######## regfile_wb_arbiter ########
## config.mk

```make
export PLATFORM = sky130hd
export DESIGN_NAME = regfile_wb_arbiter
export DESIGN_NICKNAME = d
export VERILOG_FILES = /design/src/rtl/regfile_wb_arbiter.sv
export SDC_FILE = /design/constraint.sdc
export NUM_CORES = 1
export LEC_CHECK = 0
export CAP_MARGIN = 10
export CORE_MARGIN = 4
export CORE_UTILIZATION = 40
export DETAILED_ROUTE_END_ITERATION = 10
export GPL_TIMING_DRIVEN = 0
export REMOVE_ABC_BUFFERS = 1
export SETUP_SLACK_MARGIN = 0.2
export SLEW_MARGIN = 30
export SYNTH_ARGS = -nofsm -noshare
export SYNTH_HDL_FRONTEND = slang
export SYNTH_SLANG_ARGS = --single-unit
export TNS_END_PERCENT = 20
```

## constraint.sdc

```tcl
create_clock -name clk -period 7.7 [get_ports clk]
set_input_delay 1.155 -clock clk [delete_from_list [all_inputs] [get_ports clk]]
set_output_delay 1.155 -clock clk [all_outputs]
set_load 0.005 [all_outputs]
```

## src/rtl/regfile_wb_arbiter.sv

```systemverilog
// Register-file write-back arbiter: two per-source FIFOs (A = ALU, B = load unit) share one write port.
// Optional macro WB_RR_ARB_EN selects round-robin arbitration; otherwise B has fixed priority over A.

module regfile_wb_fifo #(
  parameter int DEPTH = 2
) (
  input  logic        clk,
  input  logic        rst,
  input  logic        push,
  input  logic [4:0]  push_addr,
  input  logic [31:0] push_data,
  input  logic        pop,
  output logic        ready,
  output logic        not_empty,
  output logic [4:0]  head_addr,
  output logic [31:0] head_data,
  output logic [31:0] pend
);

  localparam int PW = $clog2(DEPTH);
  localparam int CW = PW + 1;
  localparam logic [CW-1:0] FULL = CW'(DEPTH);

  typedef struct packed {
    logic [4:0]  addr;
    logic [31:0] data;
  } entry_t;

  entry_t          mem_q [DEPTH];
  entry_t          mem_d [DEPTH];
  logic [PW-1:0]   wr_ptr_q, wr_ptr_d;
  logic [PW-1:0]   rd_ptr_q, rd_ptr_d;
  logic [CW-1:0]   count_q, count_d;
  logic            do_push, do_pop;
  logic [DEPTH-1:0] entry_valid;

  assign ready     = count_q < FULL;
  assign not_empty = count_q != '0;
  assign do_push   = push && ready;
  assign do_pop    = pop && not_empty;
  assign head_addr = mem_q[rd_ptr_q].addr;
  assign head_data = mem_q[rd_ptr_q].data;

  always_comb begin
    mem_d    = mem_q;
    wr_ptr_d = wr_ptr_q;
    rd_ptr_d = rd_ptr_q;
    count_d  = count_q;
    if (do_push) begin
      mem_d[wr_ptr_q] = '{addr: push_addr, data: push_data};
      wr_ptr_d        = wr_ptr_q + PW'(1);
    end
    if (do_pop) begin
      rd_ptr_d = rd_ptr_q + PW'(1);
    end
    case ({do_push, do_pop})
      2'b10:   count_d = count_q + CW'(1);
      2'b01:   count_d = count_q - CW'(1);
      default: count_d = count_q;
    endcase
  end

  always_ff @(posedge clk or posedge rst) begin
    if (rst) begin
      for (int i = 0; i < DEPTH; i++) begin
        mem_q[i] <= '0;
      end
      wr_ptr_q <= '0;
      rd_ptr_q <= '0;
      count_q  <= '0;
    end else begin
      mem_q    <= mem_d;
      wr_ptr_q <= wr_ptr_d;
      rd_ptr_q <= rd_ptr_d;
      count_q  <= count_d;
    end
  end

  // A slot is live when its distance from the read pointer (mod DEPTH) is below the occupancy.
  for (genvar g = 0; g < DEPTH; g++) begin : g_valid
    logic [PW-1:0] offset;
    assign offset         = PW'(g) - rd_ptr_q;
    assign entry_valid[g] = {1'b0, offset} < count_q;
  end

  always_comb begin
    pend = '0;
    for (int i = 0; i < DEPTH; i++) begin
      if (entry_valid[i]) begin
        pend[mem_q[i].addr] = 1'b1;
      end
    end
    pend[0] = 1'b0;
  end

endmodule

module regfile_wb_arbiter #(
  parameter int DEPTH = 2
) (
  input  logic        clk,
  input  logic        rst,
  input  logic        a_valid,
  output logic        a_ready,
  input  logic [4:0]  a_addr,
  input  logic [31:0] a_data,
  input  logic        b_valid,
  output logic        b_ready,
  input  logic [4:0]  b_addr,
  input  logic [31:0] b_data,
  output logic        we,
  output logic [4:0]  wa,
  output logic [31:0] wd,
  output logic [31:0] pend,
  output logic        busy
);

  typedef enum logic {
    SRC_A = 1'b0,
    SRC_B = 1'b1
  } src_e;

  logic        a_push, b_push, a_pop, b_pop;
  logic        a_ne, b_ne;
  logic [4:0]  a_head_addr, b_head_addr;
  logic [31:0] a_head_data, b_head_data;
  logic [31:0] a_pend, b_pend;

  logic        grant_valid;
  src_e        grant_src;
  logic [4:0]  grant_addr;
  logic [31:0] grant_data;

  logic        we_q, we_d;
  logic [4:0]  wa_q, wa_d;
  logic [31:0] wd_q, wd_d;

`ifdef WB_RR_ARB_EN
  src_e        last_q, last_d;
`endif

  assign a_push = a_valid && a_ready;
  assign b_push = b_valid && b_ready;

  regfile_wb_fifo #(.DEPTH(DEPTH)) u_fifo_a (
    .clk       (clk),
    .rst       (rst),
    .push      (a_push),
    .push_addr (a_addr),
    .push_data (a_data),
    .pop       (a_pop),
    .ready     (a_ready),
    .not_empty (a_ne),
    .head_addr (a_head_addr),
    .head_data (a_head_data),
    .pend      (a_pend)
  );

  regfile_wb_fifo #(.DEPTH(DEPTH)) u_fifo_b (
    .clk       (clk),
    .rst       (rst),
    .push      (b_push),
    .push_addr (b_addr),
    .push_data (b_data),
    .pop       (b_pop),
    .ready     (b_ready),
    .not_empty (b_ne),
    .head_addr (b_head_addr),
    .head_data (b_head_data),
    .pend      (b_pend)
  );

  // last_q remembers the winner of the most recent contended grant; the other source goes next.
  always_comb begin
    grant_valid = a_ne || b_ne;
    grant_src   = SRC_A;
`ifdef WB_RR_ARB_EN
    last_d = last_q;
    if (a_ne && b_ne) begin
      grant_src = (last_q == SRC_A) ? SRC_B : SRC_A;
      last_d    = grant_src;
    end else if (b_ne) begin
      grant_src = SRC_B;
    end
`else
    if (b_ne) begin
      grant_src = SRC_B;
    end
`endif
  end

  assign a_pop = grant_valid && (grant_src == SRC_A);
  assign b_pop = grant_valid && (grant_src == SRC_B);

  assign grant_addr = (grant_src == SRC_B) ? b_head_addr : a_head_addr;
  assign grant_data = (grant_src == SRC_B) ? b_head_data : a_head_data;

  // Entries targeting x0 are still popped, but never reach the write port.
  always_comb begin
    we_d = 1'b0;
    wa_d = wa_q;
    wd_d = wd_q;
    if (grant_valid && (grant_addr != 5'd0)) begin
      we_d = 1'b1;
      wa_d = grant_addr;
      wd_d = grant_data;
    end
  end

  always_ff @(posedge clk or posedge rst) begin
    if (rst) begin
      we_q <= 1'b0;
      wa_q <= '0;
      wd_q <= '0;
    end else begin
      we_q <= we_d;
      wa_q <= wa_d;
      wd_q <= wd_d;
    end
  end

`ifdef WB_RR_ARB_EN
  always_ff @(posedge clk or posedge rst) begin
    if (rst) begin
      last_q <= SRC_A;
    end else begin
      last_q <= last_d;
    end
  end
`endif

  assign we   = we_q;
  assign wa   = wa_q;
  assign wd   = wd_q;
  assign pend = a_pend | b_pend;
  assign busy = a_ne || b_ne;

endmodule

```

######## spi_responder ########
--- src/rtl/spi_responder.sv ---
// rtl/spi_responder.sv - SPI mode-0 responder with RX/TX byte FIFOs behind a strobe interface.
// Optional sticky overrun/underrun flags with clear input: SPI_RESP_ERR_EN.
module spi_responder #(
  parameter int          RX_DEPTH  = 8,
  parameter int          TX_DEPTH  = 8,
  parameter logic [7:0]  FILL_BYTE = 8'hFF
) (
  input  logic       clk,
  input  logic       Rst,
  input  logic       spi_sck_in,
  input  logic       spi_cs_in,
  input  logic       spi_mosi_in,
  output logic       spi_miso_out,
  input  logic       slv_rd,
  input  logic       slv_wr,
  input  logic [7:0] slv_din,
  output logic [7:0] slv_dout,
  output logic       slv_data_avail,
  output logic       slv_tx_empty,
  output logic       slv_tx_full,
  output logic       slv_busy
`ifdef SPI_RESP_ERR_EN
  ,
  input  logic       slv_err_clr,
  output logic       slv_rx_overrun,
  output logic       slv_tx_underrun
`endif
);
  localparam int RAW = $clog2(RX_DEPTH);
  localparam int TAW = $clog2(TX_DEPTH);
  localparam logic [RAW:0] RX_ONE = 1;
  localparam logic [TAW:0] TX_ONE = 1;

  typedef enum logic { S_IDLE, S_ACTIVE } state_t;

  // Synchronizer bit order: {cs, sck, mosi}; cs flops reset high (deselected).
  logic [2:0] sync1_q, sync1_d, sync2_q, sync2_d;
  logic [1:0] prev_q, prev_d;
  logic [1:0] settle_q, settle_d;
  logic       armed_q, armed_d;
  state_t     state_q, state_d;
  logic [2:0] bit_cnt_q, bit_cnt_d;
  logic       byte_done_q, byte_done_d;
  logic [7:0] tx_shift_q, tx_shift_d;
  logic [7:0] rx_shift_q, rx_shift_d;

  logic [7:0]   rx_mem_q [RX_DEPTH];
  logic [7:0]   rx_mem_d [RX_DEPTH];
  logic [RAW:0] rx_wptr_q, rx_wptr_d, rx_rptr_q, rx_rptr_d;
  logic [7:0]   tx_mem_q [TX_DEPTH];
  logic [7:0]   tx_mem_d [TX_DEPTH];
  logic [TAW:0] tx_wptr_q, tx_wptr_d, tx_rptr_q, tx_rptr_d;

  logic cs_sync, sck_sync, mosi_sync, cs_fall, sck_rise, sck_fall;
  logic rx_empty, rx_full, tx_empty, tx_full;
  logic rx_push, rx_rd_ok, rx_wr_ok, tx_pop_req, tx_pop_ok, tx_wr_ok;
  logic [7:0] tx_next;

  assign cs_sync   = sync2_q[2];
  assign sck_sync  = sync2_q[1];
  assign mosi_sync = sync2_q[0];
  assign sck_rise  = sck_sync & ~prev_q[0];
  assign sck_fall  = ~sck_sync & prev_q[0];
  // A fall only counts once CS has been seen high after reset has flushed the synchronizers.
  assign cs_fall   = armed_q & ~cs_sync & prev_q[1];

  assign rx_empty = (rx_wptr_q == rx_rptr_q);
  assign rx_full  = (rx_wptr_q[RAW] != rx_rptr_q[RAW]) && (rx_wptr_q[RAW-1:0] == rx_rptr_q[RAW-1:0]);
  assign tx_empty = (tx_wptr_q == tx_rptr_q);
  assign tx_full  = (tx_wptr_q[TAW] != tx_rptr_q[TAW]) && (tx_wptr_q[TAW-1:0] == tx_rptr_q[TAW-1:0]);
  assign tx_next  = tx_empty ? FILL_BYTE : tx_mem_q[tx_rptr_q[TAW-1:0]];

  always_comb begin
    sync1_d     = {spi_cs_in, spi_sck_in, spi_mosi_in};
    sync2_d     = sync1_q;
    prev_d      = sync2_q[2:1];
    settle_d    = (settle_q == 2'd3) ? settle_q : settle_q + 2'd1;
    armed_d     = armed_q | ((settle_q == 2'd3) & cs_sync);
    state_d     = state_q;
    bit_cnt_d   = bit_cnt_q;
    byte_done_d = byte_done_q;
    tx_shift_d  = tx_shift_q;
    rx_shift_d  = rx_shift_q;
    rx_push     = 1'b0;
    tx_pop_req  = 1'b0;
    case (state_q)
      S_IDLE: begin
        bit_cnt_d   = 3'd0;
        byte_done_d = 1'b0;
        if (cs_fall) begin
          state_d    = S_ACTIVE;
          tx_pop_req = 1'b1;
          tx_shift_d = tx_next;
        end
      end
      default: begin
        if (cs_sync) begin
          state_d     = S_IDLE;
          bit_cnt_d   = 3'd0;
          byte_done_d = 1'b0;
          rx_shift_d  = 8'h00;
        end else if (sck_rise) begin
          rx_shift_d = {rx_shift_q[6:0], mosi_sync};
          bit_cnt_d  = bit_cnt_q + 3'd1;
          if (bit_cnt_q == 3'd7) begin
            rx_push     = 1'b1;
            byte_done_d = 1'b1;
          end
        end else if (sck_fall) begin
          if (byte_done_q) begin
            tx_pop_req  = 1'b1;
            tx_shift_d  = tx_next;
            byte_done_d = 1'b0;
          end else begin
            tx_shift_d = {tx_shift_q[6:0], 1'b0};
          end
        end
      end
    endcase
  end

  // A full FIFO still accepts a write when a same-cycle pop frees the slot.
  always_comb begin
    rx_rd_ok  = slv_rd & ~rx_empty;
    rx_wr_ok  = rx_push & (~rx_full | rx_rd_ok);
    tx_pop_ok = tx_pop_req & ~tx_empty;
    tx_wr_ok  = slv_wr & (~tx_full | tx_pop_ok);
    rx_mem_d  = rx_mem_q;
    tx_mem_d  = tx_mem_q;
    rx_wptr_d = rx_wptr_q;
    rx_rptr_d = rx_rptr_q;
    tx_wptr_d = tx_wptr_q;
    tx_rptr_d = tx_rptr_q;
    if (rx_wr_ok) begin
      rx_mem_d[rx_wptr_q[RAW-1:0]] = rx_shift_d;
      rx_wptr_d = rx_wptr_q + RX_ONE;
    end
    if (rx_rd_ok) rx_rptr_d = rx_rptr_q + RX_ONE;
    if (tx_wr_ok) begin
      tx_mem_d[tx_wptr_q[TAW-1:0]] = slv_din;
      tx_wptr_d = tx_wptr_q + TX_ONE;
    end
    if (tx_pop_ok) tx_rptr_d = tx_rptr_q + TX_ONE;
  end

  always_ff @(posedge clk) begin
    if (Rst) begin
      sync1_q     <= 3'b100;
      sync2_q     <= 3'b100;
      prev_q      <= 2'b10;
      settle_q    <= 2'd0;
      armed_q     <= 1'b0;
      state_q     <= S_IDLE;
      bit_cnt_q   <= 3'd0;
      byte_done_q <= 1'b0;
      tx_shift_q  <= 8'h00;
      rx_shift_q  <= 8'h00;
      rx_wptr_q   <= '0;
      rx_rptr_q   <= '0;
      tx_wptr_q   <= '0;
      tx_rptr_q   <= '0;
      for (int i = 0; i < RX_DEPTH; i++) rx_mem_q[i] <= 8'h00;
      for (int i = 0; i < TX_DEPTH; i++) tx_mem_q[i] <= 8'h00;
    end else begin
      sync1_q     <= sync1_d;
      sync2_q     <= sync2_d;
      prev_q      <= prev_d;
      settle_q    <= settle_d;
      armed_q     <= armed_d;
      state_q     <= state_d;
      bit_cnt_q   <= bit_cnt_d;
      byte_done_q <= byte_done_d;
      tx_shift_q  <= tx_shift_d;
      rx_shift_q  <= rx_shift_d;
      rx_wptr_q   <= rx_wptr_d;
      rx_rptr_q   <= rx_rptr_d;
      tx_wptr_q   <= tx_wptr_d;
      tx_rptr_q   <= tx_rptr_d;
      rx_mem_q    <= rx_mem_d;
      tx_mem_q    <= tx_mem_d;
    end
  end

  assign spi_miso_out   = (state_q == S_ACTIVE) & tx_shift_q[7];
  assign slv_dout       = rx_empty ? 8'h00 : rx_mem_q[rx_rptr_q[RAW-1:0]];
  assign slv_data_avail = ~rx_empty;
  assign slv_tx_empty   = tx_empty;
  assign slv_tx_full    = tx_full;
  assign slv_busy       = ~cs_sync;

`ifdef SPI_RESP_ERR_EN
  logic ovr_q, ovr_d, und_q, und_d;
  always_comb begin
    ovr_d = (rx_push & rx_full & ~rx_rd_ok) | (ovr_q & ~slv_err_clr);
    und_d = (tx_pop_req & tx_empty) | (und_q & ~slv_err_clr);
  end
  always_ff @(posedge clk) begin
    if (Rst) begin
      ovr_q <= 1'b0;
      und_q <= 1'b0;
    end else begin
      ovr_q <= ovr_d;
      und_q <= und_d;
    end
  end
  assign slv_rx_overrun  = ovr_q;
  assign slv_tx_underrun = und_q;
`endif
endmodule

--- config.mk ---
export PLATFORM = sky130hd
export DESIGN_NAME = spi_responder
export DESIGN_NICKNAME = d
export VERILOG_FILES = /design/src/rtl/spi_responder.sv
export SDC_FILE = /design/constraint.sdc
export NUM_CORES = 1
export LEC_CHECK = 0
export CAP_MARGIN = 20
export CELL_PAD_IN_SITES_DETAIL_PLACEMENT = 2
export CELL_PAD_IN_SITES_GLOBAL_PLACEMENT = 2
export CORE_MARGIN = 4
export CORE_UTILIZATION = 30
export DETAILED_ROUTE_END_ITERATION = 10
export DONT_BUFFER_PORTS = 1
export GPL_ROUTABILITY_DRIVEN = 0
export GPL_TIMING_DRIVEN = 0
export PLACE_DENSITY = 0.64
export SYNTH_ARGS = -nofsm -noshare
export SYNTH_HDL_FRONTEND = slang
export SYNTH_SLANG_ARGS = --single-unit
--- constraint.sdc ---
create_clock -name clk -period 2.25 [get_ports clk]
set_input_delay 0.3375 -clock clk [delete_from_list [all_inputs] [get_ports clk]]
set_output_delay 0.3375 -clock clk [all_outputs]
set_load 0.005 [all_outputs]
==> regfile_wb_arbiter/floorplan.png <==
Scale bar: 50 um. Pins as bars on the die edge. Tap cells in grey.
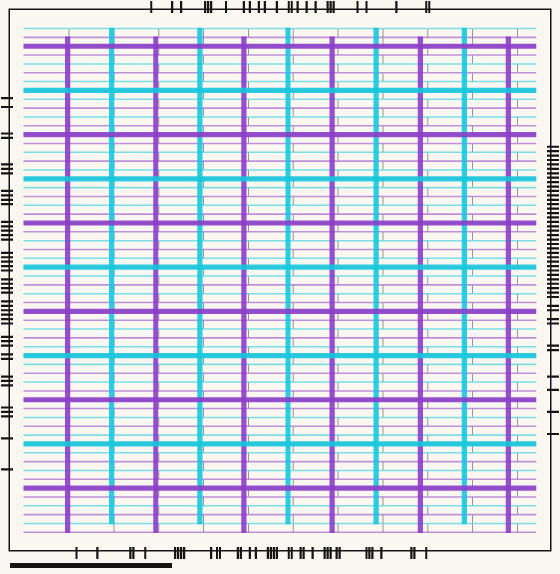
| colour | net |
|---|---|
| purple | VSS |
| cyan | VDD |
met5 straps: 11
met4 straps: 11
signal pins: 151
met1 rails: 58
rows: 57
Die Width: 166.2 um
Peak VDD IR: 0.1758 mV
core area: 0.02446 mm2
die height: 166.2 um

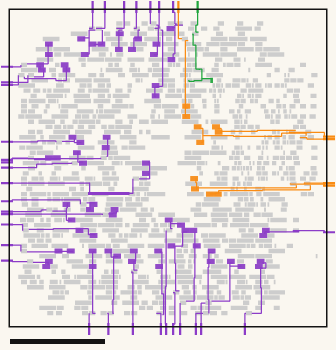
(regfile_wb_arbiter/port_trees.png)
Scale bar: 50 um.
| colour | port | direction | edge | end cells | buffers | wire |
|---|---|---|---|---|---|---|
| green | a_ready | output | top | 1 | 1 | 56.8 um |
| purple | a_data | input | 14 left, 10 bottom, 7 top, 1 right | 64 | 32 | 1340 um |
| orange | b_addr | input | 4 right, 1 top | 10 | 5 | 356 um |

==> results.py, regfile_wb_arbiter <==
# Metrics from the implementation run
metrics = {
    "final_layout": {
        "layout.nets": 1029,
        "logic_area_mm2": 0.004752,
        "antenna_cells": 0,
        "buffers": 167,
        "top_area_cell_class": "registers",
        "layout.nonclk_buf_frac": 0.1501,
    },
    "logic_synthesis": {
        "postSynthCellCount": 829,
        "yosys.area_share.aoi": 0.1615,
        "ys_cells": 829,
        "synth_area_mm2": 0.01001,
        "ys_ff": 194,
    },
    "cts": {
        "cts_inserted_buffers": 17,
    },
    "final_timing": {
        "timing.fmax_ghz": 0.2382,
        "tns_ps": 0,
    },
    "setup_path": {
        "crit_path_start": "u_fifo_a.rd_ptr_q",
    },
    "placed_design": {
        "placedCellCount": 1254,
        "dpl_cell_area_mm2": 0.01201,
    },
    "worst_hold_path": {
        "holdPathStages": 1,
    },
    "routing": {
        "wl_met3_um": 1816,
        "viasPerCell": 5.569,
        "drtIter0Drc": 396,
    },
    "power_and_ir_drop": {
        "total_power_mw": 5.824,
        "pwr-share-clk": 0.149,
        "pg_seq_mw": 2.01,
    },
    "run_status": {
        "status": "finished, final reports clean",
    },
    "grt": {
        "grt_start_max_net_pins": 71,
    },
}
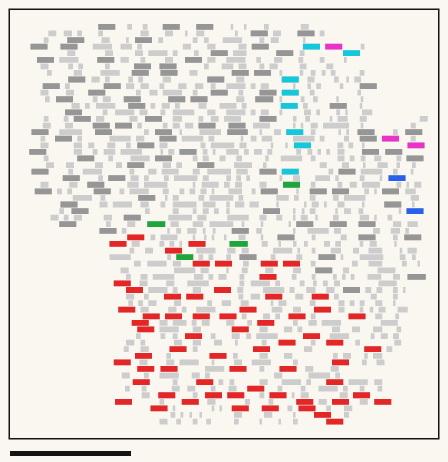
(spi_responder/ff_map.png)
Scale bar: 50 um.
| colour | signal | flops |
|---|---|---|
| red | tx_mem_q | 64 |
| magenta | sync2_q | 3 |
| green | rx_wptr_q | 4 |
| blue | settle_q | 2 |
| cyan | rx_shift_q | 8 |
not coloured: 95
Seq area share: 0.3504
seq pwr: 3.19 mW

==> results.py, spi_responder <==
# Metrics from the implementation run
metrics = {
    "run_status": {
        "status": "finished, final reports clean",
    },
    "power_and_ir_drop": {
        "swShare": 0.2623,
        "pg_comb_mw": 0.397,
    },
    "flow_run": {
        "tool_warnings": 28,
    },
    "floorplan": {
        "row_count": 61,
        "io_pins": 28,
    },
    "final_timing": {
        "final_max_slew_viol_count": 0,
        "setup_viol": 0,
    },
    "final_layout": {
        "design_area_mm2": 0.01008,
        "antenna_cells": 0,
        "comb-cell-share": 0.4778,
        "top_regs": "rx_mem_q: 64 flops, tx_mem_q: 64 flops",
    },
    "placed_design": {
        "io_buffers": 0,
    },
    "logic_synthesis": {
        "synth_top_flop_cell": "dfxtp_1",
    },
    "setup_path": {
        "worstSetupEndpoint": "slv_dout[4]",
    },
    "routing": {
        "viasPerCell": 4.991,
        "drc": 0,
    },
    "cts": {
        "clockRootBuffer": "clkbuf_16",
    },
}

## Gallery

Cell placement.
Plate I
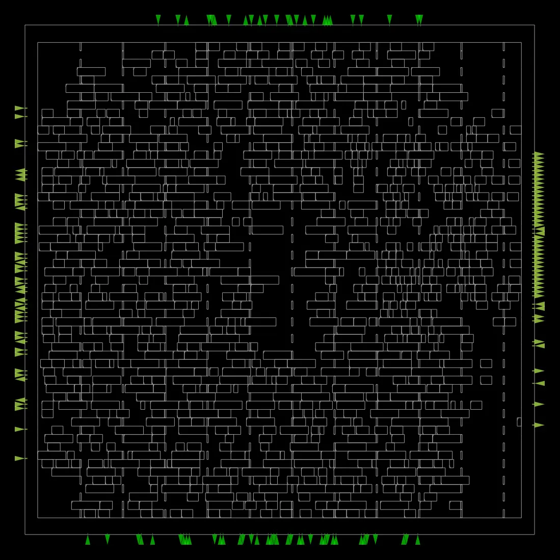
Plate II
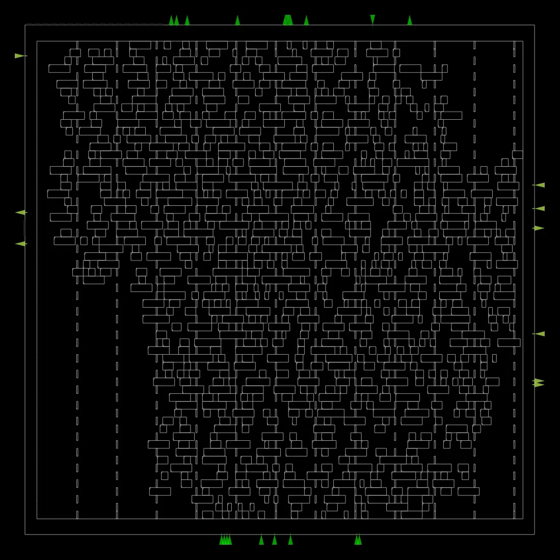
spi_responder: Plate II
regfile_wb_arbiter: Plate I
The one with the highest utilization is Plate I.


######## udt_cfg_axil_slave ########
==> udt_cfg_axil_slave/gates.png <==
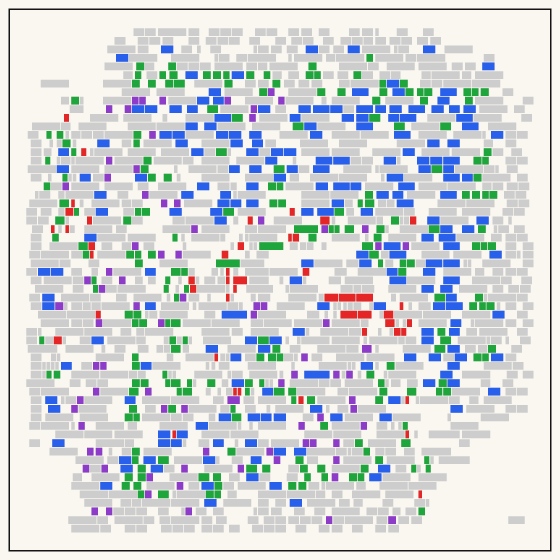

--- src/rtl/udt_cfg_axil_slave.sv ---
// AXI4-Lite configuration/connection-control register file for the UDT engine.
// Optional UDT_CFG_IRQ_EN adds an irq output and a write-only IRQ_CLR register at index 8.
module udt_cfg_axil_slave #(
  parameter int ADDR_W       = 8,
  parameter int MSS_MAX      = 1500,
  parameter int BUF_MAX      = 8192,
  parameter int FLIGHT_MAX   = 256000,
  parameter int PEER_RES_CYC = 2
) (
  input  logic              clk,
  input  logic              rst_n,
  input  logic              ctrl_s_axi_awvalid,
  output logic              ctrl_s_axi_awready,
  input  logic [ADDR_W-1:0] ctrl_s_axi_awaddr,
  input  logic              ctrl_s_axi_wvalid,
  output logic              ctrl_s_axi_wready,
  input  logic [31:0]       ctrl_s_axi_wdata,
  input  logic [3:0]        ctrl_s_axi_wstrb,
  output logic              ctrl_s_axi_bvalid,
  input  logic              ctrl_s_axi_bready,
  output logic [1:0]        ctrl_s_axi_bresp,
  input  logic              ctrl_s_axi_arvalid,
  output logic              ctrl_s_axi_arready,
  input  logic [ADDR_W-1:0] ctrl_s_axi_araddr,
  output logic              ctrl_s_axi_rvalid,
  input  logic              ctrl_s_axi_rready,
  output logic [31:0]       ctrl_s_axi_rdata,
  output logic [1:0]        ctrl_s_axi_rresp,
  output logic              Req_Connect,
  input  logic              Res_Connect,
  output logic              Req_Close,
  input  logic              Res_Close,
  input  logic [31:0]       udt_state,
  input  logic              state_valid,
  output logic              state_ready,
  input  logic              Peer_Req_Close,
  output logic              Peer_Res_Close,
  output logic              user_valid,
  input  logic              user_ready,
  output logic [31:0]       mmsize,
  output logic [31:0]       snd_buf,
  output logic [31:0]       rev_buf,
  output logic [31:0]       flight_sz,
  output logic [31:0]       init_seq
`ifdef UDT_CFG_IRQ_EN
  ,
  output logic              irq
`endif
);

`ifdef UDT_CFG_IRQ_EN
  localparam int MAX_IDX = 8;
`else
  localparam int MAX_IDX = 7;
`endif
  localparam int CNT_W = $clog2(PEER_RES_CYC) + 1;

  typedef enum logic [1:0] {W_ADDR, W_DATA, W_RESP} wstate_t;
  typedef enum logic {R_ADDR, R_DATA} rstate_t;
  typedef enum logic [2:0] {CLOSED, CONNECTING, WAIT_EST, ESTAB, CLOSING, WAIT_CLS,
                            PEER_NOTIFY, PEER_DONE} conn_t;

  wstate_t             wstate;
  rstate_t             rstate;
  conn_t               conn;
  logic [ADDR_W-1:0]   waddr;
  logic [3:0]          cfg_err;
  logic [31:0]         status;
  logic [CNT_W-1:0]    peer_cnt;

  logic [3:0]  wsel, rsel;
  logic        bad_w, bad_r, w_fire, st_fire, over;
  logic [31:0] cur, merged, rdata_nxt;
  logic [1:0]  wresp_nxt, rresp_nxt;
  logic        cfg_we, err_set, connect_cmd, close_cmd, irq_clr;

  assign wsel    = waddr[3:0];
  assign rsel    = ctrl_s_axi_araddr[3:0];
  assign bad_w   = waddr > ADDR_W'(MAX_IDX);
  assign bad_r   = ctrl_s_axi_araddr > ADDR_W'(MAX_IDX);
  assign w_fire  = (wstate == W_DATA) && ctrl_s_axi_wvalid;
  assign st_fire = state_valid && state_ready;

  // Decode the pending write: merge strobes, range-check, and decide the response.
  always_comb begin
    cur = '0;
    case (wsel)
      4'd0: cur = mmsize;
      4'd1: cur = snd_buf;
      4'd2: cur = rev_buf;
      4'd3: cur = flight_sz;
      4'd4: cur = init_seq;
      default: cur = '0;
    endcase
    merged = cur;
    for (int b = 0; b < 4; b++)
      if (ctrl_s_axi_wstrb[b]) merged[8*b +: 8] = ctrl_s_axi_wdata[8*b +: 8];
    over = 1'b0;
    case (wsel)
      4'd0:       over = merged > 32'(MSS_MAX);
      4'd1, 4'd2: over = merged > 32'(BUF_MAX);
      4'd3:       over = merged > 32'(FLIGHT_MAX);
      default:    over = 1'b0;
    endcase
    wresp_nxt   = 2'b00;
    cfg_we      = 1'b0;
    err_set     = 1'b0;
    connect_cmd = 1'b0;
    close_cmd   = 1'b0;
    irq_clr     = 1'b0;
    if (bad_w) wresp_nxt = 2'b01;
    else if (wsel <= 4'd4) begin
      if (conn != CLOSED) wresp_nxt = 2'b10;
      else if (over) begin
        wresp_nxt = 2'b11;
        err_set   = 1'b1;
      end else cfg_we = 1'b1;
    end else if (wsel == 4'd5) begin
      if (conn == CLOSED) connect_cmd = 1'b1;
      else wresp_nxt = 2'b10;
    end else if (wsel == 4'd6) begin
      // A peer close arriving in the same cycle takes priority over a local close.
      if (conn == ESTAB && !Peer_Req_Close) close_cmd = 1'b1;
      else wresp_nxt = 2'b10;
    end
`ifdef UDT_CFG_IRQ_EN
    else if (wsel == 4'd8) irq_clr = 1'b1;
`endif
  end

  always_ff @(posedge clk or negedge rst_n) begin
    if (!rst_n) begin
      wstate <= W_ADDR;
      ctrl_s_axi_awready <= 1'b1;
      ctrl_s_axi_wready  <= 1'b0;
      ctrl_s_axi_bvalid  <= 1'b0;
      ctrl_s_axi_bresp   <= 2'b00;
      waddr     <= '0;
      cfg_err   <= '0;
      mmsize    <= '0;
      snd_buf   <= '0;
      rev_buf   <= '0;
      flight_sz <= '0;
      init_seq  <= '0;
    end else begin
      case (wstate)
        W_ADDR: if (ctrl_s_axi_awvalid) begin
          waddr <= ctrl_s_axi_awaddr;
          ctrl_s_axi_awready <= 1'b0;
          ctrl_s_axi_wready  <= 1'b1;
          wstate <= W_DATA;
        end
        W_DATA: if (ctrl_s_axi_wvalid) begin
          ctrl_s_axi_wready <= 1'b0;
          ctrl_s_axi_bvalid <= 1'b1;
          ctrl_s_axi_bresp  <= wresp_nxt;
          wstate <= W_RESP;
          if (cfg_we) begin
            case (wsel)
              4'd0: mmsize    <= merged;
              4'd1: snd_buf   <= merged;
              4'd2: rev_buf   <= merged;
              4'd3: flight_sz <= merged;
              4'd4: init_seq  <= merged;
              default: ;
            endcase
            if (wsel < 4'd4) cfg_err[wsel[1:0]] <= 1'b0;
          end
          if (err_set) cfg_err[wsel[1:0]] <= 1'b1;
        end
        default: if (ctrl_s_axi_bready) begin
          ctrl_s_axi_bvalid  <= 1'b0;
          ctrl_s_axi_awready <= 1'b1;
          wstate <= W_ADDR;
        end
      endcase
    end
  end

  always_comb begin
    rdata_nxt = '0;
    rresp_nxt = 2'b00;
    if (bad_r) begin
      rdata_nxt = 32'hFFFF_FFFF;
      rresp_nxt = 2'b01;
    end else if (rsel < 4'd4 && cfg_err[rsel[1:0]]) begin
      rdata_nxt = 32'hFFFF_FFFF;
      rresp_nxt = 2'b11;
    end else begin
      case (rsel)
        4'd0: rdata_nxt = mmsize;
        4'd1: rdata_nxt = snd_buf;
        4'd2: rdata_nxt = rev_buf;
        4'd3: rdata_nxt = flight_sz;
        4'd4: rdata_nxt = init_seq;
        4'd7: rdata_nxt = status;
        default: rdata_nxt = '0;
      endcase
    end
  end

  always_ff @(posedge clk or negedge rst_n) begin
    if (!rst_n) begin
      rstate <= R_ADDR;
      ctrl_s_axi_arready <= 1'b1;
      ctrl_s_axi_rvalid  <= 1'b0;
      ctrl_s_axi_rdata   <= '0;
      ctrl_s_axi_rresp   <= 2'b00;
    end else begin
      case (rstate)
        R_ADDR: if (ctrl_s_axi_arvalid) begin
          ctrl_s_axi_arready <= 1'b0;
          ctrl_s_axi_rvalid  <= 1'b1;
          ctrl_s_axi_rdata   <= rdata_nxt;
          ctrl_s_axi_rresp   <= rresp_nxt;
          rstate <= R_DATA;
        end
        default: if (ctrl_s_axi_rready) begin
          ctrl_s_axi_rvalid  <= 1'b0;
          ctrl_s_axi_arready <= 1'b1;
          rstate <= R_ADDR;
        end
      endcase
    end
  end

  // Connection lifecycle; engine state reports always refresh STATUS.
  always_ff @(posedge clk or negedge rst_n) begin
    if (!rst_n) begin
      conn           <= CLOSED;
      Req_Connect    <= 1'b0;
      Req_Close      <= 1'b0;
      user_valid     <= 1'b0;
      Peer_Res_Close <= 1'b0;
      peer_cnt       <= '0;
      status         <= '0;
      state_ready    <= 1'b0;
    end else begin
      state_ready <= 1'b1;
      if (st_fire) status <= udt_state;
      case (conn)
        CLOSED: if (w_fire && connect_cmd) begin
          conn <= CONNECTING;
          Req_Connect <= 1'b1;
        end
        CONNECTING: if (Res_Connect) begin
          conn <= WAIT_EST;
          Req_Connect <= 1'b0;
        end
        WAIT_EST: if (st_fire && udt_state[4]) conn <= ESTAB;
        ESTAB: begin
          if (Peer_Req_Close) begin
            conn <= PEER_NOTIFY;
            user_valid <= 1'b1;
          end else if (w_fire && close_cmd) begin
            conn <= CLOSING;
            Req_Close <= 1'b1;
          end
        end
        CLOSING: if (Res_Close) begin
          conn <= WAIT_CLS;
          Req_Close <= 1'b0;
        end
        WAIT_CLS: if (st_fire && udt_state[12]) conn <= CLOSED;
        PEER_NOTIFY: if (user_ready) begin
          conn <= PEER_DONE;
          user_valid <= 1'b0;
          Peer_Res_Close <= 1'b1;
          peer_cnt <= '0;
        end
        default: begin
          if (peer_cnt == CNT_W'(PEER_RES_CYC - 1)) begin
            Peer_Res_Close <= 1'b0;
            conn <= CLOSED;
          end else peer_cnt <= peer_cnt + 1'b1;
        end
      endcase
    end
  end

`ifdef UDT_CFG_IRQ_EN
  always_ff @(posedge clk or negedge rst_n) begin
    if (!rst_n) irq <= 1'b0;
    else if (st_fire || (conn == ESTAB && Peer_Req_Close)) irq <= 1'b1;
    else if (w_fire && irq_clr) irq <= 1'b0;
  end
`endif

endmodule

--- config.mk ---
export PLATFORM = sky130hd
export DESIGN_NAME = udt_cfg_axil_slave
export DESIGN_NICKNAME = d
export VERILOG_FILES = /design/src/rtl/udt_cfg_axil_slave.sv
export SDC_FILE = /design/constraint.sdc
export NUM_CORES = 1
export LEC_CHECK = 0
export CAP_MARGIN = 20
export CORE_MARGIN = 5
export CORE_UTILIZATION = 49
export CTS_CLUSTER_SIZE = 8
export DETAILED_ROUTE_END_ITERATION = 7
export GPL_TIMING_DRIVEN = 0
export PLACE_DENSITY_LB_ADDON = 0.25
export SLEW_MARGIN = 10
export SYNTH_ARGS = -nofsm -noshare
export SYNTH_HDL_FRONTEND = slang
export SYNTH_SLANG_ARGS = --single-unit
--- constraint.sdc ---
create_clock -name clk -period 7.9 [get_ports clk]
set_input_delay 2.37 -clock clk [delete_from_list [all_inputs] [get_ports clk]]
set_output_delay 2.37 -clock clk [all_outputs]
set_load 0.01 [all_outputs]
######## fl_frame_arbiter ########
===== config.mk =====
export PLATFORM = sky130hd
export DESIGN_NAME = fl_frame_arbiter
export DESIGN_NICKNAME = d
export VERILOG_FILES = /design/src/rtl/fl_frame_arbiter.sv
export SDC_FILE = /design/constraint.sdc
export NUM_CORES = 1
export LEC_CHECK = 0
export CAP_MARGIN = 20
export CORE_ASPECT_RATIO = 1.4
export CORE_MARGIN = 4
export CORE_UTILIZATION = 18
export DETAILED_ROUTE_END_ITERATION = 8
export PLACE_DENSITY = 0.78
export SYNTH_ARGS = -nofsm -noshare
export SYNTH_HDL_FRONTEND = slang
export SYNTH_SLANG_ARGS = --single-unit

===== constraint.sdc =====
create_clock -name clk -period 1.4 [get_ports clk]
set_clock_uncertainty 0.05 [all_clocks]
set_input_delay 0.42 -clock clk [delete_from_list [all_inputs] [get_ports clk]]
set_output_delay 0.42 -clock clk [all_outputs]
set_load 0.005 [all_outputs]

===== src/rtl/fl_frame_arbiter.sv =====
// fl_frame_arbiter: frame-granular round-robin arbiter that shares one
// FrameLink datapath between PORTS requesters. A grant is held from SOF
// to EOF so frames never interleave. The granted index is published on
// tx_port for the whole frame.
//
// Handshake: all *_src_rdy_n / *_dst_rdy_n pairs are active-low
// valid/ready. A word moves on a rising clk edge exactly when both
// src_rdy_n and dst_rdy_n are 0 in the cycle before that edge. A source
// holds its word and framing stable until it is taken. A sink may change
// dst_rdy_n freely. The grant path is combinational, so the granted
// port's handshake passes through with zero latency.
module fl_frame_arbiter #(
  parameter  int DATA_WIDTH = 32,
  parameter  int PORTS      = 2,
  parameter  int PORT_BITS  = 1,
  localparam int REM_WIDTH  = (DATA_WIDTH > 8) ? $clog2(DATA_WIDTH / 8) : 1
) (
  input  logic                        clk,
  input  logic                        reset,
  input  logic [PORTS-1:0]            en,
  input  logic [PORTS*DATA_WIDTH-1:0] rx_data,
  input  logic [PORTS*REM_WIDTH-1:0]  rx_rem,
  input  logic [PORTS-1:0]            rx_sof_n,
  input  logic [PORTS-1:0]            rx_eof_n,
  input  logic [PORTS-1:0]            rx_sop_n,
  input  logic [PORTS-1:0]            rx_eop_n,
  input  logic [PORTS-1:0]            rx_src_rdy_n,
  output logic [PORTS-1:0]            rx_dst_rdy_n,
  output logic [DATA_WIDTH-1:0]       tx_data,
  output logic [REM_WIDTH-1:0]        tx_rem,
  output logic                        tx_sof_n,
  output logic                        tx_eof_n,
  output logic                        tx_sop_n,
  output logic                        tx_eop_n,
  output logic                        tx_src_rdy_n,
  input  logic                        tx_dst_rdy_n,
  output logic [PORT_BITS-1:0]        tx_port,
  output logic                        dbg_state,
  output logic [PORT_BITS-1:0]        dbg_ptr
);

  localparam logic [0:0] ST_IDLE   = 1'b0;
  localparam logic [0:0] ST_LOCKED = 1'b1;

  localparam logic [PORT_BITS:0]   PORTS_W  = (PORT_BITS + 1)'(PORTS);
  localparam logic [PORT_BITS-1:0] LAST_IDX = PORT_BITS'(PORTS - 1);

  logic [0:0]           state;
  logic [PORT_BITS-1:0] grant;
  logic [PORT_BITS-1:0] ptr;

  logic [PORTS-1:0]      req;
  logic                  found;
  logic [PORT_BITS-1:0]  winner;
  logic [PORT_BITS:0]    cand;
  logic [PORT_BITS-1:0]  next_ptr;
  logic                  xfer_eof;

  logic [DATA_WIDTH-1:0] data_a [PORTS];
  logic [REM_WIDTH-1:0]  rem_a  [PORTS];

  // Unpack the flat per-port buses so the mux can index by grant.
  for (genvar i = 0; i < PORTS; i++) begin : g_unpack
    assign data_a[i] = rx_data[i*DATA_WIDTH +: DATA_WIDTH];
    assign rem_a[i]  = rx_rem[i*REM_WIDTH +: REM_WIDTH];
  end

  // Only a ready SOF word on an enabled port can open a new frame.
  assign req = en & ~rx_src_rdy_n & ~rx_sof_n;

  // Round-robin search starting at ptr; the wrap stays inside 0..PORTS-1.
  always_comb begin
    found  = 1'b0;
    winner = '0;
    cand   = '0;
    for (int k = 0; k < PORTS; k++) begin
      cand = {1'b0, ptr} + (PORT_BITS + 1)'(k);
      if (cand >= PORTS_W) cand = cand - PORTS_W;
      if (!found && req[cand[PORT_BITS-1:0]]) begin
        found  = 1'b1;
        winner = cand[PORT_BITS-1:0];
      end
    end
  end

  // Pointer moves to the port after the one that just finished.
  assign next_ptr = (grant == LAST_IDX) ? '0 : grant + 1'b1;

  // Zero-latency data/handshake mux on the held grant.
  always_comb begin
    tx_data      = data_a[grant];
    tx_rem       = rem_a[grant];
    tx_sof_n     = rx_sof_n[grant];
    tx_eof_n     = rx_eof_n[grant];
    tx_sop_n     = rx_sop_n[grant];
    tx_eop_n     = rx_eop_n[grant];
    tx_src_rdy_n = 1'b1;
    rx_dst_rdy_n = '1;
    if (state == ST_LOCKED) begin
      tx_src_rdy_n        = rx_src_rdy_n[grant];
      rx_dst_rdy_n[grant] = tx_dst_rdy_n;
    end
  end

  assign xfer_eof = (state == ST_LOCKED) & ~tx_src_rdy_n & ~tx_dst_rdy_n & ~tx_eof_n;

  // Lock on a request in IDLE; release on the EOF transfer.
  always_ff @(posedge clk or posedge reset) begin
    if (reset) begin
      state <= ST_IDLE;
      grant <= '0;
      ptr   <= '0;
    end else if (state == ST_IDLE) begin
      if (found) begin
        grant <= winner;
        state <= ST_LOCKED;
      end
    end else begin
      if (xfer_eof) begin
        state <= ST_IDLE;
        ptr   <= next_ptr;
      end
    end
  end

  assign tx_port   = grant;
  assign dbg_state = state;
  assign dbg_ptr   = ptr;

endmodule


######## cardinal_issue_ctrl_flat ########
<file path="config.mk">
export PLATFORM = sky130hd
export DESIGN_NAME = cardinal_issue_ctrl_flat
export DESIGN_NICKNAME = d
export VERILOG_FILES = /design/src/rtl/cardinal_pkg.sv /design/src/rtl/cardinal_issue_ctrl_if.sv /design/src/rtl/cardinal_scoreboard.sv /design/src/rtl/cardinal_issue_ctrl.sv /design/src/flat_wrapper.sv
export SDC_FILE = /design/constraint.sdc
export NUM_CORES = 1
export LEC_CHECK = 0
export ABC_CLOCK_PERIOD_IN_PS = 2100
export CORE_ASPECT_RATIO = 1.4
export CORE_UTILIZATION = 30
export DETAILED_ROUTE_END_ITERATION = 16
export GPL_TIMING_DRIVEN = 1
export MAX_ROUTING_LAYER = met4
export PLACE_DENSITY = 0.55
export RECOVER_POWER = 25
export SLEW_MARGIN = 15
export SYNTH_ARGS = -nofsm -noshare
export SYNTH_HDL_FRONTEND = slang
export SYNTH_SLANG_ARGS = --single-unit
</file>
<file path="constraint.sdc">
create_clock -name clk -period 2.1 [get_ports clk]
set_clock_uncertainty 0.15 [all_clocks]
set_input_delay 0.315 -clock clk [delete_from_list [all_inputs] [get_ports clk]]
set_output_delay 0.315 -clock clk [all_outputs]
set_load 0.02 [all_outputs]
</file>
<file path="src/rtl/cardinal_pkg.sv">
// cardinal_pkg: opcodes, ALU function codes, latency-class and operand decode for the Cardinal issue controller
package cardinal_pkg;
  localparam logic [0:5] VALU  = 6'b101010;
  localparam logic [0:5] VLD   = 6'b100000;
  localparam logic [0:5] VSD   = 6'b100001;
  localparam logic [0:5] VBEZ  = 6'b100010;
  localparam logic [0:5] VBNEZ = 6'b100011;
  localparam logic [0:5] VNOP  = 6'b111100;
  localparam logic [0:5] VAND   = 6'd1;
  localparam logic [0:5] VOR    = 6'd2;
  localparam logic [0:5] VXOR   = 6'd3;
  localparam logic [0:5] VNOT   = 6'd4;
  localparam logic [0:5] VMOV   = 6'd5;
  localparam logic [0:5] VADD   = 6'd6;
  localparam logic [0:5] VSUB   = 6'd7;
  localparam logic [0:5] VMULEU = 6'd8;
  localparam logic [0:5] VMULOU = 6'd9;
  localparam logic [0:5] VSLL   = 6'd10;
  localparam logic [0:5] VSRL   = 6'd11;
  localparam logic [0:5] VSRA   = 6'd12;
  localparam logic [0:5] VDIV   = 6'd13;
  localparam logic [0:5] VMOD   = 6'd14;
  localparam logic [0:5] VSQEU  = 6'd15;
  localparam logic [0:5] VSQOU  = 6'd16;
  localparam logic [0:5] VSQRT  = 6'd17;
  typedef enum logic {IDLE, BUSY} state_t;
  typedef enum logic [1:0] {LC_ONE, LC_SHORT, LC_MID, LC_LONG} lat_t;
  typedef struct packed {logic dst; logic ra; logic rb; logic rd;} use_t;
  typedef struct packed {logic v; logic [0:4] r;} tag_t;
  // Writes to r0 are discarded, so such ALU ops retire in a single cycle.
  function automatic lat_t lat_class(input logic [0:5] op, input logic [0:5] fn, input logic [0:4] rd);
    return (op != VALU || rd == '0) ? LC_ONE :
           (fn inside {VDIV, VSQRT}) ? LC_LONG :
           (fn inside {VMULEU, VMULOU, VMOD, VSQEU, VSQOU}) ? LC_MID :
           (fn inside {VADD, VSUB, VSLL, VSRL, VSRA}) ? LC_SHORT : LC_ONE;
  endfunction
  function automatic use_t decode(input logic [0:5] op, input logic [0:5] fn, input logic [0:4] rd);
    return '{dst: (op == VALU || op == VLD) && rd != '0,
             ra: op == VALU,
             rb: op == VALU && !(fn inside {VNOT, VMOV}),
             rd: op inside {VSD, VBEZ, VBNEZ}};
  endfunction
endpackage

</file>
<file path="src/rtl/cardinal_issue_ctrl_if.sv">
// cardinal_issue_ctrl_if: ID-stage fields into the issue controller and pipeline control back to the core
// master = core side (drives id_* and branch_cond), slave = controller (drives stall/flush/issue/alu_busy/ex_done/busy_cnt)
interface cardinal_issue_ctrl_if #(parameter int CNT_W = 3);
  logic id_valid;
  logic [0:5] id_opcode;
  logic [0:5] id_alu_opcode;
  logic [0:4] id_rD;
  logic [0:4] id_rA;
  logic [0:4] id_rB;
  logic branch_cond;
  logic stall;
  logic flush;
  logic issue;
  logic alu_busy;
  logic ex_done;
  logic [0:CNT_W-1] busy_cnt;
  modport master (output id_valid, id_opcode, id_alu_opcode, id_rD, id_rA, id_rB, branch_cond,
                  input stall, flush, issue, alu_busy, ex_done, busy_cnt);
  modport slave (input id_valid, id_opcode, id_alu_opcode, id_rD, id_rA, id_rB, branch_cond,
                 output stall, flush, issue, alu_busy, ex_done, busy_cnt);
endinterface

</file>
<file path="src/rtl/cardinal_scoreboard.sv">
// cardinal_scoreboard: EX/WB destination tags and RAW hazard compare for the ID instruction
// Ports: clk, reset, id_valid, issue, ex_done, uses (decoded operand mask), rd/ra/rb, hazard out.
// CARDINAL_RF_WRITE_THROUGH_EN drops the WB tag from the compare.
module cardinal_scoreboard import cardinal_pkg::*; (
  input  logic clk,
  input  logic reset,
  input  logic id_valid,
  input  logic issue,
  input  logic ex_done,
  input  use_t uses,
  input  logic [0:4] rd,
  input  logic [0:4] ra,
  input  logic [0:4] rb,
  output logic hazard
);
`ifdef CARDINAL_RF_WRITE_THROUGH_EN
  localparam logic WB_CHK = 1'b0;
`else
  localparam logic WB_CHK = 1'b1;
`endif
  tag_t ex_tag, wb_tag;
  function automatic logic seen(input tag_t ex, input tag_t wb, input logic [0:4] r);
    return (ex.v && ex.r == r) || (WB_CHK && wb.v && wb.r == r);
  endfunction
  // A same-cycle issue replaces the retiring EX tag; the WB tag lives for one cycle only.
  always_ff @(posedge clk) begin
    if (reset) begin
      ex_tag <= '0;
      wb_tag <= '0;
    end else begin
      ex_tag <= issue ? '{uses.dst, rd} : ex_done ? '0 : ex_tag;
      wb_tag <= ex_done ? ex_tag : '0;
    end
  end
  assign hazard = id_valid && ((uses.ra && seen(ex_tag, wb_tag, ra)) ||
                               (uses.rb && seen(ex_tag, wb_tag, rb)) ||
                               (uses.rd && seen(ex_tag, wb_tag, rd)));
endmodule

</file>
<file path="src/rtl/cardinal_issue_ctrl.sv">
// cardinal_issue_ctrl: issue/stall/flush control beside the ID stage of the 4-stage Cardinal pipeline
// Ports: clk, reset (sync, active high), bus (cardinal_issue_ctrl_if.slave).
// Optional macro CARDINAL_RF_WRITE_THROUGH_EN: register-file write-through, WB tag no longer hazards.
module cardinal_issue_ctrl import cardinal_pkg::*; #(
  parameter int LAT_LONG  = 5,
  parameter int LAT_MID   = 4,
  parameter int LAT_SHORT = 3,
  parameter int CNT_W     = 3
) (
  input logic clk,
  input logic reset,
  cardinal_issue_ctrl_if.slave bus
);
  state_t state, state_nx;
  logic [0:CNT_W-1] cnt, cnt_nx, lat_m1;
  logic done_q, done_nx, hazard;
  use_t uses;
  lat_t lc;
  assign uses = decode(bus.id_opcode, bus.id_alu_opcode, bus.id_rD);
  assign lc = lat_class(bus.id_opcode, bus.id_alu_opcode, bus.id_rD);
  assign lat_m1 = lc == LC_LONG  ? CNT_W'(LAT_LONG - 1) :
                  lc == LC_MID   ? CNT_W'(LAT_MID - 1) :
                  lc == LC_SHORT ? CNT_W'(LAT_SHORT - 1) : '0;
  assign bus.busy_cnt = cnt;
  cardinal_scoreboard sb (
    .clk(clk), .reset(reset), .id_valid(bus.id_valid), .issue(bus.issue), .ex_done(bus.ex_done),
    .uses(uses), .rd(bus.id_rD), .ra(bus.id_rA), .rb(bus.id_rB), .hazard(hazard)
  );
  always_ff @(posedge clk) begin
    if (reset) begin
      state  <= IDLE;
      cnt    <= '0;
      done_q <= 1'b0;
    end else begin
      state  <= state_nx;
      cnt    <= cnt_nx;
      done_q <= done_nx;
    end
  end
  // done_q marks a single-cycle op that retires from EX/MEM in the cycle after its issue.
  always_comb begin
    state_nx     = state;
    cnt_nx       = cnt;
    done_nx      = 1'b0;
    bus.alu_busy = state == BUSY;
    bus.stall    = state == BUSY || hazard;
    bus.issue    = state == IDLE && bus.id_valid && !hazard && bus.id_opcode != VNOP;
    bus.flush    = state == IDLE && bus.id_valid && !hazard && bus.branch_cond &&
                   (bus.id_opcode inside {VBEZ, VBNEZ});
    bus.ex_done  = state == BUSY ? cnt == CNT_W'(1) : done_q;
    if (state == BUSY) begin
      cnt_nx   = cnt - CNT_W'(1);
      state_nx = cnt == CNT_W'(1) ? IDLE : BUSY;
    end else if (bus.issue) begin
      cnt_nx   = lat_m1;
      state_nx = lat_m1 != '0 ? BUSY : IDLE;
      done_nx  = lat_m1 == '0;
    end
  end
endmodule

</file>
<file path="src/flat_wrapper.sv">
// flat-port wrapper written by rule: the top's interface ports become plain ports
module cardinal_issue_ctrl_flat import cardinal_pkg::*;
#(
  parameter int LAT_LONG  = 5,
  parameter int LAT_MID   = 4,
  parameter int LAT_SHORT = 3,
  parameter int CNT_W     = 3
)
  (clk, reset, bus_id_valid, bus_id_opcode, bus_id_alu_opcode, bus_id_rD, bus_id_rA, bus_id_rB, bus_branch_cond, bus_stall, bus_flush, bus_issue, bus_alu_busy, bus_ex_done, bus_busy_cnt);
  cardinal_issue_ctrl_if #(.CNT_W(CNT_W)) bus_i ();
  input logic clk;
  input logic reset;
  input wire logic [$bits(bus_i.id_valid)-1:0] bus_id_valid;
  input wire logic [$bits(bus_i.id_opcode)-1:0] bus_id_opcode;
  input wire logic [$bits(bus_i.id_alu_opcode)-1:0] bus_id_alu_opcode;
  input wire logic [$bits(bus_i.id_rD)-1:0] bus_id_rD;
  input wire logic [$bits(bus_i.id_rA)-1:0] bus_id_rA;
  input wire logic [$bits(bus_i.id_rB)-1:0] bus_id_rB;
  input wire logic [$bits(bus_i.branch_cond)-1:0] bus_branch_cond;
  output wire logic [$bits(bus_i.stall)-1:0] bus_stall;
  output wire logic [$bits(bus_i.flush)-1:0] bus_flush;
  output wire logic [$bits(bus_i.issue)-1:0] bus_issue;
  output wire logic [$bits(bus_i.alu_busy)-1:0] bus_alu_busy;
  output wire logic [$bits(bus_i.ex_done)-1:0] bus_ex_done;
  output wire logic [$bits(bus_i.busy_cnt)-1:0] bus_busy_cnt;
  assign bus_i.id_valid = bus_id_valid;
  assign bus_i.id_opcode = bus_id_opcode;
  assign bus_i.id_alu_opcode = bus_id_alu_opcode;
  assign bus_i.id_rD = bus_id_rD;
  assign bus_i.id_rA = bus_id_rA;
  assign bus_i.id_rB = bus_id_rB;
  assign bus_i.branch_cond = bus_branch_cond;
  assign bus_stall = bus_i.stall;
  assign bus_flush = bus_i.flush;
  assign bus_issue = bus_i.issue;
  assign bus_alu_busy = bus_i.alu_busy;
  assign bus_ex_done = bus_i.ex_done;
  assign bus_busy_cnt = bus_i.busy_cnt;
  cardinal_issue_ctrl #(.LAT_LONG(LAT_LONG), .LAT_MID(LAT_MID), .LAT_SHORT(LAT_SHORT), .CNT_W(CNT_W)) u_core (.clk(clk), .reset(reset), .bus(bus_i));
endmodule
</file>
######## turn_arbiter ########
--- src/rtl/turn_arbiter.sv ---
// turn_arbiter: alternates black/white move requests, checks range and occupancy,
// issues placements to the board FSM and tracks passes, timeouts and game over.
module turn_arbiter #(
    parameter int         BOARD_SIZE   = 9,
    parameter int         TURN_TIMEOUT = 0,
    parameter logic [7:0] PASS_CODE    = 8'hFF
) (
    input  logic                                          clk_in,
    input  logic                                          reset,
    input  logic                                          b_req_valid,
    input  logic [7:0]                                    b_req_move,
    output logic                                          b_req_ready,
    input  logic                                          w_req_valid,
    input  logic [7:0]                                    w_req_move,
    output logic                                          w_req_ready,
    input  logic [BOARD_SIZE-1:0][BOARD_SIZE-1:0][1:0]    board,
    output logic                                          move_avail,
    output logic [7:0]                                    move,
    output logic [1:0]                                    move_color,
    output logic [1:0]                                    turn,
    output logic                                          reject,
    output logic [1:0]                                    reject_code,
    output logic                                          timeout,
    output logic                                          game_over
);
    localparam int TW = TURN_TIMEOUT > 0 ? $clog2(TURN_TIMEOUT + 1) : 1;
    localparam logic [TW-1:0] T_LAST = TW'(TURN_TIMEOUT > 0 ? TURN_TIMEOUT - 1 : 0);
    localparam logic [3:0] BS = 4'(BOARD_SIZE);

    typedef enum logic [2:0] {WAIT_REQ, CHECK, ISSUE, SETTLE, GAME_OVER} state_t;

    state_t        state;
    logic [1:0]    pass_cnt, pass_inc;
    logic [TW-1:0] timer;
    logic          hs, expire, off_board;
    logic [3:0]    row, col;

    assign b_req_ready = state == WAIT_REQ && turn == 2'b01;
    assign w_req_ready = state == WAIT_REQ && turn == 2'b10;
    assign hs          = (b_req_ready && b_req_valid) || (w_req_ready && w_req_valid);
    // A handshake in the expiry cycle takes priority over the timeout.
    assign expire      = TURN_TIMEOUT > 0 && state == WAIT_REQ && timer == T_LAST;
    assign timeout     = expire && !hs && !reset;
    assign row         = move[7:4];
    assign col         = move[3:0];
    assign off_board   = row >= BS || col >= BS;
    assign pass_inc    = pass_cnt == 2'd2 ? 2'd2 : pass_cnt + 2'd1;

    always_ff @(posedge clk_in or posedge reset) begin
        if (reset) begin
            state       <= WAIT_REQ;
            turn        <= 2'b01;
            move        <= 8'h00;
            move_color  <= 2'b00;
            move_avail  <= 1'b0;
            reject      <= 1'b0;
            reject_code <= 2'b00;
            game_over   <= 1'b0;
            pass_cnt    <= 2'd0;
            timer       <= '0;
        end else begin
            move_avail <= 1'b0;
            reject     <= 1'b0;
            case (state)
                WAIT_REQ: begin
                    if (hs) begin
                        move  <= turn == 2'b01 ? b_req_move : w_req_move;
                        state <= CHECK;
                    end else if (expire) begin
                        pass_cnt <= pass_inc;
                        state    <= SETTLE;
                    end else if (TURN_TIMEOUT > 0) begin
                        timer <= timer + TW'(1);
                    end
                end
                CHECK: begin
                    if (move == PASS_CODE) begin
                        pass_cnt <= pass_inc;
                        state    <= SETTLE;
                    end else if (off_board || board[row][col] != 2'b00) begin
                        reject      <= 1'b1;
                        reject_code <= off_board ? 2'b01 : 2'b10;
                        state       <= WAIT_REQ;
                    end else begin
                        pass_cnt   <= 2'd0;
                        move_avail <= 1'b1;
                        move_color <= turn;
                        state      <= ISSUE;
                    end
                end
                ISSUE: state <= SETTLE;
                SETTLE: begin
                    turn      <= ~turn;
                    timer     <= '0;
                    game_over <= pass_cnt == 2'd2;
                    state     <= pass_cnt == 2'd2 ? GAME_OVER : WAIT_REQ;
                end
                default: state <= GAME_OVER;
            endcase
        end
    end
endmodule

--- config.mk ---
export PLATFORM = sky130hd
export DESIGN_NAME = turn_arbiter
export DESIGN_NICKNAME = d
export VERILOG_FILES = /design/src/rtl/turn_arbiter.sv
export SDC_FILE = /design/constraint.sdc
export NUM_CORES = 1
export LEC_CHECK = 0
export CORE_ASPECT_RATIO = 0.5
export CORE_UTILIZATION = 33
export DETAILED_ROUTE_END_ITERATION = 16
export PLACE_DENSITY = 0.82
export SETUP_SLACK_MARGIN = 0.2
export SLEW_MARGIN = 30
export SYNTH_ARGS = -nofsm -noshare
export SYNTH_HDL_FRONTEND = slang
export SYNTH_SLANG_ARGS = --single-unit
--- constraint.sdc ---
create_clock -name clk_in -period 2.6 [get_ports clk_in]
set_input_delay 0.65 -clock clk_in [delete_from_list [all_inputs] [get_ports clk_in]]
set_output_delay 0.65 -clock clk_in [all_outputs]
set_load 0.02 [all_outputs]
==> turn_arbiter/floorplan.png <==
Scale bar: 20 um. Pins as bars on the die edge. Tap cells in grey.
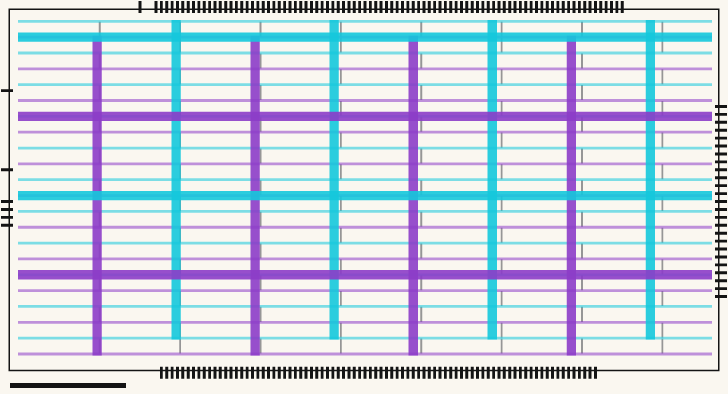
| colour | net |
|---|---|
| cyan | VDD |
| purple | VSS |
tap cells: 92
met4 straps: 8
met1 rails: 22
rows: 21
met5 straps: 4
die height: 61.78 um
core area: 0.006805 mm2

==> results.py, turn_arbiter <==
# Metrics from the implementation run
metrics = {
    "run_status": {
        "status": "finished with violations",
        "violations": "setup timing",
    },
    "routing": {
        "drc": 0,
    },
    "placed_design": {
        "gp_congestion": 0.8100,
        "dpl.hpwl_um": 8176,
    },
    "final_timing": {
        "final.setup.worst_slack_ps": -68.80,
        "fin_hold_ws_ps": 502.1,
        "setup_viol": 2,
        "fin_crit_ps": 2669,
    },
    "setup_path": {
        "cp-end-kind": "flop",
        "worstPathMaxFanout": 7,
    },
    "cts": {
        "numClockSinks": 22,
        "clockBufferDepth": 2,
        "cts_inserted_buffers": 3,
    },
    "power_and_ir_drop": {
        "pg_seq_mw": 0.342,
        "switchingPower_mw": 0.2097,
    },
    "logic_synthesis": {
        "avgSynthCellArea_um2": 9.071,
        "floorplan.nets": 444,
    },
    "floorplan": {
        "die_area_mm2": 0.007510,
    },
    "final_layout": {
        "fillers": 465,
    },
    "worst_hold_path": {
        "min_from": "state[2]",
    },
    "flow_run": {
        "maxCapViolCount": 0,
    },
}
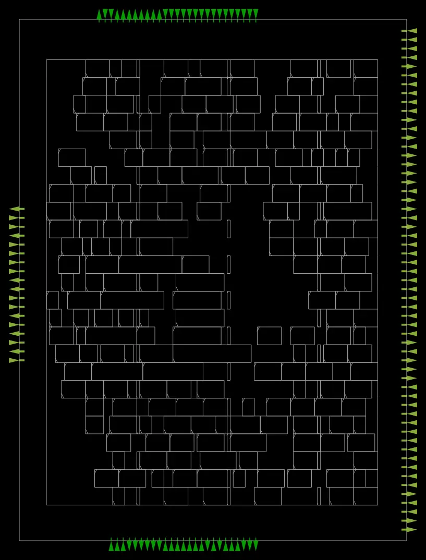
(fl_frame_arbiter/placed.png)
fill count: 286
Rows: 25

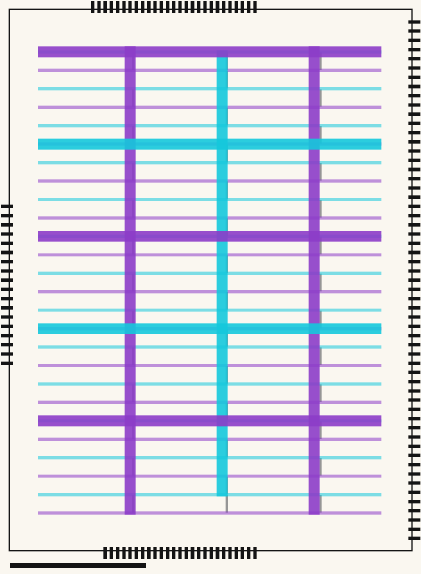
(fl_frame_arbiter/floorplan.png)
Scale bar: 20 um. Pins as bars on the die edge. Tap cells in grey.
| colour | net |
|---|---|
| purple | VSS |
| cyan | VDD |
rows: 25
tap cells: 40
met5 straps: 5

==> results.py, fl_frame_arbiter <==
# Metrics from the implementation run
metrics = {
    "final_timing": {
        "setup_viol": 44,
        "tns_ps": -16440,
        "final.setup.worst_slack_ps": -496.8,
        "grt_setup_unrepaired": "true",
    },
    "placed_design": {
        "gp_congestion": 0.7341,
        "dpl.hpwl_um": 3338,
    },
    "routing": {
        "num_vias": 1108,
        "viasPerCell": 4.414,
        "maxUsedRoutingLayer": "met4",
    },
    "logic_synthesis": {
        "synth_top_flop_cell": "dfrtp_1",
        "yosys.area_share.aoi": 0.04744,
        "synth_warnings": 0,
        "ys_sh_adder": 0,
    },
    "setup_path": {
        "crit_chain": "buf_12 -> bufbuf_16 -> mux2_2 -> buf_2",
        "rrSetupSlack_ps": -190,
        "r2r_start": "tx_port",
        "crit_family": "buffers and inverters",
        "crit_path_start": "tx_port",
        "critPathBufInv": 3,
        "required_ps": 930,
    },
    "cts": {
        "holdBufCountCts": 0,
        "clk_latency_ps": 220,
        "clockBufferDepth": 2,
        "cts_tree": "done",
    },
    "flow_run": {
        "maxCapViolCount": 0,
    },
    "grt": {
        "grt_pass1_vias": 1270,
        "met3_usage": 0.05178,
        "top_usage_layer": "met2",
        "use_met2": 0.3208,
    },
    "final_layout": {
        "flops": 3,
        "nClkBuffers": 4,
        "layout_top_cells": "77 x clkdlybuf4s50_1, 32 x mux2_2, 31 x buf_2",
        "layout.cells.non_filler": 251,
    },
    "power_and_ir_drop": {
        "clk-power_mw": 0.253,
        "pg_seq_mw": 0.183,
        "power_leader": "combinational cells",
    },
    "floorplan": {
        "fp.dieW_um": 59.15,
    },
    "run_status": {
        "violations": "setup timing",
        "status": "finished with violations",
    },
}
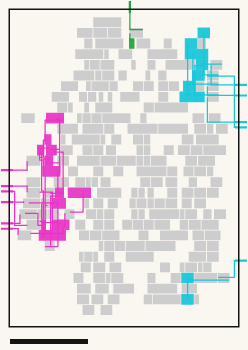
(cardinal_issue_ctrl_flat/port_trees.png)
Scale bar: 20 um.
| colour | port | direction | edge | end cells | buffers | wire |
|---|---|---|---|---|---|---|
| green | bus_ex_done | output | top | 1 | 1 | 10.3 um |
| cyan | bus_id_rB | input | right | 10 | 5 | 148 um |
| magenta | bus_id_alu_opcode | input | left | 14 | 11 | 240 um |
port bufs: 38
Top Ports: 39

==> results.py, cardinal_issue_ctrl_flat <==
# Metrics from the implementation run
metrics = {
    "run_status": {
        "violations": "setup timing",
        "status": "finished with violations",
    },
    "final_timing": {
        "final.setup.worst_slack_ps": -111.5,
        "setup_viol": 3,
    },
    "grt": {
        "overflow": 0,
        "grt_pass1_wl_um": 6727,
    },
    "logic_synthesis": {
        "top_cell_area_share": 0.2568,
        "synth_top_cell_by_area": "dfxtp_1",
        "yosysSeqAreaShare": 0.2568,
        "synth_top_flop_cell": "dfxtp_1",
    },
    "power_and_ir_drop": {
        "p_int_mw": 0.5873,
    },
    "cts": {
        "ctsHtreeMaxLevel": 1,
    },
    "setup_path": {
        "r2r_start": "u_core.sb.ex_tag[0]",
        "required_ps": 1630,
    },
    "final_layout": {
        "layout.cells.non_filler": 299,
    },
}
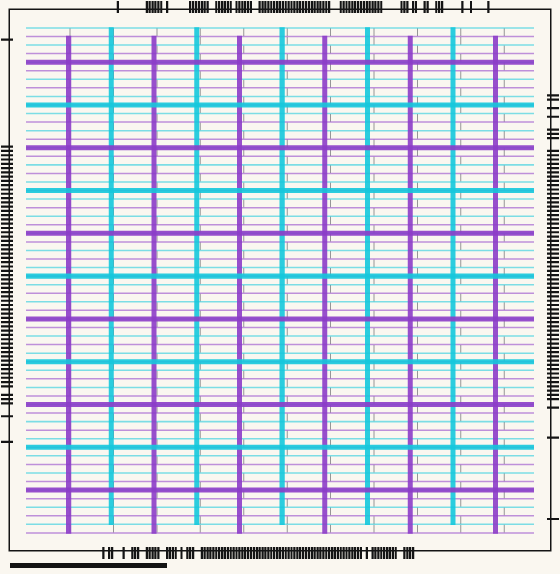
(udt_cfg_axil_slave/floorplan.png)
Scale bar: 50 um. Pins as bars on the die edge. Tap cells in grey.
| colour | net |
|---|---|
| cyan | VDD |
| purple | VSS |
signal pins: 302
tap cells: 335
met1 rails: 60
Peak VDD IR: 0.2609 mV
core area: 0.02591 mm2
die height: 171.6 um
Die Width: 171.6 um

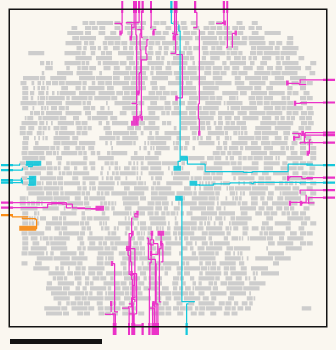
(udt_cfg_axil_slave/port_trees.png)
Scale bar: 50 um.
| colour | port | direction | edge | end cells | buffers | wire |
|---|---|---|---|---|---|---|
| magenta | ctrl_s_axi_wdata | input | 11 top, 11 bottom, 8 right, 2 left | 33 | 32 | 1210 um |
| orange | ctrl_s_axi_bvalid | output | left | 1 | 1 | 24.7 um |
| cyan | ctrl_s_axi_awaddr | input | 4 left, 2 right, 1 top, 1 bottom | 8 | 8 | 382 um |

About udt_cfg_axil_slave/gates.png:
| colour | family | cells |
|---|---|---|
| purple | and/or cells | 83 |
| red | nor cells | 47 |
| blue | mux cells | 206 |
| green | aoi and oai cells | 219 |

==> results.py, udt_cfg_axil_slave <==
# Metrics from the implementation run
metrics = {
    "setup_path": {
        "r2r_start": "waddr[3]",
        "cp-end-kind": "flop",
        "rrSetupSlack_ps": 3510,
    },
    "final_layout": {
        "layout.nonclk_buf_frac": 0.2010,
        "layout.cells.non_filler": 1755,
        "num-nonclk-inverters": 33,
    },
    "final_timing": {
        "clock_skew_ps": 20.69,
        "final.setup.worst_slack_ps": 2213,
        "final_max_slew_viol_count": 0,
    },
    "placed_design": {
        "dpl.hpwl_um": 33730,
    },
    "grt": {
        "grt_pass1_wl_um": 70680,
        "antenna_found_initial": 3,
    },
    "floorplan": {
        "die_area_mm2": 0.02945,
    },
    "run_status": {
        "status": "finished, final reports clean",
    },
    "logic_synthesis": {
        "synth_area_mm2": 0.01280,
    },
    "power_and_ir_drop": {
        "pg_seq_mw": 1.54,
    },
    "cts": {
        "cts_tree": "done",
        "clockRootBuffer": "clkbuf_16",
    },
}

==> gallery <==
Cell density map.
picture 1
Scale bar: 20 um. 12 x 6 tiles, from white (low) to dark blue (high), 0 to 100% covered.
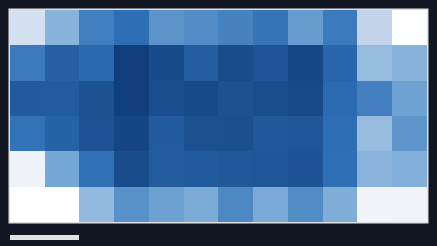
picture 2
Scale bar: 20 um. 6 x 8 tiles, from white (low) to dark blue (high), 0 to 100% covered.
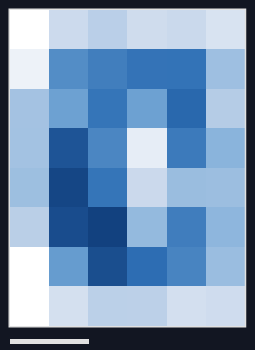
picture 3
Scale bar: 20 um. 6 x 8 tiles, from white (low) to dark blue (high), 0 to 100% covered.
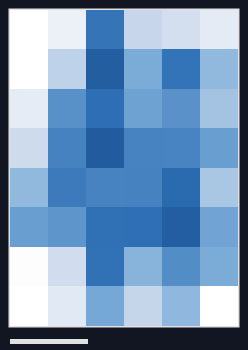
picture 4
Scale bar: 50 um. 17 x 17 tiles, from white (low) to dark blue (high), 0 to 100% covered.
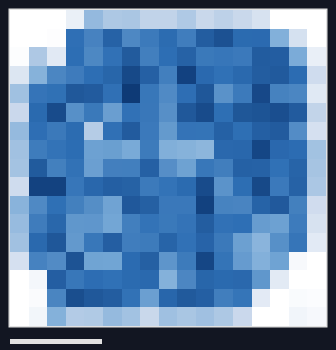
turn_arbiter is picture 1.
fl_frame_arbiter is picture 2.
udt_cfg_axil_slave is picture 4.
cardinal_issue_ctrl_flat is picture 3.
The one with the lowest utilization is picture 3.
The one with the largest die is picture 4.



==> notes/layouts.md <==
Pictures saved along the way, in no particular order.

Cell placement.
panel A
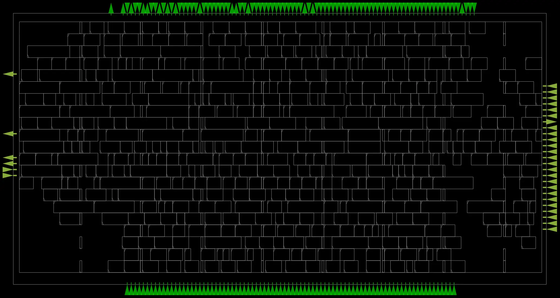
panel B
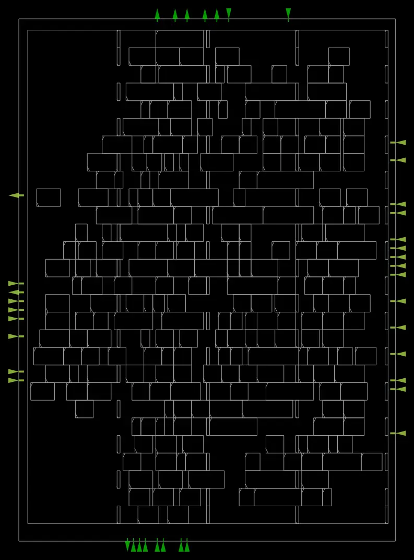
panel C
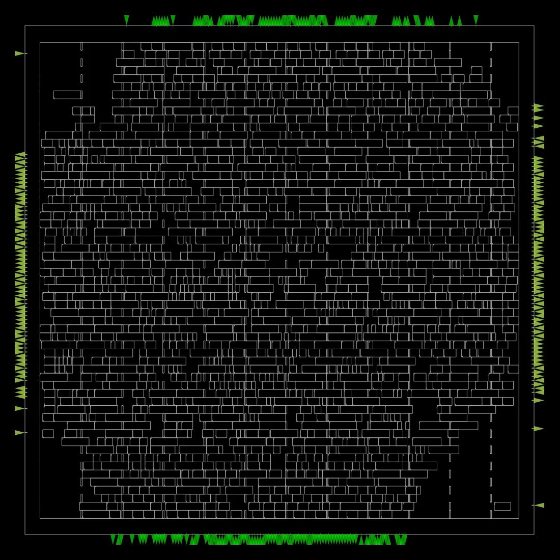
Panel B is cardinal_issue_ctrl_flat.
Panel A is turn_arbiter.
Panel C is udt_cfg_axil_slave.


==> screenshots <==
Nets reached from selected ports.
(a)
Scale bar: 50 um.
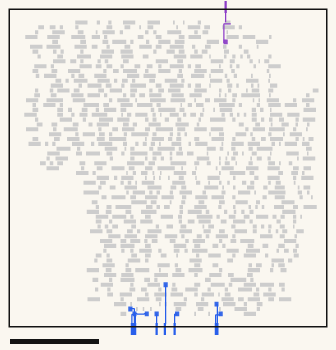
(b)
Scale bar: 20 um.
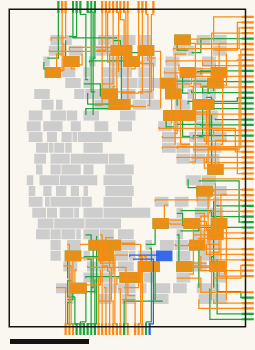
(c)
Scale bar: 20 um.
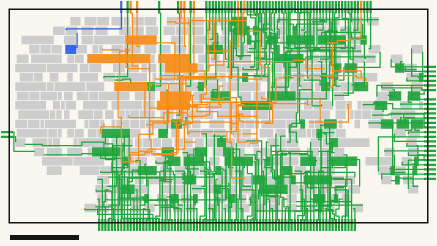
spi_responder -> (a)
turn_arbiter -> (c)
fl_frame_arbiter -> (b)
The one with the smallest die is (b).
The one with the fewest cells is (b).

Power figures rest on the tool's default switching activity, not on a simulated workload.
